# block 1

### Routing congestion map, block 1

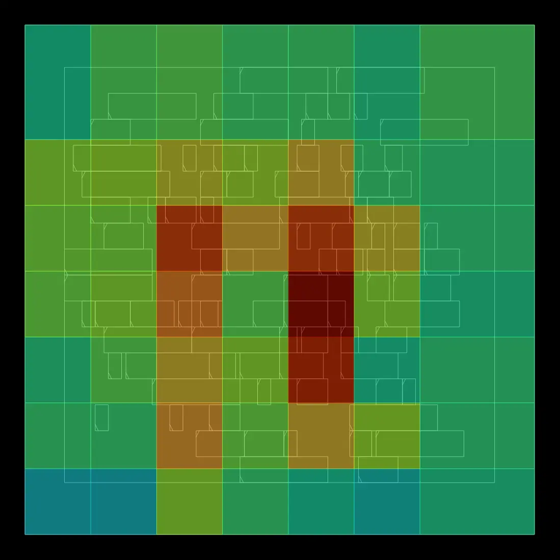

**src/rtl/fifo_write_ctrl_param.sv**
```systemverilog
`default_nettype none
// ============================================================================
// Module   : fifo_write_ctrl_param
// Brief    : Write-side FIFO controller. Gates producer writes against full,
//            drives the registered RAM write port and tracks occupancy.
// Revision : 1.0 - initial release
// ============================================================================
module fifo_write_ctrl_param #(
  parameter int ADDR_W   = 4,
  parameter int AFULL_TH = (2 ** ADDR_W) - 2
) (
  input  logic              i_clk,
  input  logic              i_rest,
  input  logic              i_wen,
  input  logic              i_pop,
  input  logic              i_flush,
  input  logic              i_clr_ovf,
  output logic              o_wen_ctrl,
  output logic [ADDR_W-1:0] o_waddr,
  output logic [ADDR_W:0]   o_wptr,
  output logic [ADDR_W:0]   o_count,
  output logic              o_full,
  output logic              o_afull,
  output logic              o_ovf
);

  localparam logic [ADDR_W:0] DEPTH_V = {1'b1, {ADDR_W{1'b0}}};
  localparam logic [ADDR_W:0] ONE_V   = {{ADDR_W{1'b0}}, 1'b1};
  localparam logic [ADDR_W:0] AFULL_V = AFULL_TH[ADDR_W:0];

  logic              wen_q,   wen_d;
  logic [ADDR_W-1:0] waddr_q, waddr_d;
  logic [ADDR_W:0]   wptr_q,  wptr_d;
  logic [ADDR_W:0]   count_q, count_d;
  logic              ovf_q,   ovf_d;

  logic w_full;
  logic w_accept;
  logic w_pop_v;

  // Flags depend only on registered occupancy to keep i_wen/i_pop off the path.
  assign w_full   = (count_q == DEPTH_V);
  assign w_accept = i_wen & ~w_full & ~i_flush;
  assign w_pop_v  = i_pop & (count_q != '0);

  always_comb begin
    wen_d   = w_accept;
    waddr_d = waddr_q;
    wptr_d  = wptr_q;
    count_d = count_q;
    ovf_d   = ovf_q;

    if (w_accept) begin
      waddr_d = wptr_q[ADDR_W-1:0];
      wptr_d  = wptr_q + ONE_V;
    end

    if (w_accept && !w_pop_v) begin
      count_d = count_q + ONE_V;
    end else if (!w_accept && w_pop_v) begin
      count_d = count_q - ONE_V;
    end

    if (i_flush) begin
      wptr_d  = '0;
      count_d = '0;
    end

    // Set has priority over clear.
    if (i_wen && w_full && !i_flush) begin
      ovf_d = 1'b1;
    end else if (i_clr_ovf) begin
      ovf_d = 1'b0;
    end
  end

  always_ff @(posedge i_clk or posedge i_rest) begin
    if (i_rest) begin
      wen_q   <= 1'b0;
      waddr_q <= '0;
      wptr_q  <= '0;
      count_q <= '0;
      ovf_q   <= 1'b0;
    end else begin
      wen_q   <= wen_d;
      waddr_q <= waddr_d;
      wptr_q  <= wptr_d;
      count_q <= count_d;
      ovf_q   <= ovf_d;
    end
  end

  assign o_wen_ctrl = wen_q;
  assign o_waddr    = waddr_q;
  assign o_wptr     = wptr_q;
  assign o_count    = count_q;
  assign o_full     = w_full;
  assign o_afull    = (count_q >= AFULL_V);
  assign o_ovf      = ovf_q;

endmodule
`default_nettype wire
```
**config.mk**
```make
export PLATFORM = sky130hd
export DESIGN_NAME = fifo_write_ctrl_param
export DESIGN_NICKNAME = d
export VERILOG_FILES = /design/src/rtl/fifo_write_ctrl_param.sv
export SDC_FILE = /design/constraint.sdc
export NUM_CORES = 1
export LEC_CHECK = 0
export CAP_MARGIN = 20
export CORE_MARGIN = 4
export CORE_UTILIZATION = 46
export CTS_CLUSTER_DIAMETER = 150
export DETAILED_ROUTE_END_ITERATION = 6
export DONT_BUFFER_PORTS = 1
export PLACE_DENSITY = 0.6
export SLEW_MARGIN = 30
export SYNTH_ARGS = -nofsm -noshare
export SYNTH_HDL_FRONTEND = slang
export SYNTH_SLANG_ARGS = --single-unit
```
**constraint.sdc**
```tcl
create_clock -name i_clk -period 4.7 [get_ports i_clk]
set_input_delay 0.705 -clock i_clk [delete_from_list [all_inputs] [get_ports i_clk]]
set_output_delay 0.705 -clock i_clk [all_outputs]
set_load 0.01 [all_outputs]
```
# block 2

[src/rtl/lfsr_pkg.sv]
// Shared definitions for the LFSR step sequencer.
//   NBITS_DEF          default LFSR width
//   TAP_A/TAP_B/TAP_C  1-based feedback tap positions of the Fibonacci LFSR
//   state_e            controller FSM states
//   lfsr_next()        one shift of the reference LFSR (used by models of the datapath)
package lfsr_pkg;

  localparam int NBITS_DEF = 16;

  localparam int TAP_A = 12;
  localparam int TAP_B = 3;
  localparam int TAP_C = 1;

  typedef enum logic [2:0] {
    IDLE,
    LOAD,
    RUN,
    WAIT,
    DONE
  } state_e;

  // Shift left, feedback from the three taps enters at bit 0.
  function automatic logic [NBITS_DEF-1:0] lfsr_next(input logic [NBITS_DEF-1:0] q);
    return {q[NBITS_DEF-2:0], q[TAP_A-1] ^ q[TAP_B-1] ^ q[TAP_C-1]};
  endfunction

endpackage

[src/rtl/lfsr_seq_ctrl_if.sv]
// Bundle between requesters, the LFSR datapath, the result consumer and the sequencer.
//   req/req_seed/req_len   requester side (packed per requester)
//   gnt                    one-hot grant pulse
//   lfsr_load/seed/step/q  datapath control and registered state
//   done_valid/id/q/ready  result handshake
//   busy                   sequencer not idle
// slave is the sequencer view, master the surrounding environment.
interface lfsr_seq_ctrl_if #(
  parameter int NREQ  = 4,
  parameter int NBITS = 16,
  parameter int LENW  = 8
);
  localparam int IW = $clog2(NREQ);

  logic [NREQ-1:0]       req;
  logic [NREQ*NBITS-1:0] req_seed;
  logic [NREQ*LENW-1:0]  req_len;
  logic [NREQ-1:0]       gnt;
  logic                  lfsr_load;
  logic [NBITS-1:0]      lfsr_seed;
  logic                  lfsr_step;
  logic [NBITS-1:0]      lfsr_q;
  logic                  done_valid;
  logic [IW-1:0]         done_id;
  logic [NBITS-1:0]      done_q;
  logic                  done_ready;
  logic                  busy;

  modport slave (
    input  req, req_seed, req_len, lfsr_q, done_ready,
    output gnt, lfsr_load, lfsr_seed, lfsr_step, done_valid, done_id, done_q, busy
  );

  modport master (
    output req, req_seed, req_len, lfsr_q, done_ready,
    input  gnt, lfsr_load, lfsr_seed, lfsr_step, done_valid, done_id, done_q, busy
  );

endinterface

[src/rtl/rr_arbiter.sv]
// Combinational round-robin picker.
//   req_i  request vector
//   ptr_i  index with highest priority this round
//   gnt_o  one-hot grant (zero when no request)
//   idx_o  encoded index of the granted requester
module rr_arbiter #(
  parameter int NREQ = 4,
  parameter int IW   = $clog2(NREQ)
) (
  input  logic [NREQ-1:0] req_i,
  input  logic [IW-1:0]   ptr_i,
  output logic [NREQ-1:0] gnt_o,
  output logic [IW-1:0]   idx_o
);

  always_comb begin
    logic          found;
    logic [IW-1:0] cand;
    // NOTE: every output gets a default before the loop so no path leaves it unassigned (no latch).
    gnt_o = '0;
    idx_o = '0;
    found = 1'b0;
    cand  = '0;
    // Scan from the pointer upwards, wrapping modulo NREQ; first hit wins.
    for (int off = 0; off < NREQ; off++) begin
      cand = IW'((int'(ptr_i) + off) % NREQ);
      if (!found && req_i[cand]) begin
        found       = 1'b1;
        gnt_o[cand] = 1'b1;
        idx_o       = cand;
      end
    end
  end

endmodule

[src/rtl/lfsr_seq_ctrl.sv]
// Shares one external LFSR datapath between NREQ requesters. A round-robin winner's
// seed is loaded, exactly len step pulses are issued, and the resulting LFSR value is
// returned tagged with the requester id over a valid/ready handshake.
//   clk, rst  clock and asynchronous active-low reset
//   bus       lfsr_seq_ctrl_if.slave (requests, datapath control, result, busy)
// Parameters must match those of the connected interface instance.
module lfsr_seq_ctrl
  import lfsr_pkg::*;
#(
  parameter int NREQ  = 4,
  parameter int NBITS = NBITS_DEF,
  parameter int LENW  = 8
) (
  input logic            clk,
  input logic            rst,
  lfsr_seq_ctrl_if.slave bus
);

  localparam int IW = $clog2(NREQ);

  state_e           state_q;
  logic [IW-1:0]    rr_q;
  logic [IW-1:0]    win_q;
  logic [NBITS-1:0] seed_q;
  logic [LENW-1:0]  len_q;
  logic [LENW-1:0]  cnt_q;
  logic [NREQ-1:0]  gnt_q;
  logic             load_q;
  logic [NBITS-1:0] lfsr_seed_q;
  logic             step_q;
  logic             done_valid_q;
  logic [IW-1:0]    done_id_q;
  logic [NBITS-1:0] done_q_q;

  logic [NBITS-1:0] seed_arr [NREQ];
  logic [LENW-1:0]  len_arr  [NREQ];
  logic [NREQ-1:0]  arb_gnt;
  logic [IW-1:0]    arb_idx;

  // Unpack the per-requester fields so the winner can be selected by index.
  always_comb begin
    for (int i = 0; i < NREQ; i++) begin
      seed_arr[i] = bus.req_seed[i*NBITS +: NBITS];
      len_arr[i]  = bus.req_len[i*LENW +: LENW];
    end
  end

  rr_arbiter #(
    .NREQ (NREQ),
    .IW   (IW)
  ) u_arb (
    .req_i (bus.req),
    .ptr_i (rr_q),
    .gnt_o (arb_gnt),
    .idx_o (arb_idx)
  );

  // NOTE: all state here uses non-blocking assignments so every register samples pre-edge values.
  always_ff @(posedge clk or negedge rst) begin
    if (!rst) begin
      state_q      <= IDLE;
      rr_q         <= '0;
      win_q        <= '0;
      seed_q       <= '0;
      len_q        <= '0;
      cnt_q        <= '0;
      gnt_q        <= '0;
      load_q       <= 1'b0;
      lfsr_seed_q  <= '0;
      step_q       <= 1'b0;
      done_valid_q <= 1'b0;
      done_id_q    <= '0;
      done_q_q     <= '0;
    end else begin
      // Strobes are single-cycle unless a state re-asserts them.
      gnt_q  <= '0;
      load_q <= 1'b0;
      step_q <= 1'b0;
      unique case (state_q)
        IDLE: begin
          if (|bus.req) begin
            gnt_q   <= arb_gnt;
            win_q   <= arb_idx;
            seed_q  <= seed_arr[arb_idx];
            len_q   <= len_arr[arb_idx];
            state_q <= LOAD;
          end
        end
        LOAD: begin
          load_q      <= 1'b1;
          lfsr_seed_q <= seed_q;
          cnt_q       <= len_q;
          state_q     <= (len_q == '0) ? DONE : RUN;
        end
        RUN: begin
          // Counter only runs down from len to 1, so len=255 cannot wrap.
          step_q <= 1'b1;
          cnt_q  <= cnt_q - 1'b1;
          if (cnt_q == LENW'(1)) state_q <= WAIT;
        end
        WAIT: begin
          // Last step pulse is on the wire now; lfsr_q settles before DONE samples it.
          state_q <= DONE;
        end
        DONE: begin
          if (!done_valid_q) begin
            done_valid_q <= 1'b1;
            done_id_q    <= win_q;
            // With len=0 the datapath is still loading this cycle, so take the seed directly.
            done_q_q     <= (len_q == '0) ? seed_q : bus.lfsr_q;
          end else if (bus.done_ready) begin
            done_valid_q <= 1'b0;
            rr_q         <= (win_q == IW'(NREQ - 1)) ? '0 : win_q + 1'b1;
            state_q      <= IDLE;
          end
        end
        default: state_q <= IDLE;
      endcase
    end
  end

  assign bus.gnt        = gnt_q;
  assign bus.lfsr_load  = load_q;
  assign bus.lfsr_seed  = lfsr_seed_q;
  assign bus.lfsr_step  = step_q;
  assign bus.done_valid = done_valid_q;
  assign bus.done_id    = done_id_q;
  assign bus.done_q     = done_q_q;
  assign bus.busy       = (state_q != IDLE);

endmodule

[src/flat_wrapper.sv]
// flat-port wrapper written by rule: the top's interface ports become plain ports
module lfsr_seq_ctrl_flat import lfsr_pkg::*;
#(
  parameter int NREQ  = 4,
  parameter int NBITS = NBITS_DEF,
  parameter int LENW  = 8
)
  (clk, rst, bus_req, bus_req_seed, bus_req_len, bus_lfsr_q, bus_done_ready, bus_gnt, bus_lfsr_load, bus_lfsr_seed, bus_lfsr_step, bus_done_valid, bus_done_id, bus_done_q, bus_busy);
  lfsr_seq_ctrl_if #(.NREQ(NREQ), .NBITS(NBITS), .LENW(LENW)) bus_i ();
  input logic clk;
  input logic rst;
  input wire logic [$bits(bus_i.req)-1:0] bus_req;
  input wire logic [$bits(bus_i.req_seed)-1:0] bus_req_seed;
  input wire logic [$bits(bus_i.req_len)-1:0] bus_req_len;
  input wire logic [$bits(bus_i.lfsr_q)-1:0] bus_lfsr_q;
  input wire logic [$bits(bus_i.done_ready)-1:0] bus_done_ready;
  output wire logic [$bits(bus_i.gnt)-1:0] bus_gnt;
  output wire logic [$bits(bus_i.lfsr_load)-1:0] bus_lfsr_load;
  output wire logic [$bits(bus_i.lfsr_seed)-1:0] bus_lfsr_seed;
  output wire logic [$bits(bus_i.lfsr_step)-1:0] bus_lfsr_step;
  output wire logic [$bits(bus_i.done_valid)-1:0] bus_done_valid;
  output wire logic [$bits(bus_i.done_id)-1:0] bus_done_id;
  output wire logic [$bits(bus_i.done_q)-1:0] bus_done_q;
  output wire logic [$bits(bus_i.busy)-1:0] bus_busy;
  assign bus_i.req = bus_req;
  assign bus_i.req_seed = bus_req_seed;
  assign bus_i.req_len = bus_req_len;
  assign bus_i.lfsr_q = bus_lfsr_q;
  assign bus_i.done_ready = bus_done_ready;
  assign bus_gnt = bus_i.gnt;
  assign bus_lfsr_load = bus_i.lfsr_load;
  assign bus_lfsr_seed = bus_i.lfsr_seed;
  assign bus_lfsr_step = bus_i.lfsr_step;
  assign bus_done_valid = bus_i.done_valid;
  assign bus_done_id = bus_i.done_id;
  assign bus_done_q = bus_i.done_q;
  assign bus_busy = bus_i.busy;
  lfsr_seq_ctrl #(.NREQ(NREQ), .NBITS(NBITS), .LENW(LENW)) u_core (.clk(clk), .rst(rst), .bus(bus_i));
endmodule
[config.mk]
export PLATFORM = sky130hd
export DESIGN_NAME = lfsr_seq_ctrl_flat
export DESIGN_NICKNAME = d
export VERILOG_FILES = /design/src/rtl/lfsr_pkg.sv /design/src/rtl/lfsr_seq_ctrl_if.sv /design/src/rtl/rr_arbiter.sv /design/src/rtl/lfsr_seq_ctrl.sv /design/src/flat_wrapper.sv
export SDC_FILE = /design/constraint.sdc
export NUM_CORES = 1
export LEC_CHECK = 0
export ABC_AREA = 1
export CAP_MARGIN = 40
export CORE_MARGIN = 1.5
export CORE_UTILIZATION = 46
export CTS_CLUSTER_DIAMETER = 60
export DETAILED_ROUTE_END_ITERATION = 6
export GPL_TIMING_DRIVEN = 0
export PLACE_DENSITY = 0.78
export SLEW_MARGIN = 40
export SYNTH_ARGS = -nofsm -noshare
export SYNTH_HDL_FRONTEND = slang
export SYNTH_SLANG_ARGS = --single-unit
[constraint.sdc]
create_clock -name clk -period 3.1 [get_ports clk]
set_input_delay 0.31 -clock clk [delete_from_list [all_inputs] [get_ports clk]]
set_output_delay 0.31 -clock clk [all_outputs]
set_load 0.01 [all_outputs]
# block 3

===== config.mk =====
export PLATFORM = sky130hd
export DESIGN_NAME = dino_sprite_rom_flat
export DESIGN_NICKNAME = d
export VERILOG_FILES = /design/src/rtl/dino_sprite_rom_if.sv /design/src/rtl/dino_sprite_rom.sv /design/src/flat_wrapper.sv
export SDC_FILE = /design/constraint.sdc
export NUM_CORES = 1
export LEC_CHECK = 0
export ABC_AREA = 1
export CAP_MARGIN = 5
export CORE_MARGIN = 4
export CORE_UTILIZATION = 30
export CTS_BUF_LIST = sky130_fd_sc_hd__clkbuf_4
export CTS_CLUSTER_SIZE = 10
export DETAILED_ROUTE_END_ITERATION = 16
export PLACE_DENSITY = 0.6
export SETUP_SLACK_MARGIN = 0.1
export SYNTH_ARGS = -nofsm -noshare
export SYNTH_HDL_FRONTEND = slang
export SYNTH_SLANG_ARGS = --single-unit

===== constraint.sdc =====
create_clock -name clock -period 11.4 [get_ports clock]
set_input_delay 2.28 -clock clock [delete_from_list [all_inputs] [get_ports clock]]
set_output_delay 2.28 -clock clock [all_outputs]
set_load 0.005 [all_outputs]

===== src/rtl/dino_sprite_rom_if.sv =====
// Renderer-to-ROM pixel lookup bus: the sprite address goes out and the registered colour comes back.
interface dino_sprite_rom_if;
  logic [8:0] address;
  logic [2:0] q;

  modport master (output address, input q);
  modport slave  (input address, output q);
endinterface


===== src/rtl/dino_sprite_rom.sv =====
// Fixed 3-frame 10x12 dinosaur sprite store with one cycle of read latency.
// A single output register holds the colour for the address sampled at the last rising edge.
module dino_sprite_rom #(
  parameter logic [2:0] INK   = 3'b000,
  parameter logic [2:0] PAPER = 3'b111
) (
  input  logic              clock,
  input  logic              resetn,
  dino_sprite_rom_if.slave  rom
);

  // Bit 9 is column 0 (leftmost), so each row reads the same way as the artwork.
  function automatic logic [9:0] body_row(input logic [3:0] row);
    logic [9:0] bits;
    case (row)
      4'd0:    bits = 10'b0000001111;
      4'd1:    bits = 10'b0000011011;
      4'd2:    bits = 10'b0000011111;
      4'd3:    bits = 10'b0000011100;
      4'd4:    bits = 10'b1000111110;
      4'd5:    bits = 10'b1001111010;
      4'd6:    bits = 10'b1111111100;
      4'd7:    bits = 10'b0111111000;
      4'd8:    bits = 10'b0011111000;
      4'd9:    bits = 10'b0001110000;
      default: bits = 10'b0000000000;
    endcase
    return bits;
  endfunction

  function automatic logic [9:0] leg_row(input logic [1:0] frame, input logic second);
    logic [9:0] bits;
    case ({frame, second})
      3'b000:  bits = 10'b0001010000;
      3'b001:  bits = 10'b0001101100;
      3'b010:  bits = 10'b0001011000;
      3'b011:  bits = 10'b0001100000;
      3'b100:  bits = 10'b0011010000;
      3'b101:  bits = 10'b0000011000;
      default: bits = 10'b0000000000;
    endcase
    return bits;
  endfunction

  logic [1:0] frame;
  logic [6:0] offset;
  logic [3:0] row;
  logic [3:0] col;
  logic [9:0] row_bits;
  logic       in_range;
  logic       ink;
  logic [2:0] q_d;
  logic [2:0] q_q;

  always_comb begin
    in_range = (rom.address < 9'd360);
    if (rom.address >= 9'd240) begin
      frame  = 2'd2;
      offset = 7'(rom.address - 9'd240);
    end else if (rom.address >= 9'd120) begin
      frame  = 2'd1;
      offset = 7'(rom.address - 9'd120);
    end else begin
      frame  = 2'd0;
      offset = 7'(rom.address);
    end
    row = 4'(offset / 7'd10);
    col = 4'(offset % 7'd10);
    // Only rows 10 and 11 depend on the frame; row[0] picks between them.
    row_bits = (row < 4'd10) ? body_row(row) : leg_row(frame, row[0]);
    ink      = in_range && row_bits[4'd9 - col];
    q_d      = ink ? INK : PAPER;
  end

  always_ff @(posedge clock) begin
    if (!resetn) begin
      q_q <= PAPER;
    end else begin
      q_q <= q_d;
    end
  end

  assign rom.q = q_q;

endmodule


===== src/flat_wrapper.sv =====
// flat-port wrapper written by rule: the top's interface ports become plain ports
module dino_sprite_rom_flat 
#(
  parameter logic [2:0] INK   = 3'b000,
  parameter logic [2:0] PAPER = 3'b111
)
  (clock, resetn, rom_address, rom_q);
  dino_sprite_rom_if rom_i ();
  input  logic clock;
  input  logic resetn;
  input wire logic [$bits(rom_i.address)-1:0] rom_address;
  output wire logic [$bits(rom_i.q)-1:0] rom_q;
  assign rom_i.address = rom_address;
  assign rom_q = rom_i.q;
  dino_sprite_rom #(.INK(INK), .PAPER(PAPER)) u_core (.clock(clock), .resetn(resetn), .rom(rom_i));
endmodule


==> screenshots <==
Cells colored by class.
Bar = 20 um. Fill, decap, tap and diode cells in gray.
picture 1
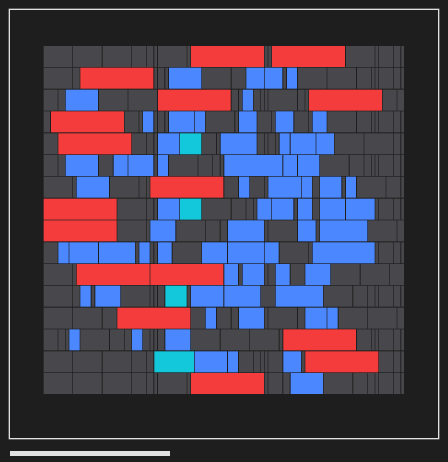
picture 2
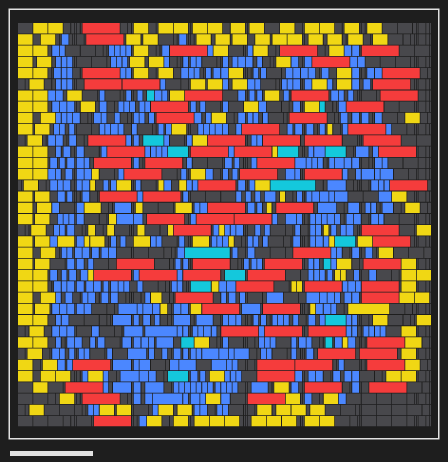
picture 3
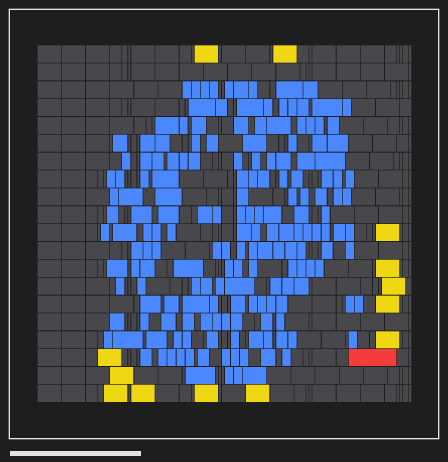
| from | picture |
|---|---|
| block 1 | picture 1 |
| block 3 | picture 3 |
| block 2 | picture 2 |
Of these, fewest cells: picture 1

### Wires at chosen ports, followed through buffers, block 3

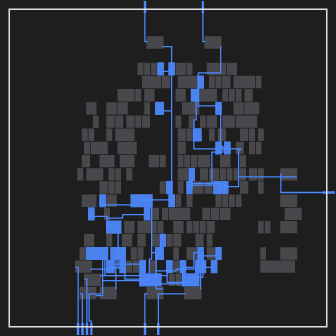
legend:
  rom_address:
    color: blue
    bits: 9
    direction: input
    edge: 6 south, 2 north, 1 east
    end_cells: 35
    wire: 432 um
number of port buffers: 13
IO Pins: 14

### M1 wires, block 3

Supply wires on this layer in gray.
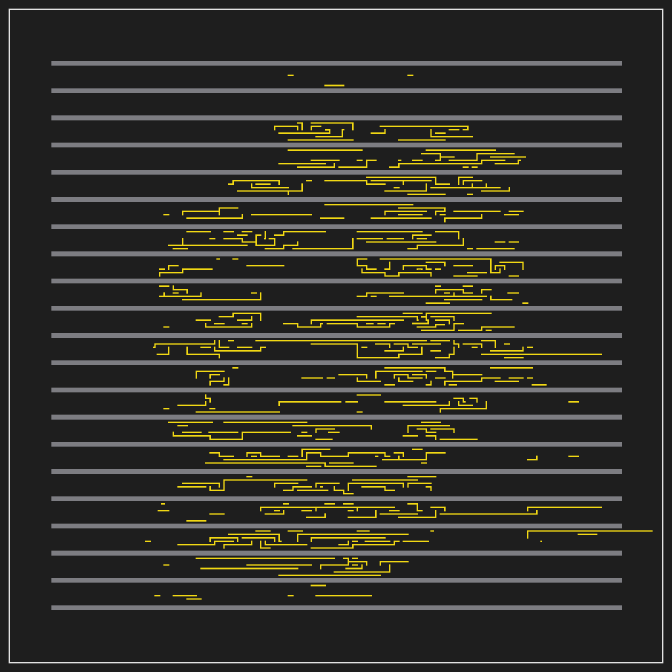
wire length on this layer: 1090 um
share of all routed wire: 51%
main direction: horizontal
nets with wire on the layer: 191
longest straight run: 17.0 um
Via Count: 1054
overall routed net length: 2120 um
met1 Usage GRT: 0.138

==> results.tsv, block 3 <==
metric	value	unit
vias in the first global route	922	
maximum fanout encountered on the critical timing path	11	
top routing layer used	met3	
final slew viol count	0	
FFs w/ async S/R, synth	0	
post-synthesis instance total	181	
start point of the critical path	rom_address[4]	
residual DRC count	0	
Hold Crit Start	resetn	
highest cell delay on the worst timing path	0.59	ns
cell occurring most often along the worst timing path	sky130_fd_sc_hd__nand2_2	
cell area after synthesis	981	sq um
Simple-Gate Fraction of Synth Area	0.629	
M1 wire length	1090	um
top library cells by usage in the layout, fill and taps aside	sky130_fd_sc_hd__nand2_1, sky130_fd_sc_hd__inv_1, sky130_fd_sc_hd__nand3_1	
fraction of post-synthesis cell area in the top cell type by area	0.210	
outcome	completed	
number of flip-flops in the largest register	1	
total number of warnings across the stage logs	31	
Critical Path Slowest Stage Cell	sky130_fd_sc_hd__clkdlybuf4s50_1	
count leader, synth	sky130_fd_sc_hd__nand2_1	
post-CTS resize count	0	
std cell rows	20	
Worst Path Buf+Inv	4	
multiplexer share of the synthesized area	0	
flops out of synthesis	1	
final number of hold-violating endpoints	0	
## block 3: cell type report
type | count | area share
inverter | 31 | 0.102
multi-input combinational | 146 | 0.718
sequential | 1 | 0.0176
tap | 44 | 0.0483
timing repair buffer | 13 | 0.114
## block 3: power by group
group | internal [W] | leakage, nW | switching [W] | total, W
combinational | 0.0000478 | 0.610 | 0.0000783 | 0.000126
sequential | 0.00000465 | 0.00827 | 0.000000631 | 0.00000529
clock | 0 | 0 | 0 | 0
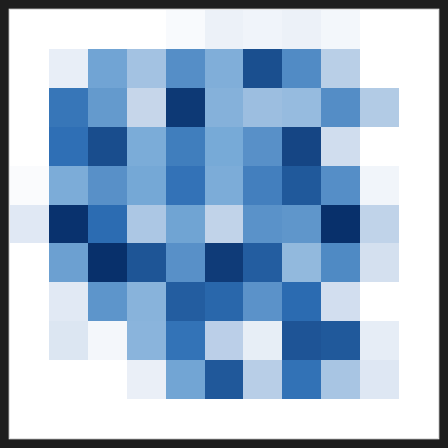
*Placement density heat map, block 1*
11 x 11 tiles, from white (low) to dark blue (high), 0 to 100% covered.
fullest tile: 100%
densest ninth of the die: center
mean over tiles: 34%
tiles over 75% full: 15%
final design utilization: 0.515
Initial Utilization: 0.483
Floorplan Core Area: 1960 sq um

About 'Routing congestion map' of block 1:
met1 Usage GRT: 0.185
average wire per standard cell: 17.0 um

==> results.tsv, block 1 <==
metric	value	unit
outcome	completed	
Nets	102	
final slew viol count	0	
hold buffer count at CTS	0	
Worst Skew	0.00741	ns
Worst IR Drop VDD	0.000280	V
critical path required time	4.91	ns
start point of the critical path	o_count[1]$_DFFE_PP0P_	
total number of warnings across the stage logs	27	
CTS Buf Count	3	
area figure in the yosys stat output	948	sq um
timing endpoint of the critical path	o_count[4]$_DFFE_PP0P_	
P_leak	0.441	nW
top routing layer used	met4	
IO Pins	24	
Inverters, non-clock	6	
final instance area	1010	sq um
Fmax	0.349	GHz
count of non-filler cells in the finished layout	116	
block 1: cell families after synthesis:
logic type                 synth area share
muxes                                 0.104
buffers and inverters                0.0330
DFF                                   0.422
xor gates and xnor gates             0.0462
and+or+nand+nor                       0.125
AOI/OAI and AO/OA                     0.182
adders and majority gates            0.0871
block 1: power by group:
part / switching, W / internal (W) / leakage (nW) / total, W
sequential: 0.0000773 / 0.000164 / 0.214 / 0.000241
clock: 0.0000442 / 0.0000471 / 0.0210 / 0.0000914
combinational: 0.000102 / 0.0000974 / 0.207 / 0.000199
### Metal 4, block 2

Bar = 20 um. Supply wires on this layer in gray. Cells faint in the background.
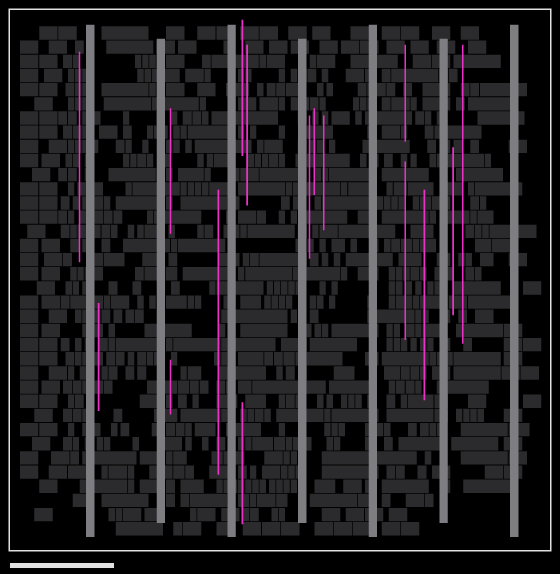
main direction: vertical
nets with wire on the layer: 15
wire length on this layer: 475 um
longest straight run: 57.1 um
overall routed net length: 15200 um
Via Count: 5034

### M1 wires, block 2

Supply wires on this layer in gray.
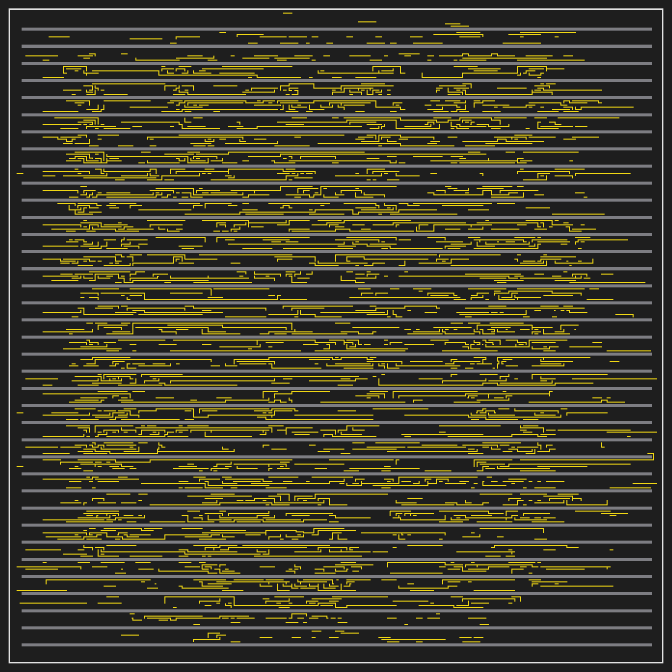
share of all routed wire: 43%
wire length on this layer: 6510 um
nets with wire on the layer: 811
main direction: horizontal
met1 Usage GRT: 0.386

==> results.tsv, block 2 <==
metric	value	unit
Largest cells by area	sky130_fd_sc_hd__dfrtp_1, sky130_fd_sc_hd__nand2_1, sky130_fd_sc_hd__nand3_1, sky130_fd_sc_hd__o21ai_0, sky130_fd_sc_hd__ha_1	
final worst-path cycle share	0.875	
post-synthesis instance total	637	
total design power	0.00761	W
final slew viol count	0	
start point of the critical path	u_core.rr_q[0]$_DFFE_PN0P_	
outcome	completed	
Final clock-cell share	0.0316	
area figure in the yosys stat output	4660	sq um
synth unique cells	36	
std cell rows	36	
Nets	940	
sequential power share	0.259	
flops out of synthesis	80	
Non-Clock Buffer Count	197	
Warnings, synthesis	0	
average wire per standard cell	16.0	um
count of non-filler cells in the finished layout	948	
worst r2r dst	u_core.len_q[5]$_DFFE_PN0P_	
Syn Area/Cell	7.32	sq um
residual DRC count	0	
maximum count of clock buffers along a single path	2	
-- block 2: kinds of logic (layout without fill, tap and decap cells) --
kind of cell | Yosys count | count (layout) | share of synthesized area
XOR/XNOR | 1 | 1 | 0.00188
flip-flops | 80 | 80 | 0.429
buffers and inverters | 67 | 245 | 0.0660
adder cells (fa/ha/maj) | 11 | 11 | 0.0295
AND/OR/NAND/NOR | 403 | 403 | 0.383
AND-OR/OR-AND | 73 | 73 | 0.0858
multiplexers | 2 | 2 | 0.00483

# block 4

### M1 wires, block 4

Supply wires on this layer in gray.
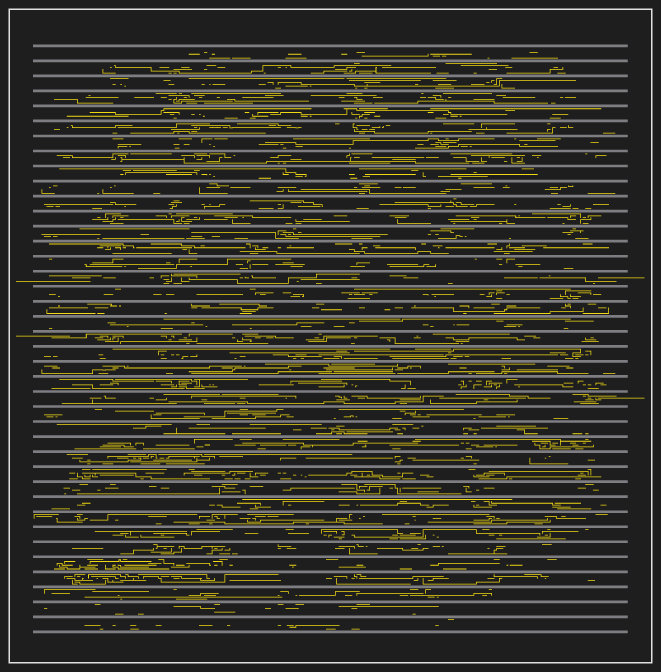

$ cat config.mk
export PLATFORM = sky130hd
export DESIGN_NAME = powlib_sfifo_lvl
export DESIGN_NICKNAME = d
export VERILOG_FILES = /design/src/rtl/powlib_sfifo_lvl.sv
export SDC_FILE = /design/constraint.sdc
export NUM_CORES = 1
export LEC_CHECK = 0
export ABC_AREA = 1
export CELL_PAD_IN_SITES_DETAIL_PLACEMENT = 0
export CELL_PAD_IN_SITES_GLOBAL_PLACEMENT = 1
export CORE_AREA = 4 4 112 114
export DETAILED_ROUTE_END_ITERATION = 6
export DIE_AREA = 0 0 116 118
export GPL_ROUTABILITY_DRIVEN = 0
export GPL_TIMING_DRIVEN = 0
export PLACE_DENSITY_LB_ADDON = 0.1
export SYNTH_ARGS = -nofsm -noshare
export SYNTH_HDL_FRONTEND = slang
export SYNTH_SLANG_ARGS = --single-unit
$ cat constraint.sdc
create_clock -name clk -period 6.92 [get_ports clk]
set_clock_uncertainty 0.2 [all_clocks]
set_input_delay 0.692 -clock clk [delete_from_list [all_inputs] [get_ports clk]]
set_output_delay 0.692 -clock clk [all_outputs]
set_load 0.03 [all_outputs]
$ cat src/rtl/powlib_sfifo_lvl.sv
// ============================================================================
// Module   : powlib_sfifo_lvl
// Brief    : Single-clock valid/ready FIFO, full-depth (any D >= 2), with
//            occupancy level, almost-full/empty flags, flush, optional
//            registered output stage.
// Revision : 1.0
// ============================================================================
`timescale 1ns/1ps
`default_nettype none

module powlib_sfifo_lvl #(
    parameter int    W     = 16,
    parameter int    D     = 8,
    parameter int    EOREG = 0,
    parameter int    AFT   = 6,
    parameter int    AET   = 2,
    parameter int    EDBG  = 0,
    parameter string ID    = "SFIFOL",
    localparam int   LW    = $clog2(D + EOREG + 1)
) (
    input  logic          clk,
    input  logic          rst,
    input  logic          clr,
    input  logic [W-1:0]  wrdata,
    input  logic          wrvld,
    output logic          wrrdy,
    output logic [W-1:0]  rddata,
    output logic          rdvld,
    input  logic          rdrdy,
    output logic [LW-1:0] lvl,
    output logic          afull,
    output logic          aempty
);

    localparam int            C_CAP  = D + EOREG;
    localparam int            WPTR   = $clog2(D);
    localparam logic [LW-1:0] c_CAP  = LW'(C_CAP);
    localparam logic [LW-1:0] c_AFT  = LW'(AFT);
    localparam logic [LW-1:0] c_AET  = LW'(AET);

    if (EDBG != 0 && (D < 2 || AFT < 1 || AFT > C_CAP || AET < 0 || AET > C_CAP - 1)) begin : g_badparam
        $error("%s: illegal parameters D=%0d EOREG=%0d AFT=%0d AET=%0d", ID, D, EOREG, AFT, AET);
    end

    logic [W-1:0]    r_ram [D];
    logic [WPTR-1:0] r_wrptr;
    logic [WPTR-1:0] r_rdptr;
    logic [LW-1:0]   r_lvl;
    logic            w_wr;
    logic            w_rd;
    logic            w_rpop;
    logic            w_hvld;
    logic [W-1:0]    w_ramq;

    // Pointers wrap explicitly at D-1 so non-power-of-two depths use every slot.
    function automatic logic [WPTR-1:0] f_inc(input logic [WPTR-1:0] p);
        return (p == WPTR'(D - 1)) ? '0 : p + WPTR'(1);
    endfunction

    assign wrrdy  = (r_lvl != c_CAP) && !clr;
    assign rdvld  = w_hvld && !clr;
    assign w_wr   = wrvld && wrrdy;
    assign w_rd   = rdvld && rdrdy;
    assign w_ramq = r_ram[r_rdptr];
    assign lvl    = r_lvl;
    assign afull  = (r_lvl >= c_AFT);
    assign aempty = (r_lvl <= c_AET);

    always_ff @(posedge clk) begin
        if (w_wr) begin
            r_ram[r_wrptr] <= wrdata;
        end
    end

    always_ff @(posedge clk or posedge rst) begin
        if (rst) begin
            r_wrptr <= '0;
            r_rdptr <= '0;
            r_lvl   <= '0;
        end else if (clr) begin
            r_wrptr <= '0;
            r_rdptr <= '0;
            r_lvl   <= '0;
        end else begin
            if (w_wr) begin
                r_wrptr <= f_inc(r_wrptr);
            end
            if (w_rpop) begin
                r_rdptr <= f_inc(r_rdptr);
            end
            if (w_wr && !w_rd) begin
                r_lvl <= r_lvl + LW'(1);
            end else if (!w_wr && w_rd) begin
                r_lvl <= r_lvl - LW'(1);
            end
        end
    end

    if (EOREG != 0) begin : g_oreg
        localparam int RW = $clog2(D + 1);
        logic [RW-1:0] r_ramcnt;
        logic          r_ovld;
        logic [W-1:0]  r_odata;

        // Head register refills from RAM whenever it is empty or being consumed.
        assign w_rpop = (r_ramcnt != '0) && (!r_ovld || w_rd);
        assign w_hvld = r_ovld;
        assign rddata = r_odata;

        always_ff @(posedge clk) begin
            if (w_rpop) begin
                r_odata <= w_ramq;
            end
        end

        always_ff @(posedge clk or posedge rst) begin
            if (rst) begin
                r_ramcnt <= '0;
                r_ovld   <= 1'b0;
            end else if (clr) begin
                r_ramcnt <= '0;
                r_ovld   <= 1'b0;
            end else begin
                if (w_wr && !w_rpop) begin
                    r_ramcnt <= r_ramcnt + RW'(1);
                end else if (!w_wr && w_rpop) begin
                    r_ramcnt <= r_ramcnt - RW'(1);
                end
                if (w_rpop) begin
                    r_ovld <= 1'b1;
                end else if (w_rd) begin
                    r_ovld <= 1'b0;
                end
            end
        end
    end else begin : g_noreg
        assign w_rpop = w_rd;
        assign w_hvld = (r_lvl != '0);
        assign rddata = w_ramq;
    end

endmodule

`default_nettype wire

# block 5

[src/rtl/alu_issue_if.sv]
// rtl/alu_issue_if.sv - issue-side and ID/EX-side signal bundle for alu_issue
interface alu_issue_if #(
  parameter int DSIZE = 32,
  parameter int CNTW  = 16
);
  logic             instr_valid;
  logic [31:0]      instr;
  logic             issue_ready;
  logic [3:0]       rs_addr;
  logic [3:0]       rt_addr;
  logic [DSIZE-1:0] rs_data;
  logic [DSIZE-1:0] rt_data;
  logic             ex_stall;
  logic             flush;
  logic             ex_valid;
  logic [2:0]       ex_op;
  logic [DSIZE-1:0] ex_a;
  logic [DSIZE-1:0] ex_b;
  logic [3:0]       ex_rd;
  logic             ex_wen;
  logic             ex_memread;
  logic             ex_memwrite;
  logic [DSIZE-1:0] ex_store_data;
  logic             illegal;
  logic [CNTW-1:0]  stall_cnt;

  modport slave (
    input  instr_valid, instr, rs_data, rt_data, ex_stall, flush,
    output issue_ready, rs_addr, rt_addr, ex_valid, ex_op, ex_a, ex_b, ex_rd,
           ex_wen, ex_memread, ex_memwrite, ex_store_data, illegal, stall_cnt
  );

  modport master (
    output instr_valid, instr, rs_data, rt_data, ex_stall, flush,
    input  issue_ready, rs_addr, rt_addr, ex_valid, ex_op, ex_a, ex_b, ex_rd,
           ex_wen, ex_memread, ex_memwrite, ex_store_data, illegal, stall_cnt
  );
endinterface

[src/rtl/alu_issue.sv]
// rtl/alu_issue.sv - decode/issue stage with ID/EX register, stall, flush and load-use interlock
module alu_issue #(
  parameter int DSIZE = 32,
  parameter int CNTW  = 16
) (
  input  logic        clk,
  input  logic        rst,
  alu_issue_if.slave  bus
);

  localparam logic [2:0] OP_ADD  = 3'd0;
  localparam logic [2:0] OP_ADDI = 3'd6;
  localparam logic [CNTW-1:0] CNT_ONE = {{(CNTW-1){1'b0}}, 1'b1};

  typedef enum logic [0:0] {S_RUN = 1'b0, S_BUBBLE = 1'b1} state_t;

  state_t           r_state;
  state_t           w_state_nxt;

  logic             r_ex_valid;
  logic [2:0]       r_ex_op;
  logic [DSIZE-1:0] r_ex_a;
  logic [DSIZE-1:0] r_ex_b;
  logic [3:0]       r_ex_rd;
  logic             r_ex_wen;
  logic             r_ex_memread;
  logic             r_ex_memwrite;
  logic [DSIZE-1:0] r_ex_store_data;
  logic             r_illegal;
  logic [CNTW-1:0]  r_stall_cnt;

  logic [3:0]       w_opc;
  logic [3:0]       w_rd;
  logic [3:0]       w_rs;
  logic [3:0]       w_rt;
  logic [DSIZE-1:0] w_imm_sext;
  logic             w_legal;
  logic             w_nop;
  logic             w_reads_rt;
  logic             w_use_imm;
  logic [2:0]       w_op;
  logic             w_wen;
  logic             w_memread;
  logic             w_memwrite;
  logic [DSIZE-1:0] w_b;
  logic             w_haz;
  logic             w_ready;
  logic             w_load;

  assign w_opc      = bus.instr[31:28];
  assign w_rd       = bus.instr[27:24];
  assign w_rs       = bus.instr[23:20];
  assign w_rt       = bus.instr[19:16];
  assign w_imm_sext = {{(DSIZE-16){bus.instr[15]}}, bus.instr[15:0]};

  always_comb begin
    w_legal    = 1'b1;
    w_nop      = 1'b0;
    w_reads_rt = 1'b0;
    w_use_imm  = 1'b0;
    w_op       = OP_ADD;
    w_wen      = 1'b0;
    w_memread  = 1'b0;
    w_memwrite = 1'b0;
    case (w_opc)
      4'd0, 4'd1, 4'd2, 4'd3, 4'd4, 4'd5: begin
        w_op       = w_opc[2:0];
        w_reads_rt = 1'b1;
        w_wen      = 1'b1;
      end
      4'd6: begin
        w_op      = OP_ADDI;
        w_use_imm = 1'b1;
        w_wen     = 1'b1;
      end
      4'd7: begin
        w_use_imm = 1'b1;
        w_wen     = 1'b1;
        w_memread = 1'b1;
      end
      4'd8: begin
        w_use_imm  = 1'b1;
        w_reads_rt = 1'b1;
        w_memwrite = 1'b1;
      end
      4'd9:    w_nop   = 1'b1;
      default: w_legal = 1'b0;
    endcase
  end

  assign w_b = w_use_imm ? w_imm_sext : bus.rt_data;

  // A load in ID/EX whose result feeds this instruction forces one bubble.
  assign w_haz = bus.instr_valid & w_legal & ~w_nop &
                 r_ex_valid & r_ex_memread & (r_ex_rd != 4'd0) &
                 ((r_ex_rd == w_rs) | (w_reads_rt & (r_ex_rd == w_rt)));

  assign w_ready = bus.instr_valid & ~bus.flush & ~bus.ex_stall & ~w_haz;
  assign w_load  = w_ready & w_legal;

  always_comb begin
    w_state_nxt = S_RUN;
    if (bus.flush)         w_state_nxt = S_RUN;
    else if (bus.ex_stall) w_state_nxt = r_state;
    else if (w_haz)        w_state_nxt = S_BUBBLE;
    else                   w_state_nxt = S_RUN;
  end

  always_ff @(posedge clk) begin
    if (rst) r_state <= S_RUN;
    else     r_state <= w_state_nxt;
  end

  always_ff @(posedge clk) begin
    if (rst || (!bus.flush && !bus.ex_stall && !w_load) || bus.flush) begin
      r_ex_valid      <= 1'b0;
      r_ex_op         <= 3'd0;
      r_ex_a          <= '0;
      r_ex_b          <= '0;
      r_ex_rd         <= 4'd0;
      r_ex_wen        <= 1'b0;
      r_ex_memread    <= 1'b0;
      r_ex_memwrite   <= 1'b0;
      r_ex_store_data <= '0;
    end else if (w_load) begin
      r_ex_valid      <= 1'b1;
      r_ex_op         <= w_op;
      r_ex_a          <= bus.rs_data;
      r_ex_b          <= w_b;
      r_ex_rd         <= w_rd;
      r_ex_wen        <= w_wen & (w_rd != 4'd0);
      r_ex_memread    <= w_memread;
      r_ex_memwrite   <= w_memwrite;
      r_ex_store_data <= bus.rt_data;
    end
  end

  always_ff @(posedge clk) begin
    if (rst) begin
      r_illegal   <= 1'b0;
      r_stall_cnt <= '0;
    end else begin
      r_illegal <= w_ready & ~w_legal;
      if (bus.instr_valid && !w_ready && !(&r_stall_cnt))
        r_stall_cnt <= r_stall_cnt + CNT_ONE;
    end
  end

  assign bus.issue_ready   = w_ready;
  assign bus.rs_addr       = w_rs;
  assign bus.rt_addr       = w_rt;
  assign bus.ex_valid      = r_ex_valid;
  assign bus.ex_op         = r_ex_op;
  assign bus.ex_a          = r_ex_a;
  assign bus.ex_b          = r_ex_b;
  assign bus.ex_rd         = r_ex_rd;
  assign bus.ex_wen        = r_ex_wen;
  assign bus.ex_memread    = r_ex_memread;
  assign bus.ex_memwrite   = r_ex_memwrite;
  assign bus.ex_store_data = r_ex_store_data;
  assign bus.illegal       = r_illegal;
  assign bus.stall_cnt     = r_stall_cnt;

endmodule
[src/flat_wrapper.sv]
// flat-port wrapper written by rule: the top's interface ports become plain ports
module alu_issue_flat 
#(
  parameter int DSIZE = 32,
  parameter int CNTW  = 16
)
  (clk, rst, bus_instr_valid, bus_instr, bus_rs_data, bus_rt_data, bus_ex_stall, bus_flush, bus_issue_ready, bus_rs_addr, bus_rt_addr, bus_ex_valid, bus_ex_op, bus_ex_a, bus_ex_b, bus_ex_rd, bus_ex_wen, bus_ex_memread, bus_ex_memwrite, bus_ex_store_data, bus_illegal, bus_stall_cnt);
  alu_issue_if #(.DSIZE(DSIZE), .CNTW(CNTW)) bus_i ();
  input  logic clk;
  input  logic rst;
  input wire logic [$bits(bus_i.instr_valid)-1:0] bus_instr_valid;
  input wire logic [$bits(bus_i.instr)-1:0] bus_instr;
  input wire logic [$bits(bus_i.rs_data)-1:0] bus_rs_data;
  input wire logic [$bits(bus_i.rt_data)-1:0] bus_rt_data;
  input wire logic [$bits(bus_i.ex_stall)-1:0] bus_ex_stall;
  input wire logic [$bits(bus_i.flush)-1:0] bus_flush;
  output wire logic [$bits(bus_i.issue_ready)-1:0] bus_issue_ready;
  output wire logic [$bits(bus_i.rs_addr)-1:0] bus_rs_addr;
  output wire logic [$bits(bus_i.rt_addr)-1:0] bus_rt_addr;
  output wire logic [$bits(bus_i.ex_valid)-1:0] bus_ex_valid;
  output wire logic [$bits(bus_i.ex_op)-1:0] bus_ex_op;
  output wire logic [$bits(bus_i.ex_a)-1:0] bus_ex_a;
  output wire logic [$bits(bus_i.ex_b)-1:0] bus_ex_b;
  output wire logic [$bits(bus_i.ex_rd)-1:0] bus_ex_rd;
  output wire logic [$bits(bus_i.ex_wen)-1:0] bus_ex_wen;
  output wire logic [$bits(bus_i.ex_memread)-1:0] bus_ex_memread;
  output wire logic [$bits(bus_i.ex_memwrite)-1:0] bus_ex_memwrite;
  output wire logic [$bits(bus_i.ex_store_data)-1:0] bus_ex_store_data;
  output wire logic [$bits(bus_i.illegal)-1:0] bus_illegal;
  output wire logic [$bits(bus_i.stall_cnt)-1:0] bus_stall_cnt;
  assign bus_i.instr_valid = bus_instr_valid;
  assign bus_i.instr = bus_instr;
  assign bus_i.rs_data = bus_rs_data;
  assign bus_i.rt_data = bus_rt_data;
  assign bus_i.ex_stall = bus_ex_stall;
  assign bus_i.flush = bus_flush;
  assign bus_issue_ready = bus_i.issue_ready;
  assign bus_rs_addr = bus_i.rs_addr;
  assign bus_rt_addr = bus_i.rt_addr;
  assign bus_ex_valid = bus_i.ex_valid;
  assign bus_ex_op = bus_i.ex_op;
  assign bus_ex_a = bus_i.ex_a;
  assign bus_ex_b = bus_i.ex_b;
  assign bus_ex_rd = bus_i.ex_rd;
  assign bus_ex_wen = bus_i.ex_wen;
  assign bus_ex_memread = bus_i.ex_memread;
  assign bus_ex_memwrite = bus_i.ex_memwrite;
  assign bus_ex_store_data = bus_i.ex_store_data;
  assign bus_illegal = bus_i.illegal;
  assign bus_stall_cnt = bus_i.stall_cnt;
  alu_issue #(.DSIZE(DSIZE), .CNTW(CNTW)) u_core (.clk(clk), .rst(rst), .bus(bus_i));
endmodule
[config.mk]
export PLATFORM = sky130hd
export DESIGN_NAME = alu_issue_flat
export DESIGN_NICKNAME = d
export VERILOG_FILES = /design/src/rtl/alu_issue_if.sv /design/src/rtl/alu_issue.sv /design/src/flat_wrapper.sv
export SDC_FILE = /design/constraint.sdc
export NUM_CORES = 1
export LEC_CHECK = 0
export ABC_AREA = 0
export CORE_MARGIN = 5
export CORE_UTILIZATION = 43
export CTS_CLUSTER_DIAMETER = 30
export DETAILED_ROUTE_END_ITERATION = 12
export PLACE_DENSITY = 0.87
export SYNTH_ARGS = -nofsm -noshare
export SYNTH_HDL_FRONTEND = slang
export SYNTH_SLANG_ARGS = --single-unit
[constraint.sdc]
create_clock -name clk -period 4.7 [get_ports clk]
set_input_delay 0.94 -clock clk [delete_from_list [all_inputs] [get_ports clk]]
set_output_delay 0.94 -clock clk [all_outputs]
set_load 0.01 [all_outputs]
# block 6

--- src/rtl/spi_xfer_sched_pkg.sv ---
// Shared definitions for the SPI transfer scheduler: core register map,
// CTRL/STAT bit positions and the sequencer state encoding.
package spi_xfer_sched_pkg;

    localparam logic [31:0] OFF_DATA = 32'h0000_0000;
    localparam logic [31:0] OFF_CTRL = 32'h0000_0004;
    localparam logic [31:0] OFF_STAT = 32'h0000_0008;

    localparam int CTRL_EN   = 0;
    localparam int CTRL_CPOL = 1;
    localparam int CTRL_CPHA = 2;
    localparam int CTRL_SEL  = 3;

    localparam int STAT_BUSY = 0;

    typedef enum logic [3:0] {
        ST_IDLE  = 4'd0,
        ST_LOAD  = 4'd1,
        ST_START = 4'd2,
        ST_ARM   = 4'd3,
        ST_BUSY  = 4'd4,
        ST_READ  = 4'd5,
        ST_NEXT  = 4'd6,
        ST_DONE  = 4'd7,
        ST_ABORT = 4'd8
    } state_e;

    // mode = {sel, cpha, cpol}; enable is always set for a byte start
    function automatic logic [31:0] ctrl_word(input logic [2:0] mode);
        logic [31:0] w;
        w            = 32'h0000_0000;
        w[CTRL_EN]   = 1'b1;
        w[CTRL_CPOL] = mode[0];
        w[CTRL_CPHA] = mode[1];
        w[CTRL_SEL]  = mode[2];
        return w;
    endfunction

endpackage

--- src/rtl/spi_xfer_sched_rr_arb2.sv ---
// Two-way round-robin arbiter; the pointer moves past the winner only when
// the grant is actually accepted.
module spi_rr_arb2 (
    input  logic       clk,
    input  logic       rst,
    input  logic [1:0] req,
    input  logic       accept,
    output logic       gnt_idx,
    output logic       any_req
);

    logic ptr_q;
    logic ptr_d;

    assign any_req = |req;
    assign gnt_idx = req[ptr_q] ? ptr_q : ~ptr_q;

    // Pointer update: favour the other requester after an accepted grant
    always_comb begin
        ptr_d = ptr_q;
        if (accept && any_req) begin
            ptr_d = ~gnt_idx;
        end else begin
            ptr_d = ptr_q;
        end
    end

    // Pointer register
    always_ff @(posedge clk or negedge rst) begin
        if (!rst) begin
            ptr_q <= 1'b0;
        end else begin
            ptr_q <= ptr_d;
        end
    end

endmodule

--- src/rtl/spi_xfer_sched.sv ---
// Owns the SPI core register port: grants one requester per transaction and
// walks each byte through DATA load, CTRL start, STAT busy tracking and readback.
module spi_xfer_sched
    import spi_xfer_sched_pkg::*;
#(
    parameter logic [31:0] SPI_BASE     = 32'hffff_0010,
    parameter int          ARM_TIMEOUT  = 64,
    parameter int          BUSY_TIMEOUT = 4096
) (
    input  logic        clk,
    input  logic        rst,
    input  logic [1:0]  req_valid,
    output logic [1:0]  req_ready,
    input  logic [15:0] req_len,
    input  logic [5:0]  req_mode,
    input  logic [1:0]  tx_valid,
    output logic [1:0]  tx_ready,
    input  logic [15:0] tx_data,
    output logic [1:0]  rx_valid,
    output logic [7:0]  rx_data,
    output logic [1:0]  done,
    output logic        err,
    output logic        bus_we,
    output logic [31:0] bus_addr,
    output logic [31:0] bus_wdata,
    input  logic [31:0] bus_rdata
);

    localparam int CNT_W = $clog2((ARM_TIMEOUT > BUSY_TIMEOUT) ? ARM_TIMEOUT : BUSY_TIMEOUT) + 1;
    localparam logic [31:0] ADDR_DATA = SPI_BASE + OFF_DATA;
    localparam logic [31:0] ADDR_CTRL = SPI_BASE + OFF_CTRL;
    localparam logic [31:0] ADDR_STAT = SPI_BASE + OFF_STAT;

    state_e           state_q, state_d;
    logic             owner_q, owner_d;
    logic [7:0]       rem_q, rem_d;
    logic [2:0]       mode_q, mode_d;
    logic [CNT_W-1:0] cnt_q, cnt_d;
    logic             rd_phase_q, rd_phase_d;
    logic             abort_q, abort_d;
    logic [1:0]       req_ready_q, req_ready_d;
    logic [1:0]       tx_ready_q, tx_ready_d;
    logic [1:0]       rx_valid_q, rx_valid_d;
    logic [7:0]       rx_data_q, rx_data_d;
    logic [1:0]       done_q, done_d;
    logic             err_q, err_d;
    logic             bus_we_q, bus_we_d;
    logic [31:0]      bus_addr_q, bus_addr_d;
    logic [31:0]      bus_wdata_q, bus_wdata_d;

    logic       gnt_s, any_req_s, accept_s, busy_s;
    logic [1:0] own_oh_s;
    logic [7:0] tx_byte_s, rem_dec_s;
    logic       unused_rdata_s;

    spi_rr_arb2 u_arb (
        .clk     (clk),
        .rst     (rst),
        .req     (req_valid),
        .accept  (accept_s),
        .gnt_idx (gnt_s),
        .any_req (any_req_s)
    );

    // STAT is only meaningful while no write is on the bus
    assign busy_s         = bus_rdata[STAT_BUSY] & ~bus_we_q;
    assign own_oh_s       = owner_q ? 2'b10 : 2'b01;
    assign tx_byte_s      = owner_q ? tx_data[15:8] : tx_data[7:0];
    assign rem_dec_s      = (rem_q != 8'd0) ? (rem_q - 8'd1) : 8'd0;
    assign unused_rdata_s = ^bus_rdata[31:8];

    // Sequencer next-state and next-output logic
    always_comb begin
        state_d     = state_q;
        owner_d     = owner_q;
        rem_d       = rem_q;
        mode_d      = mode_q;
        cnt_d       = cnt_q;
        rd_phase_d  = rd_phase_q;
        abort_d     = abort_q;
        accept_s    = 1'b0;
        req_ready_d = 2'b00;
        tx_ready_d  = 2'b00;
        rx_valid_d  = 2'b00;
        rx_data_d   = rx_data_q;
        done_d      = 2'b00;
        err_d       = 1'b0;
        bus_we_d    = 1'b0;
        bus_addr_d  = ADDR_STAT;
        bus_wdata_d = 32'h0000_0000;
        case (state_q)
            ST_IDLE: begin
                if (any_req_s) begin
                    accept_s    = 1'b1;
                    owner_d     = gnt_s;
                    req_ready_d = gnt_s ? 2'b10 : 2'b01;
                    rem_d       = gnt_s ? req_len[15:8] : req_len[7:0];
                    mode_d      = gnt_s ? req_mode[5:3] : req_mode[2:0];
                    abort_d     = 1'b0;
                    state_d     = (rem_d == 8'd0) ? ST_DONE : ST_LOAD;
                end else begin
                    state_d = ST_IDLE;
                end
            end
            ST_LOAD: begin
                if (tx_valid[owner_q]) begin
                    tx_ready_d  = own_oh_s;
                    bus_we_d    = 1'b1;
                    bus_addr_d  = ADDR_DATA;
                    bus_wdata_d = {24'h00_0000, tx_byte_s};
                    state_d     = ST_START;
                end else begin
                    state_d = ST_LOAD;
                end
            end
            ST_START: begin
                bus_we_d    = 1'b1;
                bus_addr_d  = ADDR_CTRL;
                bus_wdata_d = ctrl_word(mode_q);
                cnt_d       = {CNT_W{1'b0}};
                state_d     = ST_ARM;
            end
            ST_ARM: begin
                if (busy_s) begin
                    cnt_d   = {CNT_W{1'b0}};
                    state_d = ST_BUSY;
                end else if (cnt_q == CNT_W'(ARM_TIMEOUT - 1)) begin
                    state_d = ST_ABORT;
                end else begin
                    cnt_d = cnt_q + CNT_W'(1);
                end
            end
            ST_BUSY: begin
                if (!busy_s) begin
                    rd_phase_d = 1'b0;
                    state_d    = ST_READ;
                end else if (cnt_q == CNT_W'(BUSY_TIMEOUT - 1)) begin
                    state_d = ST_ABORT;
                end else begin
                    cnt_d = cnt_q + CNT_W'(1);
                end
            end
            ST_READ: begin
                bus_addr_d = ADDR_DATA;
                if (!rd_phase_q) begin
                    rd_phase_d = 1'b1;
                end else begin
                    rd_phase_d = 1'b0;
                    rx_valid_d = own_oh_s;
                    rx_data_d  = bus_rdata[7:0];
                    state_d    = ST_NEXT;
                end
            end
            ST_NEXT: begin
                rem_d   = rem_dec_s;
                state_d = (rem_dec_s == 8'd0) ? ST_DONE : ST_LOAD;
            end
            ST_DONE: begin
                done_d  = own_oh_s;
                err_d   = abort_q;
                abort_d = 1'b0;
                state_d = ST_IDLE;
            end
            ST_ABORT: begin
                bus_we_d    = 1'b1;
                bus_addr_d  = ADDR_CTRL;
                bus_wdata_d = 32'h0000_0000;
                abort_d     = 1'b1;
                state_d     = ST_DONE;
            end
            default: begin
                state_d = ST_IDLE;
            end
        endcase
    end

    // State, datapath and registered outputs
    always_ff @(posedge clk or negedge rst) begin
        if (!rst) begin
            state_q     <= ST_IDLE;
            owner_q     <= 1'b0;
            rem_q       <= 8'd0;
            mode_q      <= 3'd0;
            cnt_q       <= {CNT_W{1'b0}};
            rd_phase_q  <= 1'b0;
            abort_q     <= 1'b0;
            req_ready_q <= 2'b00;
            tx_ready_q  <= 2'b00;
            rx_valid_q  <= 2'b00;
            rx_data_q   <= 8'h00;
            done_q      <= 2'b00;
            err_q       <= 1'b0;
            bus_we_q    <= 1'b0;
            bus_addr_q  <= ADDR_STAT;
            bus_wdata_q <= 32'h0000_0000;
        end else begin
            state_q     <= state_d;
            owner_q     <= owner_d;
            rem_q       <= rem_d;
            mode_q      <= mode_d;
            cnt_q       <= cnt_d;
            rd_phase_q  <= rd_phase_d;
            abort_q     <= abort_d;
            req_ready_q <= req_ready_d;
            tx_ready_q  <= tx_ready_d;
            rx_valid_q  <= rx_valid_d;
            rx_data_q   <= rx_data_d;
            done_q      <= done_d;
            err_q       <= err_d;
            bus_we_q    <= bus_we_d;
            bus_addr_q  <= bus_addr_d;
            bus_wdata_q <= bus_wdata_d;
        end
    end

    assign req_ready = req_ready_q;
    assign tx_ready  = tx_ready_q;
    assign rx_valid  = rx_valid_q;
    assign rx_data   = rx_data_q;
    assign done      = done_q;
    assign err       = err_q;
    assign bus_we    = bus_we_q;
    assign bus_addr  = bus_addr_q;
    assign bus_wdata = bus_wdata_q;

endmodule
--- config.mk ---
export PLATFORM = sky130hd
export DESIGN_NAME = spi_xfer_sched
export DESIGN_NICKNAME = d
export VERILOG_FILES = /design/src/rtl/spi_xfer_sched_pkg.sv /design/src/rtl/spi_xfer_sched_rr_arb2.sv /design/src/rtl/spi_xfer_sched.sv
export SDC_FILE = /design/constraint.sdc
export NUM_CORES = 1
export LEC_CHECK = 0
export CORE_UTILIZATION = 37
export DETAILED_ROUTE_END_ITERATION = 8
export PLACE_DENSITY = 0.78
export SYNTH_ARGS = -nofsm -noshare
export SYNTH_HDL_FRONTEND = slang
export SYNTH_SLANG_ARGS = --single-unit
--- constraint.sdc ---
create_clock -name clk -period 4.5 [get_ports clk]
set_input_delay 0.45 -clock clk [delete_from_list [all_inputs] [get_ports clk]]
set_output_delay 0.45 -clock clk [all_outputs]
set_load 0.02 [all_outputs]
# block 7

$ cat config.mk
export PLATFORM = sky130hd
export DESIGN_NAME = snn_config_loader_flat
export DESIGN_NICKNAME = d
export VERILOG_FILES = /design/src/rtl/snn_config_loader_if.sv /design/src/rtl/snn_config_loader.sv /design/src/flat_wrapper.sv
export SDC_FILE = /design/constraint.sdc
export NUM_CORES = 1
export LEC_CHECK = 0
export CELL_PAD_IN_SITES_DETAIL_PLACEMENT = 2
export CELL_PAD_IN_SITES_GLOBAL_PLACEMENT = 2
export CORE_ASPECT_RATIO = 2
export CORE_MARGIN = 2
export CORE_UTILIZATION = 34
export CTS_CLUSTER_DIAMETER = 60
export CTS_CLUSTER_SIZE = 40
export DETAILED_ROUTE_END_ITERATION = 7
export PLACE_DENSITY_LB_ADDON = 0.15
export SLEW_MARGIN = 20
export SYNTH_ARGS = -nofsm -noshare
export SYNTH_HDL_FRONTEND = slang
export SYNTH_SLANG_ARGS = --single-unit
$ cat constraint.sdc
create_clock -name clk -period 23.5 [get_ports clk]
set_input_delay 3.525 -clock clk [delete_from_list [all_inputs] [get_ports clk]]
set_output_delay 3.525 -clock clk [all_outputs]
set_load 0.02 [all_outputs]
$ cat src/rtl/snn_config_loader_if.sv
// Byte-serial configuration load port for the SNN config loader.
// The master side drives load pulses and bytes; the loader answers with ready.
`timescale 1ns/1ps

interface snn_config_loader_if;
  logic       load_start;
  logic       cfg_valid;
  logic [7:0] cfg_data;
  logic       cfg_ready;

  modport master (
    output load_start,
    output cfg_valid,
    output cfg_data,
    input  cfg_ready
  );

  modport slave (
    input  load_start,
    input  cfg_valid,
    input  cfg_data,
    output cfg_ready
  );
endinterface

$ cat src/rtl/snn_config_loader.sv
// Assembles the SNN's wide static configuration (weights, delays, neuron parameters)
// from a byte stream and flags when a complete image is held.
`timescale 1ns/1ps

module snn_config_loader #(
  parameter int WEIGHT_BITS = 160,
  parameter int DELAY_BITS  = 320,
  parameter int PARAM_BITS  = 6
) (
  input  logic                   clk,
  input  logic                   reset,
  snn_config_loader_if.slave     cfg,
  output logic [WEIGHT_BITS-1:0] weights,
  output logic [DELAY_BITS-1:0]  delays,
  output logic [PARAM_BITS-1:0]  threshold,
  output logic [PARAM_BITS-1:0]  decay,
  output logic [PARAM_BITS-1:0]  refractory_period,
  output logic                   config_valid,
  output logic                   cfg_overrun,
  output logic [5:0]             byte_count
);

  localparam int WB        = WEIGHT_BITS / 8;
  localparam int DB        = DELAY_BITS / 8;
  localparam int NUM_BYTES = WB + DB + 3;

  typedef enum logic [1:0] {
    IDLE,
    LOAD,
    DONE
  } state_e;

  state_e                 state_q;
  logic [WEIGHT_BITS-1:0] weights_q;
  logic [DELAY_BITS-1:0]  delays_q;
  logic [PARAM_BITS-1:0]  threshold_q;
  logic [PARAM_BITS-1:0]  decay_q;
  logic [PARAM_BITS-1:0]  refractory_q;
  logic                   config_valid_q;
  logic                   cfg_overrun_q;
  logic [5:0]             byte_count_q;

  // load_start outranks any byte offered in the same cycle; old contents are
  // deliberately kept across a restart and only replaced slot by slot.
  always_ff @(posedge clk or posedge reset) begin
    if (reset) begin
      state_q        <= IDLE;
      weights_q      <= '0;
      delays_q       <= '0;
      threshold_q    <= '0;
      decay_q        <= '0;
      refractory_q   <= '0;
      config_valid_q <= 1'b0;
      cfg_overrun_q  <= 1'b0;
      byte_count_q   <= '0;
    end else if (cfg.load_start) begin
      state_q        <= LOAD;
      byte_count_q   <= '0;
      config_valid_q <= 1'b0;
      cfg_overrun_q  <= 1'b0;
    end else if (cfg.cfg_valid) begin
      if (state_q == LOAD) begin
        for (int k = 0; k < WB; k++) begin
          if (byte_count_q == 6'(k)) begin
            weights_q[8*k +: 8] <= cfg.cfg_data;
          end
        end
        for (int k = 0; k < DB; k++) begin
          if (byte_count_q == 6'(WB + k)) begin
            delays_q[8*k +: 8] <= cfg.cfg_data;
          end
        end
        if (byte_count_q == 6'(WB + DB)) begin
          threshold_q <= cfg.cfg_data[PARAM_BITS-1:0];
        end
        if (byte_count_q == 6'(WB + DB + 1)) begin
          decay_q <= cfg.cfg_data[PARAM_BITS-1:0];
        end
        if (byte_count_q == 6'(WB + DB + 2)) begin
          refractory_q <= cfg.cfg_data[PARAM_BITS-1:0];
        end
        byte_count_q <= byte_count_q + 6'd1;
        if (byte_count_q == 6'(NUM_BYTES - 1)) begin
          state_q        <= DONE;
          config_valid_q <= 1'b1;
        end
      end else begin
        cfg_overrun_q <= 1'b1;
      end
    end
  end

  assign cfg.cfg_ready       = (state_q == LOAD);
  assign weights             = weights_q;
  assign delays              = delays_q;
  assign threshold           = threshold_q;
  assign decay               = decay_q;
  assign refractory_period   = refractory_q;
  assign config_valid        = config_valid_q;
  assign cfg_overrun         = cfg_overrun_q;
  assign byte_count          = byte_count_q;

endmodule

$ cat src/flat_wrapper.sv
// flat-port wrapper written by rule: the top's interface ports become plain ports
module snn_config_loader_flat 
#(
  parameter int WEIGHT_BITS = 160,
  parameter int DELAY_BITS  = 320,
  parameter int PARAM_BITS  = 6
)
  (clk, reset, weights, delays, threshold, decay, refractory_period, config_valid, cfg_overrun, byte_count, cfg_load_start, cfg_cfg_valid, cfg_cfg_data, cfg_cfg_ready);
  snn_config_loader_if cfg_i ();
  input  logic clk;
  input  logic reset;
  output logic [WEIGHT_BITS-1:0] weights;
  output logic [DELAY_BITS-1:0] delays;
  output logic [PARAM_BITS-1:0] threshold;
  output logic [PARAM_BITS-1:0] decay;
  output logic [PARAM_BITS-1:0] refractory_period;
  output logic config_valid;
  output logic cfg_overrun;
  output logic [5:0] byte_count;
  input wire logic [$bits(cfg_i.load_start)-1:0] cfg_load_start;
  input wire logic [$bits(cfg_i.cfg_valid)-1:0] cfg_cfg_valid;
  input wire logic [$bits(cfg_i.cfg_data)-1:0] cfg_cfg_data;
  output wire logic [$bits(cfg_i.cfg_ready)-1:0] cfg_cfg_ready;
  assign cfg_i.load_start = cfg_load_start;
  assign cfg_i.cfg_valid = cfg_cfg_valid;
  assign cfg_i.cfg_data = cfg_cfg_data;
  assign cfg_cfg_ready = cfg_i.cfg_ready;
  snn_config_loader #(.WEIGHT_BITS(WEIGHT_BITS), .DELAY_BITS(DELAY_BITS), .PARAM_BITS(PARAM_BITS)) u_core (.clk(clk), .reset(reset), .cfg(cfg_i), .weights(weights), .delays(delays), .threshold(threshold), .decay(decay), .refractory_period(refractory_period), .config_valid(config_valid), .cfg_overrun(cfg_overrun), .byte_count(byte_count));
endmodule
### Cells colored by class, block 4

Bar = 20 um. Fill, decap, tap and diode cells in gray.
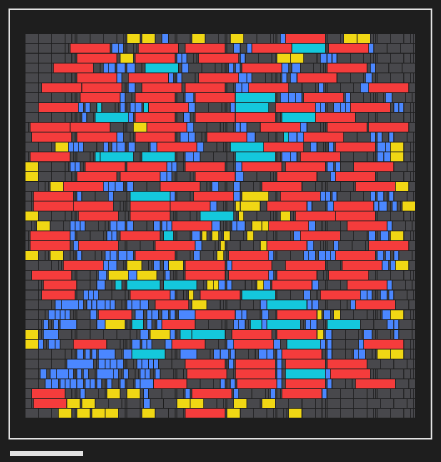
legend:
  registers:
    color: red
    cells: 138
    share_of_their_area: 59%
  remaining logic cells:
    color: blue
    cells: 317
    share_of_their_area: 22%
  clock drivers and dummy loads:
    color: cyan
    cells: 31
    share_of_their_area: 9.1%
  remaining buffers and delay cells:
    color: yellow
    cells: 72
    share_of_their_area: 9.6%

About 'M1 wires' of block 4:
share of all routed wire: 44%
main direction: horizontal
longest straight run: 50.1 um

==> results.tsv, block 4 <==
metric	value	unit
outcome	completed	
number of buffers inserted by post-CTS setup repair	0	
proportion of layout cells with a drive suffix above 1	0.136	
residual DRC count	0	
most common logic cell in the routed design	sky130_fd_sc_hd__edfxtp_1	
final instance area	7060	sq um
cell at the root of the clock tree	sky130_fd_sc_hd__clkbuf_16	
total of clock buffers placed in the layout	18	
area figure in the yosys stat output	5710	sq um
top library cells by usage in the layout, fill and taps aside	sky130_fd_sc_hd__edfxtp_1, sky130_fd_sc_hd__nor2_1, sky130_fd_sc_hd__nand2_1	
main flop type after synthesis	sky130_fd_sc_hd__edfxtp_1	
Seq/total area	0.580	
unrepaired setup endpoints after global routing	false	
gr ovfl total	0	
cell type with the largest total area after synthesis	sky130_fd_sc_hd__edfxtp_1	
total design power	0.00276	W
clock-pin slew reported for the worst setup and hold paths after clock tree synthesis	0.06	ns
average wire per standard cell	18.9	um
count leader, synth	sky130_fd_sc_hd__edfxtp_1	
count of clock tree sinks	138	
classification of the worst setup path	reg2out	
Non-Clock Buffer Count	72	
timing endpoint of the critical path	rddata[12]	
headroom to the max-slew limit	0.371	
areal power density over the cells	390	nW/um^2
total routing resource utilization after global routing	0.206	
Setup crit end kind	primary output	
[block 4: where the power goes]
group | leakage, nW | switching, W | total (W) | internal, W
sequential | 1.29 | 0.0000227 | 0.000968 | 0.000945
clock | 0.303 | 0.000333 | 0.000968 | 0.000635
combinational | 0.957 | 0.000530 | 0.000820 | 0.000290
total | 2.55 | 0.000886 | 0.00276 | 0.00187
[block 4: state kept, by name, indices dropped and copies added (netlist names)]
register and cells:
r_rdptr 3, r_wrptr 3, r_ram 128, lvl 4
[block 4: routing by layer]
layer,vias up,wire length [um]
li1,1821,-
met1,1863,5800
met2,99,6670
met3,11,677
met4,0,131
met5,-,0
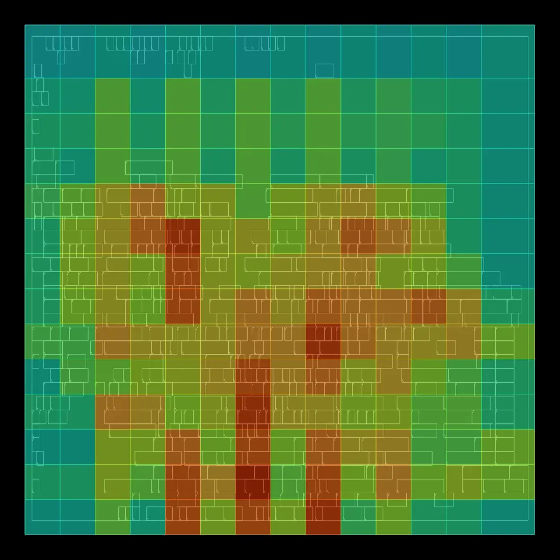
*Routing congestion map, block 6*
met3 Resource Use GR: 0.0487
final design utilization: 0.476
average wire per standard cell: 12.8 um
total routing resource utilization after global routing: 0.149
grt met2 use: 0.254

==> results.tsv, block 6 <==
metric	value	unit
outcome	completed	
Setup crit end kind	register	
gr ovfl total	0	
residual DRC count	0	
cell type with the largest total area after synthesis	sky130_fd_sc_hd__dfrtp_1	
Area-dominant class	combinational gates	
number of port buffers	79	
setup-violating endpoint count in the final report	0	
final worst-path cycle share	0.538	
worst slack at placement	1.80	ns
main flop type after synthesis	sky130_fd_sc_hd__dfrtp_1	
area taken by flip-flops and latches	1500	sq um
Adder Share, Synth	0.00702	
Maximum Capacitance Violations	0	
worst r2r dst	rem_q[5]$_DFFE_PN0P_	
fraction of the mapped netlist area in compound gates	0.125	
classification of the worst setup path	reg2reg	
clock-pin slew reported for the worst setup and hold paths after clock tree synthesis	0.06	ns
count of clock tree sinks	60	
final slew viol count	0	
maximum fanout encountered on the critical timing path	17	
most common logic cell in the routed design	sky130_fd_sc_hd__clkdlybuf4s50_1	
initial detailed-routing violation count	169	
number of tap cells inserted	129	
area share of buffers outside the clock network	0.183	
instance area after placement	4250	sq um
final instance area	4420	sq um
total of clock buffers placed in the layout	11	
number of logic stages on the critical path including buffering	6	
count of non-filler cells in the finished layout	585	
-- block 6: metal layers --
metal	up-vias	global-route usage	wire length, um
li1	1388	-	-
met1	1357	0.186	3240
met3	7	0.0487	424
met5	-	0	0
met4	0	0.0301	65
met2	96	0.254	3770
-- block 6: power breakdown --
| part | switching (W) | total, W | leakage, nW | internal, W |
|---|---|---|---|---|
| registers | 0.000185 | 0.000896 | 0.782 | 0.000711 |
| clock network | 0.000204 | 0.000415 | 0.0889 | 0.000211 |
| logic | 0.000579 | 0.00107 | 1.06 | 0.000486 |
| total | 0.000969 | 0.00238 | 1.93 | 0.00141 |
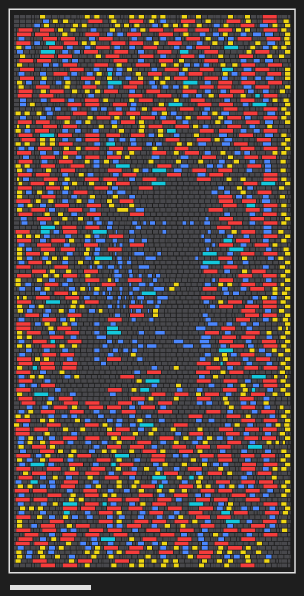
*Cells colored by class, block 7*
Bar = 50 um. Fill, decap, tap and diode cells in gray.
legend:
  remaining logic cells:
    color: blue
    cells: 618
    share_of_their_area: 26%
  remaining buffers and delay cells:
    color: yellow
    cells: 529
    share_of_their_area: 20%
  clock drivers and dummy loads:
    color: cyan
    cells: 56
    share_of_their_area: 4.4%
  registers:
    color: red
    cells: 507
    share_of_their_area: 49%

==> results.tsv, block 7 <==
metric	value	unit
number of logic stages on the critical path including buffering	1	
Seq/total area	0.472	
final slew viol count	0	
Top non-seq family	multiplexers	
multiplexer share of the synthesized area	0.285	
start point of the critical path	u_core.byte_count[2]$_DFFE_PP0P_	
Final clock-cell share	0.0420	
cell type group with the largest total delay on the critical path	flip-flops	
gr ovfl total	0	
sw power	0.000459	W
Via Count	12183	
cell at the root of the clock tree	sky130_fd_sc_hd__clkbuf_16	
Floorplan Core Area	58800	sq um
maximum count of clock buffers along a single path	3	
Inverters, non-clock	5	
Top power group	sequential cells	
classification of the worst setup path	reg2out	
most common logic cell in the routed design	sky130_fd_sc_hd__clkdlybuf4s50_1	
met3 Resource Use GR	0.0645	
Adder Share, Synth	0.00248	
proportion of total power due to net switching	0.274	
setup-violating endpoint count in the final report	0	
setup slack of the critical path after layout	17.65	ns
number of buffers inserted by post-CTS setup repair	0	
outcome	completed	
P_int	0.00122	W
number of logic gates	613	
==> block 7: stage by stage <==
step | instances | total power [W] | hold slack [ns]
after detailed placement | 2422 | 0.00107 | 0.484
after global routing | 2478 | 0.00174 | 0.517
final | 2478 | 0.00167 | 0.501
after floorplan | 1223 | 0.000991 | 0.528
after CTS | 2478 | 0.00171 | 0.506
after global placement | 2422 | 0.00106 | 0.473
==> block 7: registers in the layout, indices dropped and copies added, names as in the netlist <==
signal	count
u_core.delays	320
u_core.weights	160
u_core.byte_count	6
u_core.decay	6
u_core.refractory_period	6
u_core.threshold	6
u_core.state_q	2
u_core.cfg_overrun	1
### Routing congestion map, block 5

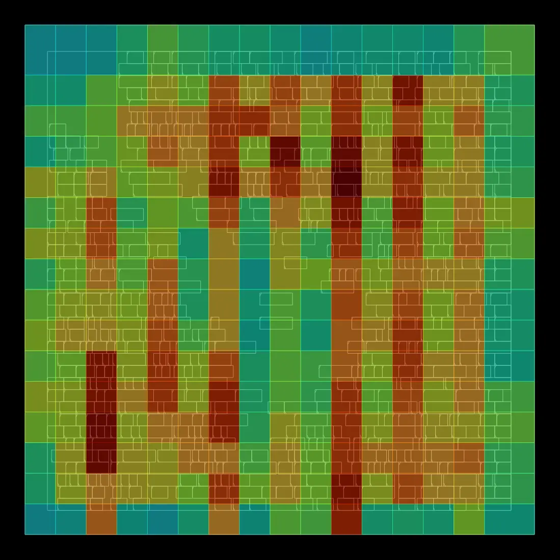
average wire per standard cell: 19.1 um
total routing resource utilization after global routing: 0.241
grt met2 use: 0.422

==> results.tsv, block 5 <==
metric	value	unit
outcome	completed	
post-synthesis instance total	487	
final number of hold-violating endpoints	0	
main flop type after synthesis	sky130_fd_sc_hd__dfxtp_1	
highest cell delay on the worst timing path	0.68	ns
synthesized net count	589	
setup-violating endpoint count in the final report	0	
instance area after placement	7080	sq um
Syn Area/Cell	9.69	sq um
post-route antenna net violation count	0	
cell area after synthesis	4720	sq um
launch point of the worst reg-to-reg path	u_core.bus.ex_rd[1]$_SDFFE_PP0P_	
depth of the worst register-to-register path	6	
Inverters, non-clock	4	
Worst Skew	0.00562	ns
number of tap cells inserted	140	
flops out of synthesis	124	
proportion of layout cells with a drive suffix above 1	0.0658	
total number of warnings across the stage logs	26	
worst r2r dst	u_core.bus.ex_wen$_SDFFE_PP0P_	
timing endpoint of the critical path	bus_issue_ready	
## block 5: sequential cells by signal, indices dropped and copies added, names as in the netlist
name	cells
u_core.bus.ex_a	32
u_core.bus.ex_b	32
u_core.bus.ex_store_data	32
u_core.bus.stall_cnt	16
u_core.bus.ex_rd	4
u_core.bus.ex_op	3
u_core.bus.ex_memread	1
u_core.bus.ex_memwrite	1
u_core.bus.ex_valid	1
u_core.bus.ex_wen	1
u_core.bus.illegal	1

# block 8

### Placement density heat map, block 8

9 x 9 tiles, from white (low) to dark blue (high), 0 to 100% covered.
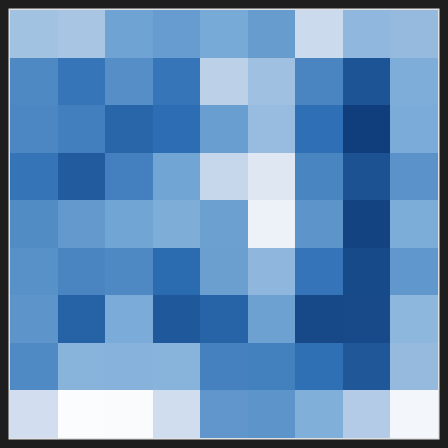

## config.mk

```make
export PLATFORM = sky130hd
export DESIGN_NAME = smp_snoop_bus_arbiter
export DESIGN_NICKNAME = d
export VERILOG_FILES = /design/src/rtl/smp_snoop_bus_arbiter.sv
export SDC_FILE = /design/constraint.sdc
export NUM_CORES = 1
export LEC_CHECK = 0
export ABC_AREA = 1
export CAP_MARGIN = 40
export CORE_MARGIN = 2
export CORE_UTILIZATION = 40
export CTS_CLUSTER_DIAMETER = 50
export DETAILED_ROUTE_END_ITERATION = 8
export PLACE_DENSITY = 0.81
export SKIP_CTS_REPAIR_TIMING = 1
export SLEW_MARGIN = 20
export SYNTH_ARGS = -nofsm -noshare
export SYNTH_HDL_FRONTEND = slang
export SYNTH_SLANG_ARGS = --single-unit
```

## constraint.sdc

```tcl
create_clock -name clk -period 3.6 [get_ports clk]
set_clock_uncertainty 0.15 [all_clocks]
set_input_delay 0.54 -clock clk [delete_from_list [all_inputs] [get_ports clk]]
set_output_delay 0.54 -clock clk [all_outputs]
set_load 0.01 [all_outputs]
```

## src/rtl/smp_snoop_bus_arbiter.sv

```systemverilog
// Snooping bus controller shared by two MSI caches and unified memory.
// Ports: req/kind/addr per core in, done per core out, bus_op/bus_addr broadcast, snoop flush in, mem rd/wr out.
module smp_snoop_bus_arbiter #(
  parameter int ADDR_W  = 16,
  parameter int DATA_W  = 16,
  parameter int MEM_LAT = 2
) (
  input  logic              clk,
  input  logic              rst_n,
  input  logic              req0,
  input  logic              req1,
  input  logic [1:0]        kind0,
  input  logic [1:0]        kind1,
  input  logic [ADDR_W-1:0] addr0,
  input  logic [ADDR_W-1:0] addr1,
  output logic              done0,
  output logic              done1,
  output logic [DATA_W-1:0] rdata,
  output logic [2:0]        bus_op,
  output logic [ADDR_W-1:0] bus_addr,
  input  logic              snp_flush,
  input  logic [DATA_W-1:0] snp_data,
  output logic              busy,
  output logic              mem_re,
  output logic              mem_we,
  output logic [ADDR_W-1:0] mem_addr,
  output logic [DATA_W-1:0] mem_wdata,
  input  logic [DATA_W-1:0] mem_rdata
);

  localparam int CW = (MEM_LAT > 1) ? $clog2(MEM_LAT) : 1;

  typedef enum logic [2:0] {
    S_IDLE,
    S_SNOOP,
    S_WB,
    S_MEM,
    S_DONE
  } state_t;

  typedef enum logic [2:0] {
    NOOP = 3'd0,
    RD0  = 3'd1,
    RD1  = 3'd2,
    WR0  = 3'd3,
    WR1  = 3'd4,
    INV0 = 3'd5,
    INV1 = 3'd6
  } bus_op_t;

  state_t      state, state_n;
  bus_op_t     op;
  logic        win, win_n;
  logic        last_gnt;
  logic [1:0]  kind_q;
  logic [CW-1:0] cnt;
  logic        gnt;
  logic        ld_cnt, dec_cnt;
  logic        cap_snp, cap_mem;
  logic        inv_k, wr_k;

  // Tie goes to the core that did not win last time.
  assign win_n = (req0 & req1) ? ~last_gnt : req1;

  assign inv_k = (kind_q == 2'b10);
  assign wr_k  = (kind_q == 2'b01);
  assign bus_op = op;

  always_ff @(posedge clk or negedge rst_n) begin
    if (!rst_n) state <= S_IDLE;
    else        state <= state_n;
  end

  always_comb begin
    state_n  = state;
    op       = NOOP;
    gnt      = 1'b0;
    busy     = 1'b1;
    mem_re   = 1'b0;
    mem_we   = 1'b0;
    mem_addr = '0;
    done0    = 1'b0;
    done1    = 1'b0;
    ld_cnt   = 1'b0;
    dec_cnt  = 1'b0;
    cap_snp  = 1'b0;
    cap_mem  = 1'b0;
    unique case (state)
      S_IDLE: begin
        busy = 1'b0;
        if (req0 | req1) begin
          gnt     = 1'b1;
          state_n = S_SNOOP;
        end
      end
      S_SNOOP: begin
        unique case (1'b1)
          inv_k:   op = win ? INV1 : INV0;
          wr_k:    op = win ? WR1 : WR0;
          default: op = win ? RD1 : RD0;
        endcase
        if (inv_k) begin
          state_n = S_DONE;
        end else if (snp_flush) begin
          cap_snp = 1'b1;
          state_n = S_WB;
        end else begin
          ld_cnt  = 1'b1;
          state_n = S_MEM;
        end
      end
      S_WB: begin
        mem_we   = 1'b1;
        mem_addr = bus_addr;
        state_n  = S_DONE;
      end
      S_MEM: begin
        mem_re   = 1'b1;
        mem_addr = bus_addr;
        if (cnt == '0) begin
          cap_mem = 1'b1;
          state_n = S_DONE;
        end else begin
          dec_cnt = 1'b1;
        end
      end
      S_DONE: begin
        done0   = ~win;
        done1   = win;
        state_n = S_IDLE;
      end
      default: state_n = S_IDLE;
    endcase
  end

  always_ff @(posedge clk or negedge rst_n) begin
    if (!rst_n) begin
      win       <= 1'b0;
      last_gnt  <= 1'b1;
      kind_q    <= 2'b00;
      bus_addr  <= '0;
      cnt       <= '0;
      rdata     <= '0;
      mem_wdata <= '0;
    end else begin
      if (gnt) begin
        win      <= win_n;
        last_gnt <= win_n;
        kind_q   <= win_n ? kind1 : kind0;
        bus_addr <= win_n ? addr1 : addr0;
      end
      if (ld_cnt)  cnt <= CW'(MEM_LAT - 1);
      if (dec_cnt) cnt <= cnt - 1'b1;
      if (cap_snp) begin
        rdata     <= snp_data;
        mem_wdata <= snp_data;
      end
      if (cap_mem) rdata <= mem_rdata;
    end
  end

endmodule

```

# block 9

==> src/rtl/mul_rr_arbiter_rq_ack_pkg.sv <==
// rtl/mul_rr_arbiter_rq_ack_pkg.sv - shared types and constants for the multiplier arbiter
package mul_arb_pkg;

    localparam logic [1:0] ST_IDLE_ENC    = 2'd0;
    localparam logic [1:0] ST_ISSUE_ENC   = 2'd1;
    localparam logic [1:0] ST_RESPOND_ENC = 2'd2;

    typedef enum logic [1:0] {
        ST_IDLE    = ST_IDLE_ENC,
        ST_ISSUE   = ST_ISSUE_ENC,
        ST_RESPOND = ST_RESPOND_ENC
    } arb_state_t;

    // Result returned to a master whose transaction was aborted; sliced to ACKDATA_WIDTH.
    localparam logic [63:0] TIMEOUT_RESULT = '1;

    function automatic int clog2(input int n);
        int r;
        int v;
        r = 0;
        v = 1;
        while (v < n) begin
            v = v << 1;
            r = r + 1;
        end
        return r;
    endfunction

endpackage

==> src/rtl/mul_rr_arbiter_rq_ack_rr_picker.sv <==
// rtl/mul_rr_arbiter_rq_ack_rr_picker.sv - combinational round-robin winner search from last+1
module rr_picker #(
    parameter int N  = 4,
    parameter int GW = 2
) (
    input  logic [N-1:0]  req,
    input  logic [GW-1:0] last,
    output logic          valid,
    output logic [GW-1:0] winner
);

    logic [GW-1:0] idx;

    always_comb begin
        valid  = 1'b0;
        winner = '0;
        idx    = '0;
        for (int i = 1; i <= N; i++) begin
            idx = GW'((int'(last) + i) % N);
            if (!valid && req[idx]) begin
                valid  = 1'b1;
                winner = idx;
            end
        end
    end

endmodule

==> src/rtl/mul_rr_arbiter_rq_ack.sv <==
// rtl/mul_rr_arbiter_rq_ack.sv - round-robin arbiter sharing one req/ack multiplier slave
module mul_rr_arbiter_rq_ack
    import mul_arb_pkg::*;
#(
    parameter int NR_MASTERS    = 4,
    parameter int REQDATA_WIDTH = 16,
    parameter int ACKDATA_WIDTH = 16,
    parameter int TIMEOUT       = 64,
    localparam int GW           = clog2(NR_MASTERS)
) (
    input  logic                                clk,
    input  logic                                rst,
    input  logic [NR_MASTERS-1:0]               m_req,
    input  logic [NR_MASTERS*REQDATA_WIDTH-1:0] m_req_data,
    output logic [NR_MASTERS-1:0]               m_ack,
    output logic [ACKDATA_WIDTH-1:0]            m_ack_data,
    output logic                                s_req,
    output logic [REQDATA_WIDTH-1:0]            s_req_data,
    input  logic                                s_ack,
    input  logic [ACKDATA_WIDTH-1:0]            s_ack_data,
    output logic [GW-1:0]                       grant_id,
    output logic                                busy,
    output logic                                timeout_err
);

    localparam int CW = clog2(TIMEOUT + 2);

    arb_state_t                 state_q, state_d;
    logic                       s_req_q, s_req_d;
    logic [REQDATA_WIDTH-1:0]   s_req_data_q, s_req_data_d;
    logic [GW-1:0]              grant_id_q, grant_id_d;
    logic [GW-1:0]              last_q, last_d;
    logic [NR_MASTERS-1:0]      m_ack_q, m_ack_d;
    logic [ACKDATA_WIDTH-1:0]   m_ack_data_q, m_ack_data_d;
    logic                       timeout_err_q, timeout_err_d;
    logic [CW-1:0]              tcnt_q, tcnt_d;

    logic                       pick_valid;
    logic [GW-1:0]              pick_id;

    rr_picker #(
        .N  (NR_MASTERS),
        .GW (GW)
    ) u_picker (
        .req    (m_req),
        .last   (last_q),
        .valid  (pick_valid),
        .winner (pick_id)
    );

    always_comb begin
        state_d       = state_q;
        s_req_d       = s_req_q;
        s_req_data_d  = s_req_data_q;
        grant_id_d    = grant_id_q;
        last_d        = last_q;
        m_ack_d       = '0;
        m_ack_data_d  = m_ack_data_q;
        timeout_err_d = timeout_err_q;
        tcnt_d        = tcnt_q;

        unique case (state_q)
            ST_IDLE: begin
                if (pick_valid) begin
                    for (int i = 0; i < NR_MASTERS; i++) begin
                        if (pick_id == GW'(i)) begin
                            s_req_data_d = m_req_data[i*REQDATA_WIDTH +: REQDATA_WIDTH];
                        end
                    end
                    grant_id_d = pick_id;
                    last_d     = pick_id;
                    s_req_d    = 1'b1;
                    tcnt_d     = '0;
                    state_d    = ST_ISSUE;
                end
            end
            ST_ISSUE: begin
                tcnt_d = tcnt_q + 1'b1;
                // A late s_ack on the limit cycle still wins over the abort.
                if (s_ack) begin
                    m_ack_data_d = s_ack_data;
                    s_req_d      = 1'b0;
                    m_ack_d      = NR_MASTERS'(1) << grant_id_q;
                    state_d      = ST_RESPOND;
                end else if (TIMEOUT > 0 && tcnt_q == CW'(TIMEOUT - 1)) begin
                    m_ack_data_d  = TIMEOUT_RESULT[ACKDATA_WIDTH-1:0];
                    s_req_d       = 1'b0;
                    timeout_err_d = 1'b1;
                    m_ack_d       = NR_MASTERS'(1) << grant_id_q;
                    state_d       = ST_RESPOND;
                end
            end
            ST_RESPOND: begin
                state_d = ST_IDLE;
            end
            default: begin
                state_d = ST_IDLE;
                s_req_d = 1'b0;
            end
        endcase
    end

    always_ff @(posedge clk) begin
        if (rst) begin
            state_q       <= ST_IDLE;
            s_req_q       <= 1'b0;
            s_req_data_q  <= '0;
            grant_id_q    <= '0;
            last_q        <= GW'(NR_MASTERS - 1);
            m_ack_q       <= '0;
            m_ack_data_q  <= '0;
            timeout_err_q <= 1'b0;
            tcnt_q        <= '0;
        end else begin
            state_q       <= state_d;
            s_req_q       <= s_req_d;
            s_req_data_q  <= s_req_data_d;
            grant_id_q    <= grant_id_d;
            last_q        <= last_d;
            m_ack_q       <= m_ack_d;
            m_ack_data_q  <= m_ack_data_d;
            timeout_err_q <= timeout_err_d;
            tcnt_q        <= tcnt_d;
        end
    end

    assign m_ack       = m_ack_q;
    assign m_ack_data  = m_ack_data_q;
    assign s_req       = s_req_q;
    assign s_req_data  = s_req_data_q;
    assign grant_id    = grant_id_q;
    assign busy        = (state_q != ST_IDLE);
    assign timeout_err = timeout_err_q;

endmodule

==> config.mk <==
export PLATFORM = sky130hd
export DESIGN_NAME = mul_rr_arbiter_rq_ack
export DESIGN_NICKNAME = d
export VERILOG_FILES = /design/src/rtl/mul_rr_arbiter_rq_ack_pkg.sv /design/src/rtl/mul_rr_arbiter_rq_ack_rr_picker.sv /design/src/rtl/mul_rr_arbiter_rq_ack.sv
export SDC_FILE = /design/constraint.sdc
export NUM_CORES = 1
export LEC_CHECK = 0
export ABC_AREA = 1
export CELL_PAD_IN_SITES_DETAIL_PLACEMENT = 1
export CELL_PAD_IN_SITES_GLOBAL_PLACEMENT = 1
export CORE_MARGIN = 3
export CORE_UTILIZATION = 32
export CTS_CLUSTER_SIZE = 24
export DETAILED_ROUTE_END_ITERATION = 6
export HOLD_SLACK_MARGIN = 0.1
export PLACE_DENSITY = 0.95
export SYNTH_ARGS = -nofsm -noshare
export SYNTH_HDL_FRONTEND = slang
export SYNTH_SLANG_ARGS = --single-unit
==> constraint.sdc <==
create_clock -name clk -period 5.15 [get_ports clk]
set_input_delay 0.515 -clock clk [delete_from_list [all_inputs] [get_ports clk]]
set_output_delay 0.515 -clock clk [all_outputs]
set_load 0.005 [all_outputs]
# block 10

`config.mk`:
```
export PLATFORM = sky130hd
export DESIGN_NAME = time_set_ctrl
export DESIGN_NICKNAME = d
export VERILOG_FILES = /design/src/rtl/watch_pkg.sv /design/src/rtl/btn_auto_repeat.sv /design/src/rtl/time_set_ctrl.sv
export SDC_FILE = /design/constraint.sdc
export NUM_CORES = 1
export LEC_CHECK = 0
export CAP_MARGIN = 10
export CORE_ASPECT_RATIO = 0.8
export CORE_MARGIN = 2
export CORE_UTILIZATION = 25
export CTS_BUF_LIST = sky130_fd_sc_hd__clkbuf_8
export DETAILED_ROUTE_END_ITERATION = 16
export GPL_TIMING_DRIVEN = 0
export PLACE_DENSITY = 0.4
export SLEW_MARGIN = 10
export SYNTH_ARGS = -nofsm -noshare
export SYNTH_HDL_FRONTEND = slang
export SYNTH_SLANG_ARGS = --single-unit
```
`constraint.sdc`:
```
create_clock -name clk -period 2.8 [get_ports clk]
set_input_delay 0.28 -clock clk [delete_from_list [all_inputs] [get_ports clk]]
set_output_delay 0.28 -clock clk [all_outputs]
set_load 0.005 [all_outputs]
```
`src/rtl/watch_pkg.sv`:
```
// Shared watch constants: controller state encoding and default button/blink timing.
// Latency: n/a, constants and types only.
// Backpressure: n/a.
package watch_pkg;

   // Top-level clock frequency; all default timing below is derived from it.
   localparam int CLK_FREQ_HZ    = 100_000_000;

   localparam int DEF_HOLD_DLY   = CLK_FREQ_HZ / 2;   // 0.5 s before auto-repeat
   localparam int DEF_REPEAT_PER = CLK_FREQ_HZ / 10;  // 10 repeats per second
   localparam int DEF_TIMEOUT    = CLK_FREQ_HZ * 5;   // 5 s of inactivity leaves SET
   localparam int DEF_BLINK_HALF = CLK_FREQ_HZ / 4;   // 2 Hz blink

   typedef enum logic [1:0] {
      ST_IDLE  = 2'b00,
      ST_RUN   = 2'b01,
      ST_SET   = 2'b10,
      ST_CLEAR = 2'b11
   } state_e;

endpackage

```
`src/rtl/btn_auto_repeat.sv`:
```
// Held-button auto-repeat: pulse on press, again after HOLD_DLY, then every REPEAT_PER.
// Latency: o_pulse is combinational in the cycle the press/repeat point is sampled.
// Backpressure: none; i_en low clears the repeat state and looks like a release.
module btn_auto_repeat #(
   parameter int HOLD_DLY   = watch_pkg::DEF_HOLD_DLY,
   parameter int REPEAT_PER = watch_pkg::DEF_REPEAT_PER
) (
   input  logic clk,
   input  logic reset,
   input  logic i_en,
   input  logic i_btn,
   output logic o_pulse
);

   localparam int CNT_MAX = (HOLD_DLY > REPEAT_PER) ? HOLD_DLY : REPEAT_PER;
   localparam int CNT_W   = $clog2(CNT_MAX + 1);
   localparam logic [CNT_W-1:0] HOLD_LAST = CNT_W'(HOLD_DLY);
   localparam logic [CNT_W-1:0] REP_LAST  = CNT_W'(REPEAT_PER);

   logic             btn_q, btn_d;
   logic             rep_q, rep_d;   // 0: waiting out the hold delay, 1: repeating
   logic [CNT_W-1:0] cnt_q, cnt_d;
   logic             pulse;

   // Edge detect plus hold/repeat interval counter; disabled means released.
   always_comb begin
      btn_d = 1'b0;
      rep_d = 1'b0;
      cnt_d = '0;
      pulse = 1'b0;
      if (i_en) begin
         btn_d = i_btn;
         if (i_btn && !btn_q) begin
            pulse = 1'b1;
            cnt_d = CNT_W'(1);
         end else if (i_btn) begin
            if (cnt_q == (rep_q ? REP_LAST : HOLD_LAST)) begin
               pulse = 1'b1;
               cnt_d = CNT_W'(1);
               rep_d = 1'b1;
            end else begin
               cnt_d = cnt_q + CNT_W'(1);
               rep_d = rep_q;
            end
         end
      end
   end

   // Repeat state registers.
   always_ff @(posedge clk or negedge reset) begin
      if (!reset) begin
         btn_q <= 1'b0;
         rep_q <= 1'b0;
         cnt_q <= '0;
      end else begin
         btn_q <= btn_d;
         rep_q <= rep_d;
         cnt_q <= cnt_d;
      end
   end

   assign o_pulse = pulse;

endmodule

```
`src/rtl/time_set_ctrl.sv`:
```
// Watch run/clear control with interactive time setting: cursor, auto-repeat inc/dec, timeout, blink.
// Latency: every output is registered, reflecting inputs sampled at the previous clock edge.
// Backpressure: none; i_mode_sel low freezes state and suppresses inc/dec pulses.
module time_set_ctrl
   import watch_pkg::*;
#(
   parameter int N_FIELDS   = 4,
   parameter int HOLD_DLY   = DEF_HOLD_DLY,
   parameter int REPEAT_PER = DEF_REPEAT_PER,
   parameter int TIMEOUT    = DEF_TIMEOUT,
   parameter int BLINK_HALF = DEF_BLINK_HALF
) (
   input  logic                clk,
   input  logic                reset,
   input  logic                i_mode_sel,
   input  logic                i_run,
   input  logic                i_setting,
   input  logic                i_clear,
   input  logic                i_btn_up,
   input  logic                i_btn_down,
   input  logic                i_btn_left,
   input  logic                i_btn_right,
   output logic                o_run,
   output logic                o_clear,
   output logic                o_setting,
   output logic [N_FIELDS-1:0] o_field_sel,
   output logic                o_inc,
   output logic                o_dec,
   output logic                o_blink
);

   localparam int TO_W = $clog2(TIMEOUT + 1);
   localparam int BL_W = $clog2(BLINK_HALF + 1);
   localparam logic [TO_W-1:0]     TO_LAST = TO_W'(TIMEOUT - 1);
   localparam logic [BL_W-1:0]     BL_LAST = BL_W'(BLINK_HALF - 1);
   localparam logic [N_FIELDS-1:0] CUR_RST = N_FIELDS'(1) << (N_FIELDS - 1);

   state_e              state_q, state_d;
   logic [N_FIELDS-1:0] cursor_q, cursor_d;
   logic                arm_q, arm_d;
   logic [TO_W-1:0]     to_cnt_q, to_cnt_d;
   logic [BL_W-1:0]     blink_cnt_q, blink_cnt_d;
   logic                blink_q, blink_d;

   logic                run_q, run_d;
   logic                clear_q, clear_d;
   logic                setting_q, setting_d;
   logic [N_FIELDS-1:0] field_sel_q, field_sel_d;
   logic                inc_q, inc_d;
   logic                dec_q, dec_d;
   logic                blink_out_q, blink_out_d;

   logic                activity;
   logic                rep_en;
   logic                up_pulse;
   logic                dn_pulse;

   assign activity = i_btn_up | i_btn_down | i_btn_left | i_btn_right;

   // Both directions held at once cancels both and restarts their repeat timing.
   assign rep_en = i_mode_sel && (state_q == ST_SET) && !(i_btn_up && i_btn_down);

   btn_auto_repeat #(
      .HOLD_DLY   (HOLD_DLY),
      .REPEAT_PER (REPEAT_PER)
   ) u_rep_up (
      .clk     (clk),
      .reset   (reset),
      .i_en    (rep_en),
      .i_btn   (i_btn_up),
      .o_pulse (up_pulse)
   );

   btn_auto_repeat #(
      .HOLD_DLY   (HOLD_DLY),
      .REPEAT_PER (REPEAT_PER)
   ) u_rep_dn (
      .clk     (clk),
      .reset   (reset),
      .i_en    (rep_en),
      .i_btn   (i_btn_down),
      .o_pulse (dn_pulse)
   );

   // Next state and arm flag; a pending CLEAR finishes even when the buttons are not ours.
   always_comb begin
      state_d = state_q;
      arm_d   = arm_q;
      if (i_mode_sel) begin
         case (state_q)
            ST_IDLE: begin
               if (i_setting && arm_q)  state_d = ST_SET;
               else if (i_run)          state_d = ST_RUN;
            end
            ST_RUN: begin
               if (i_setting && arm_q)  state_d = ST_SET;
               else if (i_clear)        state_d = ST_CLEAR;
            end
            ST_SET: begin
               if (!i_setting)          state_d = ST_RUN;
               else if (i_clear)        state_d = ST_CLEAR;
               else if (to_cnt_q == TO_LAST) begin
                  // Disarm so the still-high switch cannot re-enter SET at once.
                  state_d = ST_RUN;
                  arm_d   = 1'b0;
               end
            end
            default: state_d = ST_IDLE;
         endcase
         if (!i_setting) arm_d = 1'b1;
      end else if (state_q == ST_CLEAR) begin
         state_d = ST_IDLE;
      end
   end

   // Cursor rotation; only moves while setting, and is kept across SET exits.
   always_comb begin
      cursor_d = cursor_q;
      if (i_mode_sel && (state_q == ST_SET) && (i_btn_left != i_btn_right)) begin
         if (i_btn_left) cursor_d = (cursor_q << 1) | (cursor_q >> (N_FIELDS - 1));
         else            cursor_d = (cursor_q >> 1) | (cursor_q << (N_FIELDS - 1));
      end
   end

   // Inactivity timer: counts quiet cycles spent in SET, restarts on entry or any button.
   always_comb begin
      to_cnt_d = to_cnt_q;
      if (i_mode_sel) begin
         if ((state_q != ST_SET) || (state_d != ST_SET)) to_cnt_d = '0;
         else if (activity)                              to_cnt_d = '0;
         else                                            to_cnt_d = to_cnt_q + TO_W'(1);
      end
   end

   // Blink phase: starts lit on SET entry, toggles every BLINK_HALF cycles.
   always_comb begin
      blink_cnt_d = blink_cnt_q;
      blink_d     = blink_q;
      if (i_mode_sel) begin
         if ((state_q != ST_SET) && (state_d == ST_SET)) begin
            blink_cnt_d = '0;
            blink_d     = 1'b1;
         end else if (state_q == ST_SET) begin
            if (blink_cnt_q == BL_LAST) begin
               blink_cnt_d = '0;
               blink_d     = ~blink_q;
            end else begin
               blink_cnt_d = blink_cnt_q + BL_W'(1);
            end
         end
      end
   end

   // Output decode from the next state so outputs line up with the state register.
   always_comb begin
      run_d       = (state_d == ST_RUN);
      clear_d     = (state_d == ST_CLEAR);
      setting_d   = (state_d == ST_SET);
      field_sel_d = setting_d ? cursor_d : '0;
      blink_out_d = setting_d & blink_d;
      inc_d       = setting_d & up_pulse;
      dec_d       = setting_d & dn_pulse;
   end

   // State, counters and registered outputs.
   always_ff @(posedge clk or negedge reset) begin
      if (!reset) begin
         state_q     <= ST_IDLE;
         cursor_q    <= CUR_RST;
         arm_q       <= 1'b1;
         to_cnt_q    <= '0;
         blink_cnt_q <= '0;
         blink_q     <= 1'b0;
         run_q       <= 1'b0;
         clear_q     <= 1'b0;
         setting_q   <= 1'b0;
         field_sel_q <= '0;
         inc_q       <= 1'b0;
         dec_q       <= 1'b0;
         blink_out_q <= 1'b0;
      end else begin
         state_q     <= state_d;
         cursor_q    <= cursor_d;
         arm_q       <= arm_d;
         to_cnt_q    <= to_cnt_d;
         blink_cnt_q <= blink_cnt_d;
         blink_q     <= blink_d;
         run_q       <= run_d;
         clear_q     <= clear_d;
         setting_q   <= setting_d;
         field_sel_q <= field_sel_d;
         inc_q       <= inc_d;
         dec_q       <= dec_d;
         blink_out_q <= blink_out_d;
      end
   end

   assign o_run       = run_q;
   assign o_clear     = clear_q;
   assign o_setting   = setting_q;
   assign o_field_sel = field_sel_q;
   assign o_inc       = inc_q;
   assign o_dec       = dec_q;
   assign o_blink     = blink_out_q;

endmodule

```
# block 11

File: src/rtl/riscv_pkg.sv
// Shared types for the memory-port arbiter: FSM state and access owner.
package riscv_pkg;

  typedef enum logic [1:0] {
    ARB_IDLE = 2'd0,
    ARB_WAIT = 2'd1,
    ARB_RESP = 2'd2
  } arb_state_t;

  typedef enum logic {
    OWN_IF = 1'b0,
    OWN_DM = 1'b1
  } arb_owner_t;

endpackage

File: src/rtl/mem_lat_timer.sv
// Loadable down-counter that tracks RAM read latency; done is high at zero.
module mem_lat_timer #(
  parameter int MEM_LAT = 2
) (
  input  logic clk,
  input  logic rst,
  input  logic load,
  input  logic dec,
  output logic done
);

  localparam int CW = $clog2(MEM_LAT) + 1;
  localparam logic [CW-1:0] LOAD_VAL = CW'(MEM_LAT - 1);

  logic [CW-1:0] cnt_q, cnt_d;

  // Saturates at zero so a stray dec after done is harmless.
  always_comb begin
    cnt_d = cnt_q;
    if (load) begin
      cnt_d = LOAD_VAL;
    end else if (dec && (cnt_q != '0)) begin
      cnt_d = cnt_q - 1'b1;
    end
  end

  always_ff @(posedge clk) begin
    if (rst) begin
      cnt_q <= '0;
    end else begin
      cnt_q <= cnt_d;
    end
  end

  assign done = (cnt_q == '0);

endmodule

File: src/rtl/mem_port_arbiter.sv
// Shares one fixed-latency single-port RAM between instruction fetch and the
// load/store stage; data has priority, bounded by a fetch starvation guard.
module mem_port_arbiter
  import riscv_pkg::*;
#(
  parameter int ADDR_W       = 32,
  parameter int DATA_W       = 32,
  parameter int MEM_LAT      = 2,
  parameter int STARVE_LIMIT = 4
) (
  input  logic                clk,
  input  logic                rst,
  input  logic                if_req,
  input  logic [ADDR_W-1:0]   if_addr,
  output logic                if_valid,
  output logic [DATA_W-1:0]   if_rdata,
  input  logic                dm_req,
  input  logic                dm_we,
  input  logic [ADDR_W-1:0]   dm_addr,
  input  logic [DATA_W-1:0]   dm_wdata,
  input  logic [DATA_W/8-1:0] dm_be,
  output logic                dm_valid,
  output logic [DATA_W-1:0]   dm_rdata,
  output logic                mem_en,
  output logic                mem_we,
  output logic [ADDR_W-1:0]   mem_addr,
  output logic [DATA_W-1:0]   mem_wdata,
  output logic [DATA_W/8-1:0] mem_be,
  input  logic [DATA_W-1:0]   mem_rdata,
  output logic                busy,
  output arb_state_t          dbg_state
);

  localparam int SW = $clog2(STARVE_LIMIT + 1);
  localparam logic [SW-1:0] STARVE_MAX = SW'(STARVE_LIMIT);

  // Handshake: a requester raises req with its inputs stable and holds them
  // until its one-cycle valid pulse; req and inputs are sampled only in IDLE.

  arb_state_t  state_q, state_d;
  arb_owner_t  owner_q, owner_d;
  logic [SW-1:0]     starve_q, starve_d;
  logic [DATA_W-1:0] if_rdata_q, if_rdata_d;
  logic [DATA_W-1:0] dm_rdata_q, dm_rdata_d;
  logic timer_load, timer_dec, timer_done;
  logic grant_if;

  mem_lat_timer #(.MEM_LAT(MEM_LAT)) u_timer (
    .clk  (clk),
    .rst  (rst),
    .load (timer_load),
    .dec  (timer_dec),
    .done (timer_done)
  );

  always_comb begin
    state_d    = state_q;
    owner_d    = owner_q;
    starve_d   = starve_q;
    if_rdata_d = if_rdata_q;
    dm_rdata_d = dm_rdata_q;
    mem_en     = 1'b0;
    mem_we     = 1'b0;
    mem_addr   = '0;
    mem_wdata  = '0;
    mem_be     = '0;
    timer_load = 1'b0;
    timer_dec  = 1'b0;
    if_valid   = 1'b0;
    dm_valid   = 1'b0;
    busy       = 1'b0;
    grant_if   = 1'b0;
    // Reset overrides everything so nothing leaks onto the RAM port.
    if (!rst) begin
      case (state_q)
        ARB_IDLE: begin
          if (if_req || dm_req) begin
            grant_if = if_req && (!dm_req || (starve_q == STARVE_MAX));
            mem_en   = 1'b1;
            if (grant_if) begin
              owner_d    = OWN_IF;
              starve_d   = '0;
              mem_addr   = if_addr;
              mem_be     = '1;
              timer_load = 1'b1;
              state_d    = ARB_WAIT;
            end else begin
              owner_d = OWN_DM;
              if (if_req && (starve_q != STARVE_MAX)) begin
                starve_d = starve_q + 1'b1;
              end
              mem_we    = dm_we;
              mem_addr  = dm_addr;
              mem_wdata = dm_wdata;
              mem_be    = dm_be;
              if (dm_we) begin
                state_d = ARB_RESP;
              end else begin
                timer_load = 1'b1;
                state_d    = ARB_WAIT;
              end
            end
          end
        end
        ARB_WAIT: begin
          busy      = 1'b1;
          timer_dec = 1'b1;
          if (timer_done) begin
            if (owner_q == OWN_IF) begin
              if_rdata_d = mem_rdata;
            end else begin
              dm_rdata_d = mem_rdata;
            end
            state_d = ARB_RESP;
          end
        end
        ARB_RESP: begin
          busy     = 1'b1;
          if_valid = (owner_q == OWN_IF);
          dm_valid = (owner_q == OWN_DM);
          state_d  = ARB_IDLE;
        end
        default: state_d = ARB_IDLE;
      endcase
    end
  end

  always_ff @(posedge clk) begin
    if (rst) begin
      state_q    <= ARB_IDLE;
      owner_q    <= OWN_IF;
      starve_q   <= '0;
      if_rdata_q <= '0;
      dm_rdata_q <= '0;
    end else begin
      state_q    <= state_d;
      owner_q    <= owner_d;
      starve_q   <= starve_d;
      if_rdata_q <= if_rdata_d;
      dm_rdata_q <= dm_rdata_d;
    end
  end

  assign if_rdata  = if_rdata_q;
  assign dm_rdata  = dm_rdata_q;
  assign dbg_state = state_q;

endmodule

File: config.mk
export PLATFORM = sky130hd
export DESIGN_NAME = mem_port_arbiter
export DESIGN_NICKNAME = d
export VERILOG_FILES = /design/src/rtl/riscv_pkg.sv /design/src/rtl/mem_lat_timer.sv /design/src/rtl/mem_port_arbiter.sv
export SDC_FILE = /design/constraint.sdc
export NUM_CORES = 1
export LEC_CHECK = 0
export ABC_AREA = 1
export CAP_MARGIN = 5
export CORE_MARGIN = 2
export CORE_UTILIZATION = 34
export DETAILED_ROUTE_END_ITERATION = 8
export PLACE_DENSITY_LB_ADDON = 0.25
export SETUP_SLACK_MARGIN = 0.2
export SYNTH_ARGS = -nofsm -noshare
export SYNTH_HDL_FRONTEND = slang
export SYNTH_SLANG_ARGS = --single-unit
File: constraint.sdc
create_clock -name clk -period 2 [get_ports clk]
set_clock_uncertainty 0.05 [all_clocks]
set_input_delay 0.2 -clock clk [delete_from_list [all_inputs] [get_ports clk]]
set_output_delay 0.2 -clock clk [all_outputs]
set_load 0.03 [all_outputs]
### Routing congestion map, block 8

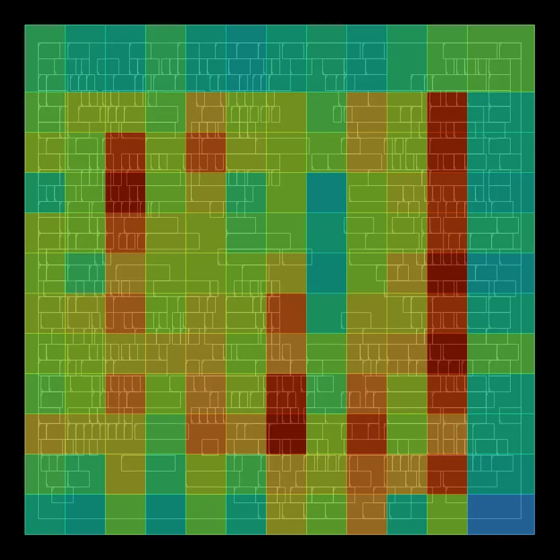
grt met2 use: 0.351
final design utilization: 0.647
met3 Resource Use GR: 0.0559
met1 Usage GRT: 0.250

## Picture notes: 'Placement density heat map' of block 8
tiles over 75% full: 19%
densest ninth of the die: east
mean over tiles: 56%
fullest tile: 94%
Initial Utilization: 0.412
Floorplan Core Area: 6760 sq um

==> results.tsv, block 8 <==
metric	value	unit
setup slack of the critical path after layout	0.815	ns
count of non-filler cells in the finished layout	590	
ant diodes	0	
highest cell delay on the worst timing path	0.58	ns
Largest cells by area	sky130_fd_sc_hd__dfrtp_1, sky130_fd_sc_hd__nand2_1, sky130_fd_sc_hd__nand3_1, sky130_fd_sc_hd__inv_1, sky130_fd_sc_hd__nor2_1	
std cell rows	30	
Via Count	2840	
outcome	completed	
proportion of layout cells with a drive suffix above 1	0.0549	
fraction of post-synthesis cell area in the top cell type by area	0.495	
initial detailed-routing violation count	130	
number of logic gates	265	
power drawn by the clock network	0.000438	W
measured slew at the worst slew-check pin	0.679	ns
Setup crit end kind	primary output	
post-route antenna net violation count	0	
area figure in the yosys stat output	2780	sq um
list of most frequent post-synthesis cells	sky130_fd_sc_hd__nand2_1, sky130_fd_sc_hd__dfrtp_1, sky130_fd_sc_hd__nand3_1, sky130_fd_sc_hd__inv_1, sky130_fd_sc_hd__nor2_1	
most common logic cell in the routed design	sky130_fd_sc_hd__nand2_1	
count leader, synth	sky130_fd_sc_hd__nand2_1	
hpwl dp	5920	um
[block 8: cells by family after synthesis]
| group | synth area share |
|---|---|
| AND-OR/OR-AND | 0.0135 |
| adder cells (fa/ha/maj) | 0.00899 |
| buffers and inverters | 0.0845 |
| AND/OR/NAND/NOR | 0.389 |
| flip-flops | 0.504 |
[block 8: flip-flops by register name, indices dropped and copies added (netlist names)]
register / flops
mem_wdata: 16
bus_addr: 16
cnt: 1
kind_q: 2
win: 1
last_gnt: 1
state: 3
rdata: 16
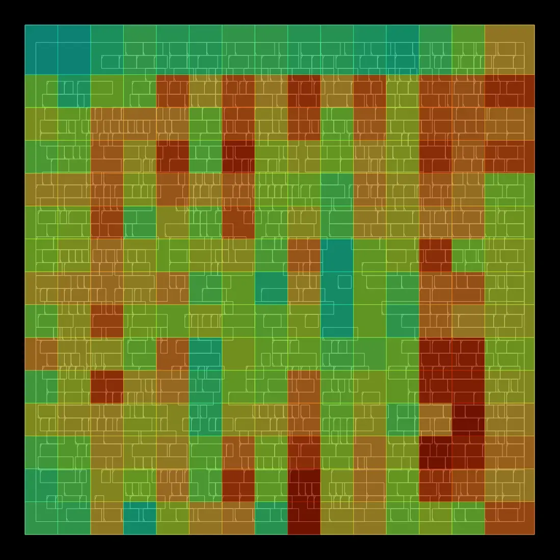
*Routing congestion map, block 11*
total routing resource utilization after global routing: 0.251
met3 Resource Use GR: 0.0711

==> results.tsv, block 11 <==
metric	value	unit
number of logic gates	408	
setup slack of the critical path after layout	-0.0155	ns
Seq/total area	0.189	
timing endpoint of the critical path	mem_addr[17]	
cell at the root of the clock tree	sky130_fd_sc_hd__clkbuf_8	
CTS Buf Count	9	
outcome	finished, violations left	
Simple-Gate Fraction of Synth Area	0.345	
parity-gate share of the synthesized area counting xor and xnor cells	0.00728	
setup-violating endpoint count in the final report	1	
Setup crit end kind	primary output	
Die W	107	um
Logic pwr share	0.438	
vias in the first global route	4552	
class of the tightest hold or removal check	in2reg	
Inverters, non-clock	19	
list of most frequent post-synthesis cells	sky130_fd_sc_hd__nor2_1, sky130_fd_sc_hd__nand2_1, sky130_fd_sc_hd__dfxtp_1, sky130_fd_sc_hd__o21ai_0, sky130_fd_sc_hd__a21oi_1	
worst r2r dst	dm_rdata[8]$_SDFFE_PP0P_	
hpwl dp	10500	um
violations in the final reports	setup timing	
==> block 11: sequential cells by signal, indices dropped and copies added, names as in the netlist <==
register	count
dm_rdata	32
if_rdata	32
starve_q	3
dbg_state	2
u_timer.cnt_q	2
owner_q	1
==> block 11: layer usage <==
layer,global-route usage,vias up,share of wire,wire (um)
li1,-,2301,-,-
met1,0.288,2185,0.39,6380
met2,0.444,196,0.50,8090
met3,0.0711,33,0.080,1300
met4,0.0900,0,0.024,395
met5,0,-,0,0
### M1 wires, block 10

Supply wires on this layer in gray.
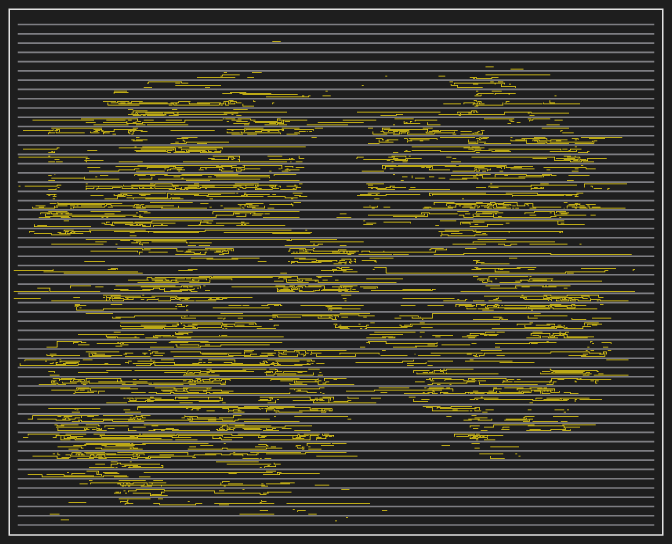
longest straight run: 59.8 um
main direction: horizontal
share of all routed wire: 55%
overall routed net length: 19000 um
met1 Usage GRT: 0.213
Via Count: 5798

==> results.tsv, block 10 <==
metric	value	unit
Seq/Total Area, Yosys	0.457	
Die W	191	um
largest registers ranked by flip-flop count	to_cnt_q x29, u_rep_dn.cnt_q x26, u_rep_up.cnt_q x26	
maximum count of clock buffers along a single path	2	
critical-path cell list	clkdlybuf4s50_1, buf_2, nor2b_1, a22oi_2, nor4_2, nand2_1, o211ai_1	
Seq/total area	0.393	
parity-gate share of the synthesized area counting xor and xnor cells	0.0661	
Reg with most FFs	to_cnt_q	
outcome	completed	
GP Congestion	0.757	
synthesis-to-finish area growth	16.3	%
area taken by flip-flops and latches	3210	sq um
std cell rows	54	
number of port buffers	18	
Worst IR Drop VDD	0.000299	V
Worst Path Buf+Inv	2	
post-route setup TNS	0	ns
setup slack of the critical path after layout	0.182	ns
final worst-path cycle share	0.935	
==> block 10: routing by layer <==
layer / part of all wire / vias up / global-route usage
li1: - / 2873 / -
met5: 0 / - / 0
met2: 0.41 / 64 / 0.189
met3: 0.029 / 17 / 0.0292
met4: 0.012 / 0 / 0.0385
met1: 0.55 / 2844 / 0.213
==> block 10: where the power goes <==
part	internal (W)	switching [W]	total (W)
Combinational	0.000293	0.000451	0.000744
Sequential	0.00195	0.0000945	0.00205
Clock	0.00106	0.000794	0.00185
Total	0.00330	0.00134	0.00464
### Routing congestion map, block 9

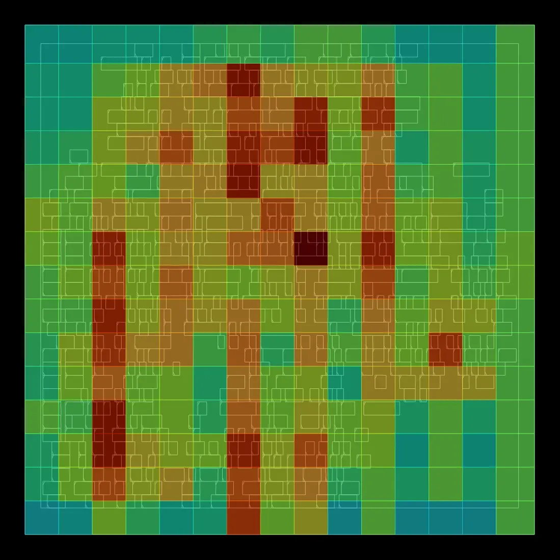
highest-utilization routing layer at the global route stage: met2
grt met2 use: 0.357
total routing resource utilization after global routing: 0.193

==> results.tsv, block 9 <==
metric	value	unit
final slew viol count	0	
fraction of the mapped netlist area in compound gates	0.205	
cell area after synthesis	3100	sq um
synthesized net count	523	
part of the total power dissipated in the clock network	0.106	
final instance area	4500	sq um
area taken by flip-flops and latches	1020	sq um
IO Pins	128	
TritonCTS clock tree	done	
outcome	completed	
count of non-filler cells in the finished layout	677	
class of the tightest hold or removal check	reg2reg	
most common logic cell in the routed design	sky130_fd_sc_hd__clkdlybuf4s50_1	
CTS Buf Count	5	
multi-input gate share of total cell area	0.378	
critical path required time	5.38	ns
initial detailed-routing violation count	116	
classification of the worst setup path	in2reg	
M1 wire length	4370	um
number of fill cells	1176	
Top power group	combinational cells	
met3 routed WL	448	um
synth unique cells	35	
area figure in the yosys stat output	3100	sq um
area share of buffers outside the clock network	0.283	
GP Congestion	0.842	
post-CTS resize count	0	
[block 9: final timing paths]
check / slack [ns] / from / end / depth (start not counted)
setup / recovery: 2.04 / m_req[1] / tcnt_q[1]$_SDFFE_PP0P_ / 12
hold / removal: 0.48 / s_req_data[13]$_SDFFE_PP0P_ / s_req_data[13]$_SDFFE_PP0P_ / 2
hold reg to reg: 0.48 / s_req_data[13]$_SDFFE_PP0P_ / s_req_data[13]$_SDFFE_PP0P_ / 2
setup reg to reg: 2.05 / last_q[0]$_SDFFE_PP1P_ / tcnt_q[1]$_SDFFE_PP0P_ / 12

==> screenshots <==
Metal 4.
panel A
Bar = 20 um. Supply wires on this layer in gray. Cells faint in the background.
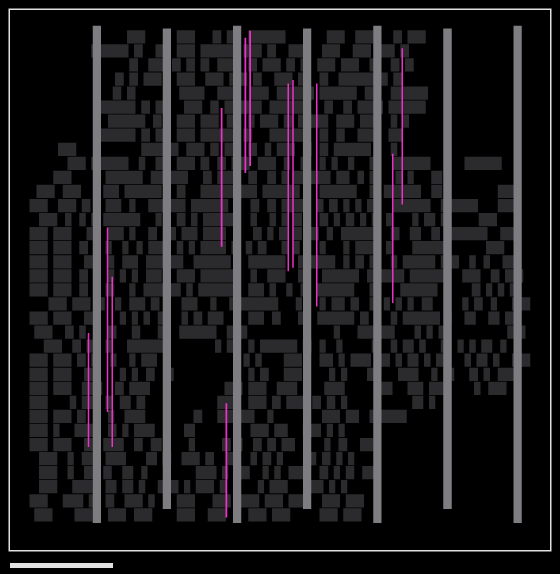
panel B
Bar = 50 um. Supply wires on this layer in gray. Cells faint in the background.
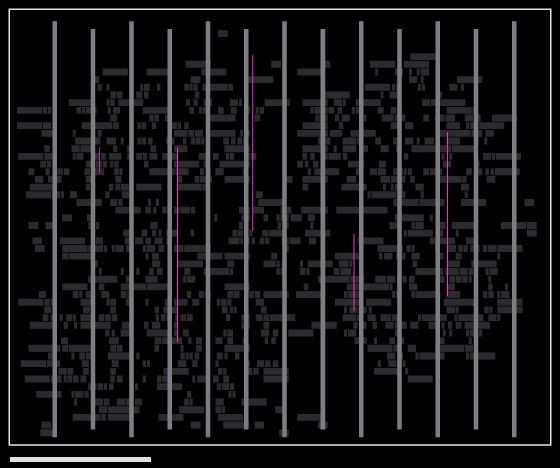
panel C
Bar = 20 um. Supply wires on this layer in gray. Cells faint in the background.
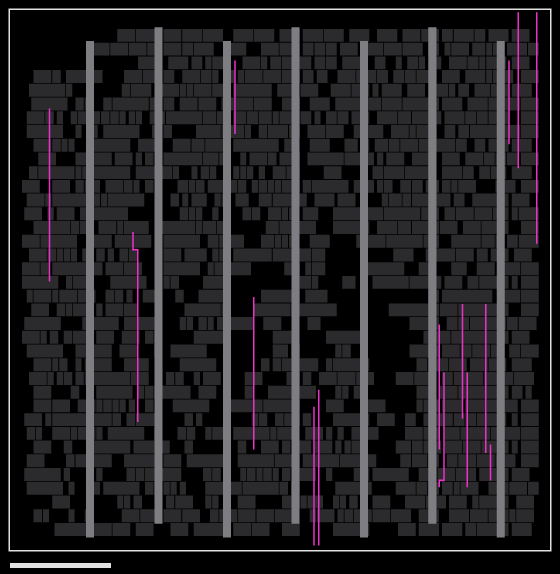
panel C -> block 11
panel B -> block 10
panel A -> block 9
The one with the largest die is panel B.

Key to panel A:
nets with wire on the layer: 12
longest straight run: 42.8 um
share of all routed wire: 3.4%



==> screenshots <==
Placement density heat map.
Plate I
10 x 10 tiles, from white (low) to dark blue (high), 0 to 100% covered.
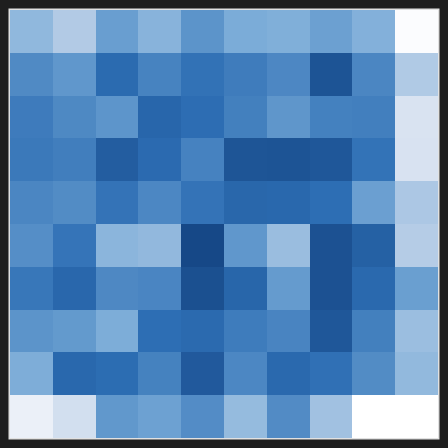
Plate II
10 x 10 tiles, from white (low) to dark blue (high), 0 to 100% covered.
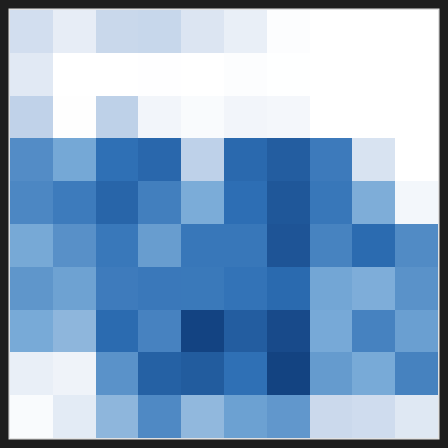
Plate III
11 x 11 tiles, from white (low) to dark blue (high), 0 to 100% covered.
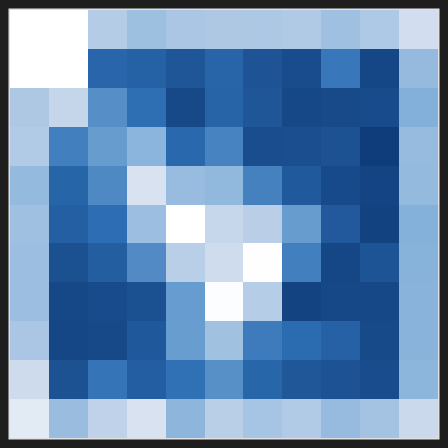
Plate IV
19 x 15 tiles, from white (low) to dark blue (high), 0 to 100% covered.
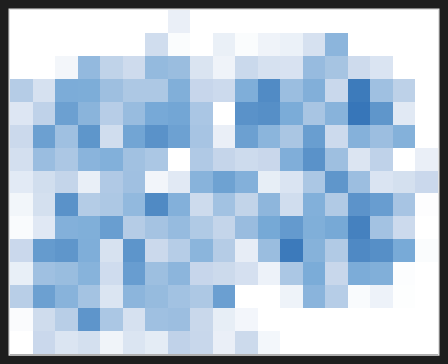
Plate V
11 x 11 tiles, from white (low) to dark blue (high), 0 to 100% covered.
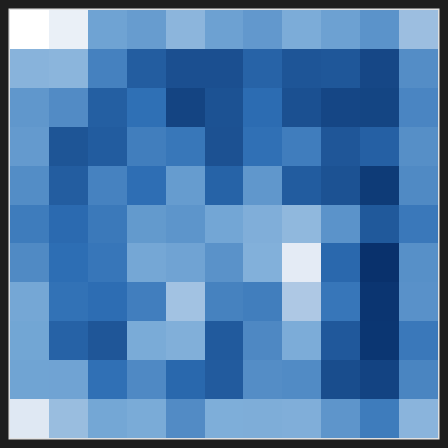
Plate VI
10 x 10 tiles, from white (low) to dark blue (high), 0 to 100% covered.
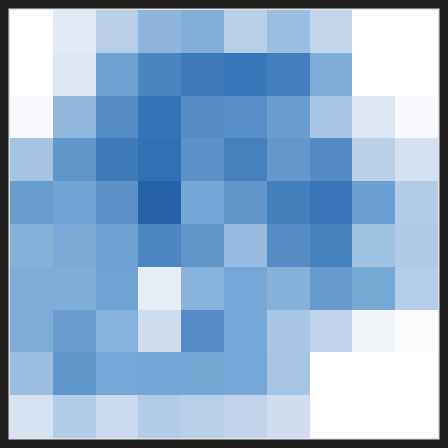
block 6: Plate II
block 11: Plate V
block 10: Plate IV
block 2: Plate I
block 5: Plate III
block 9: Plate VI
Of these, lowest utilization: Plate IV


==> layout pictures side by side <==
Placement density heat map.
shot_01.png
18 x 35 tiles, from white (low) to dark blue (high), 0 to 100% covered.
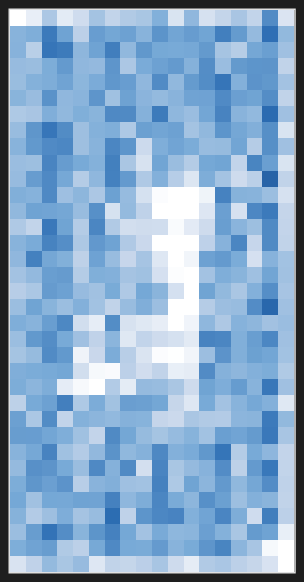
shot_02.png
12 x 12 tiles, from white (low) to dark blue (high), 0 to 100% covered.
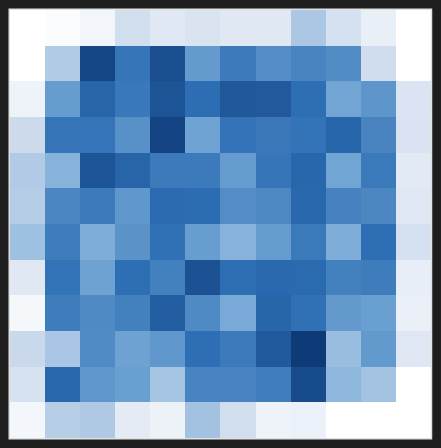
shot_03.png
7 x 7 tiles, from white (low) to dark blue (high), 0 to 100% covered.
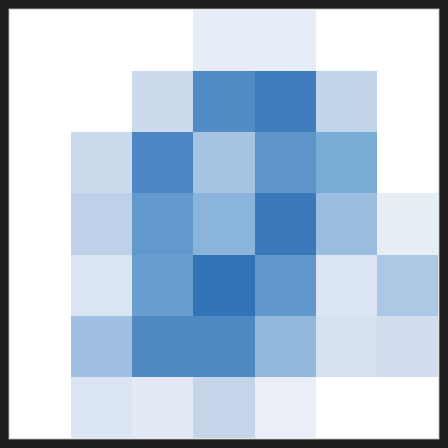
Of these, lowest utilization: shot_03.png
Of these, highest utilization: shot_02.png
- block 7 = shot_01.png
- block 4 = shot_02.png
- block 3 = shot_03.png

Key to shot_01.png:
fullest tile: 79%
tiles over 75% full: 0.60%
emptiest ninth of the die: center

Power is estimated from default activity; no workload was simulated.
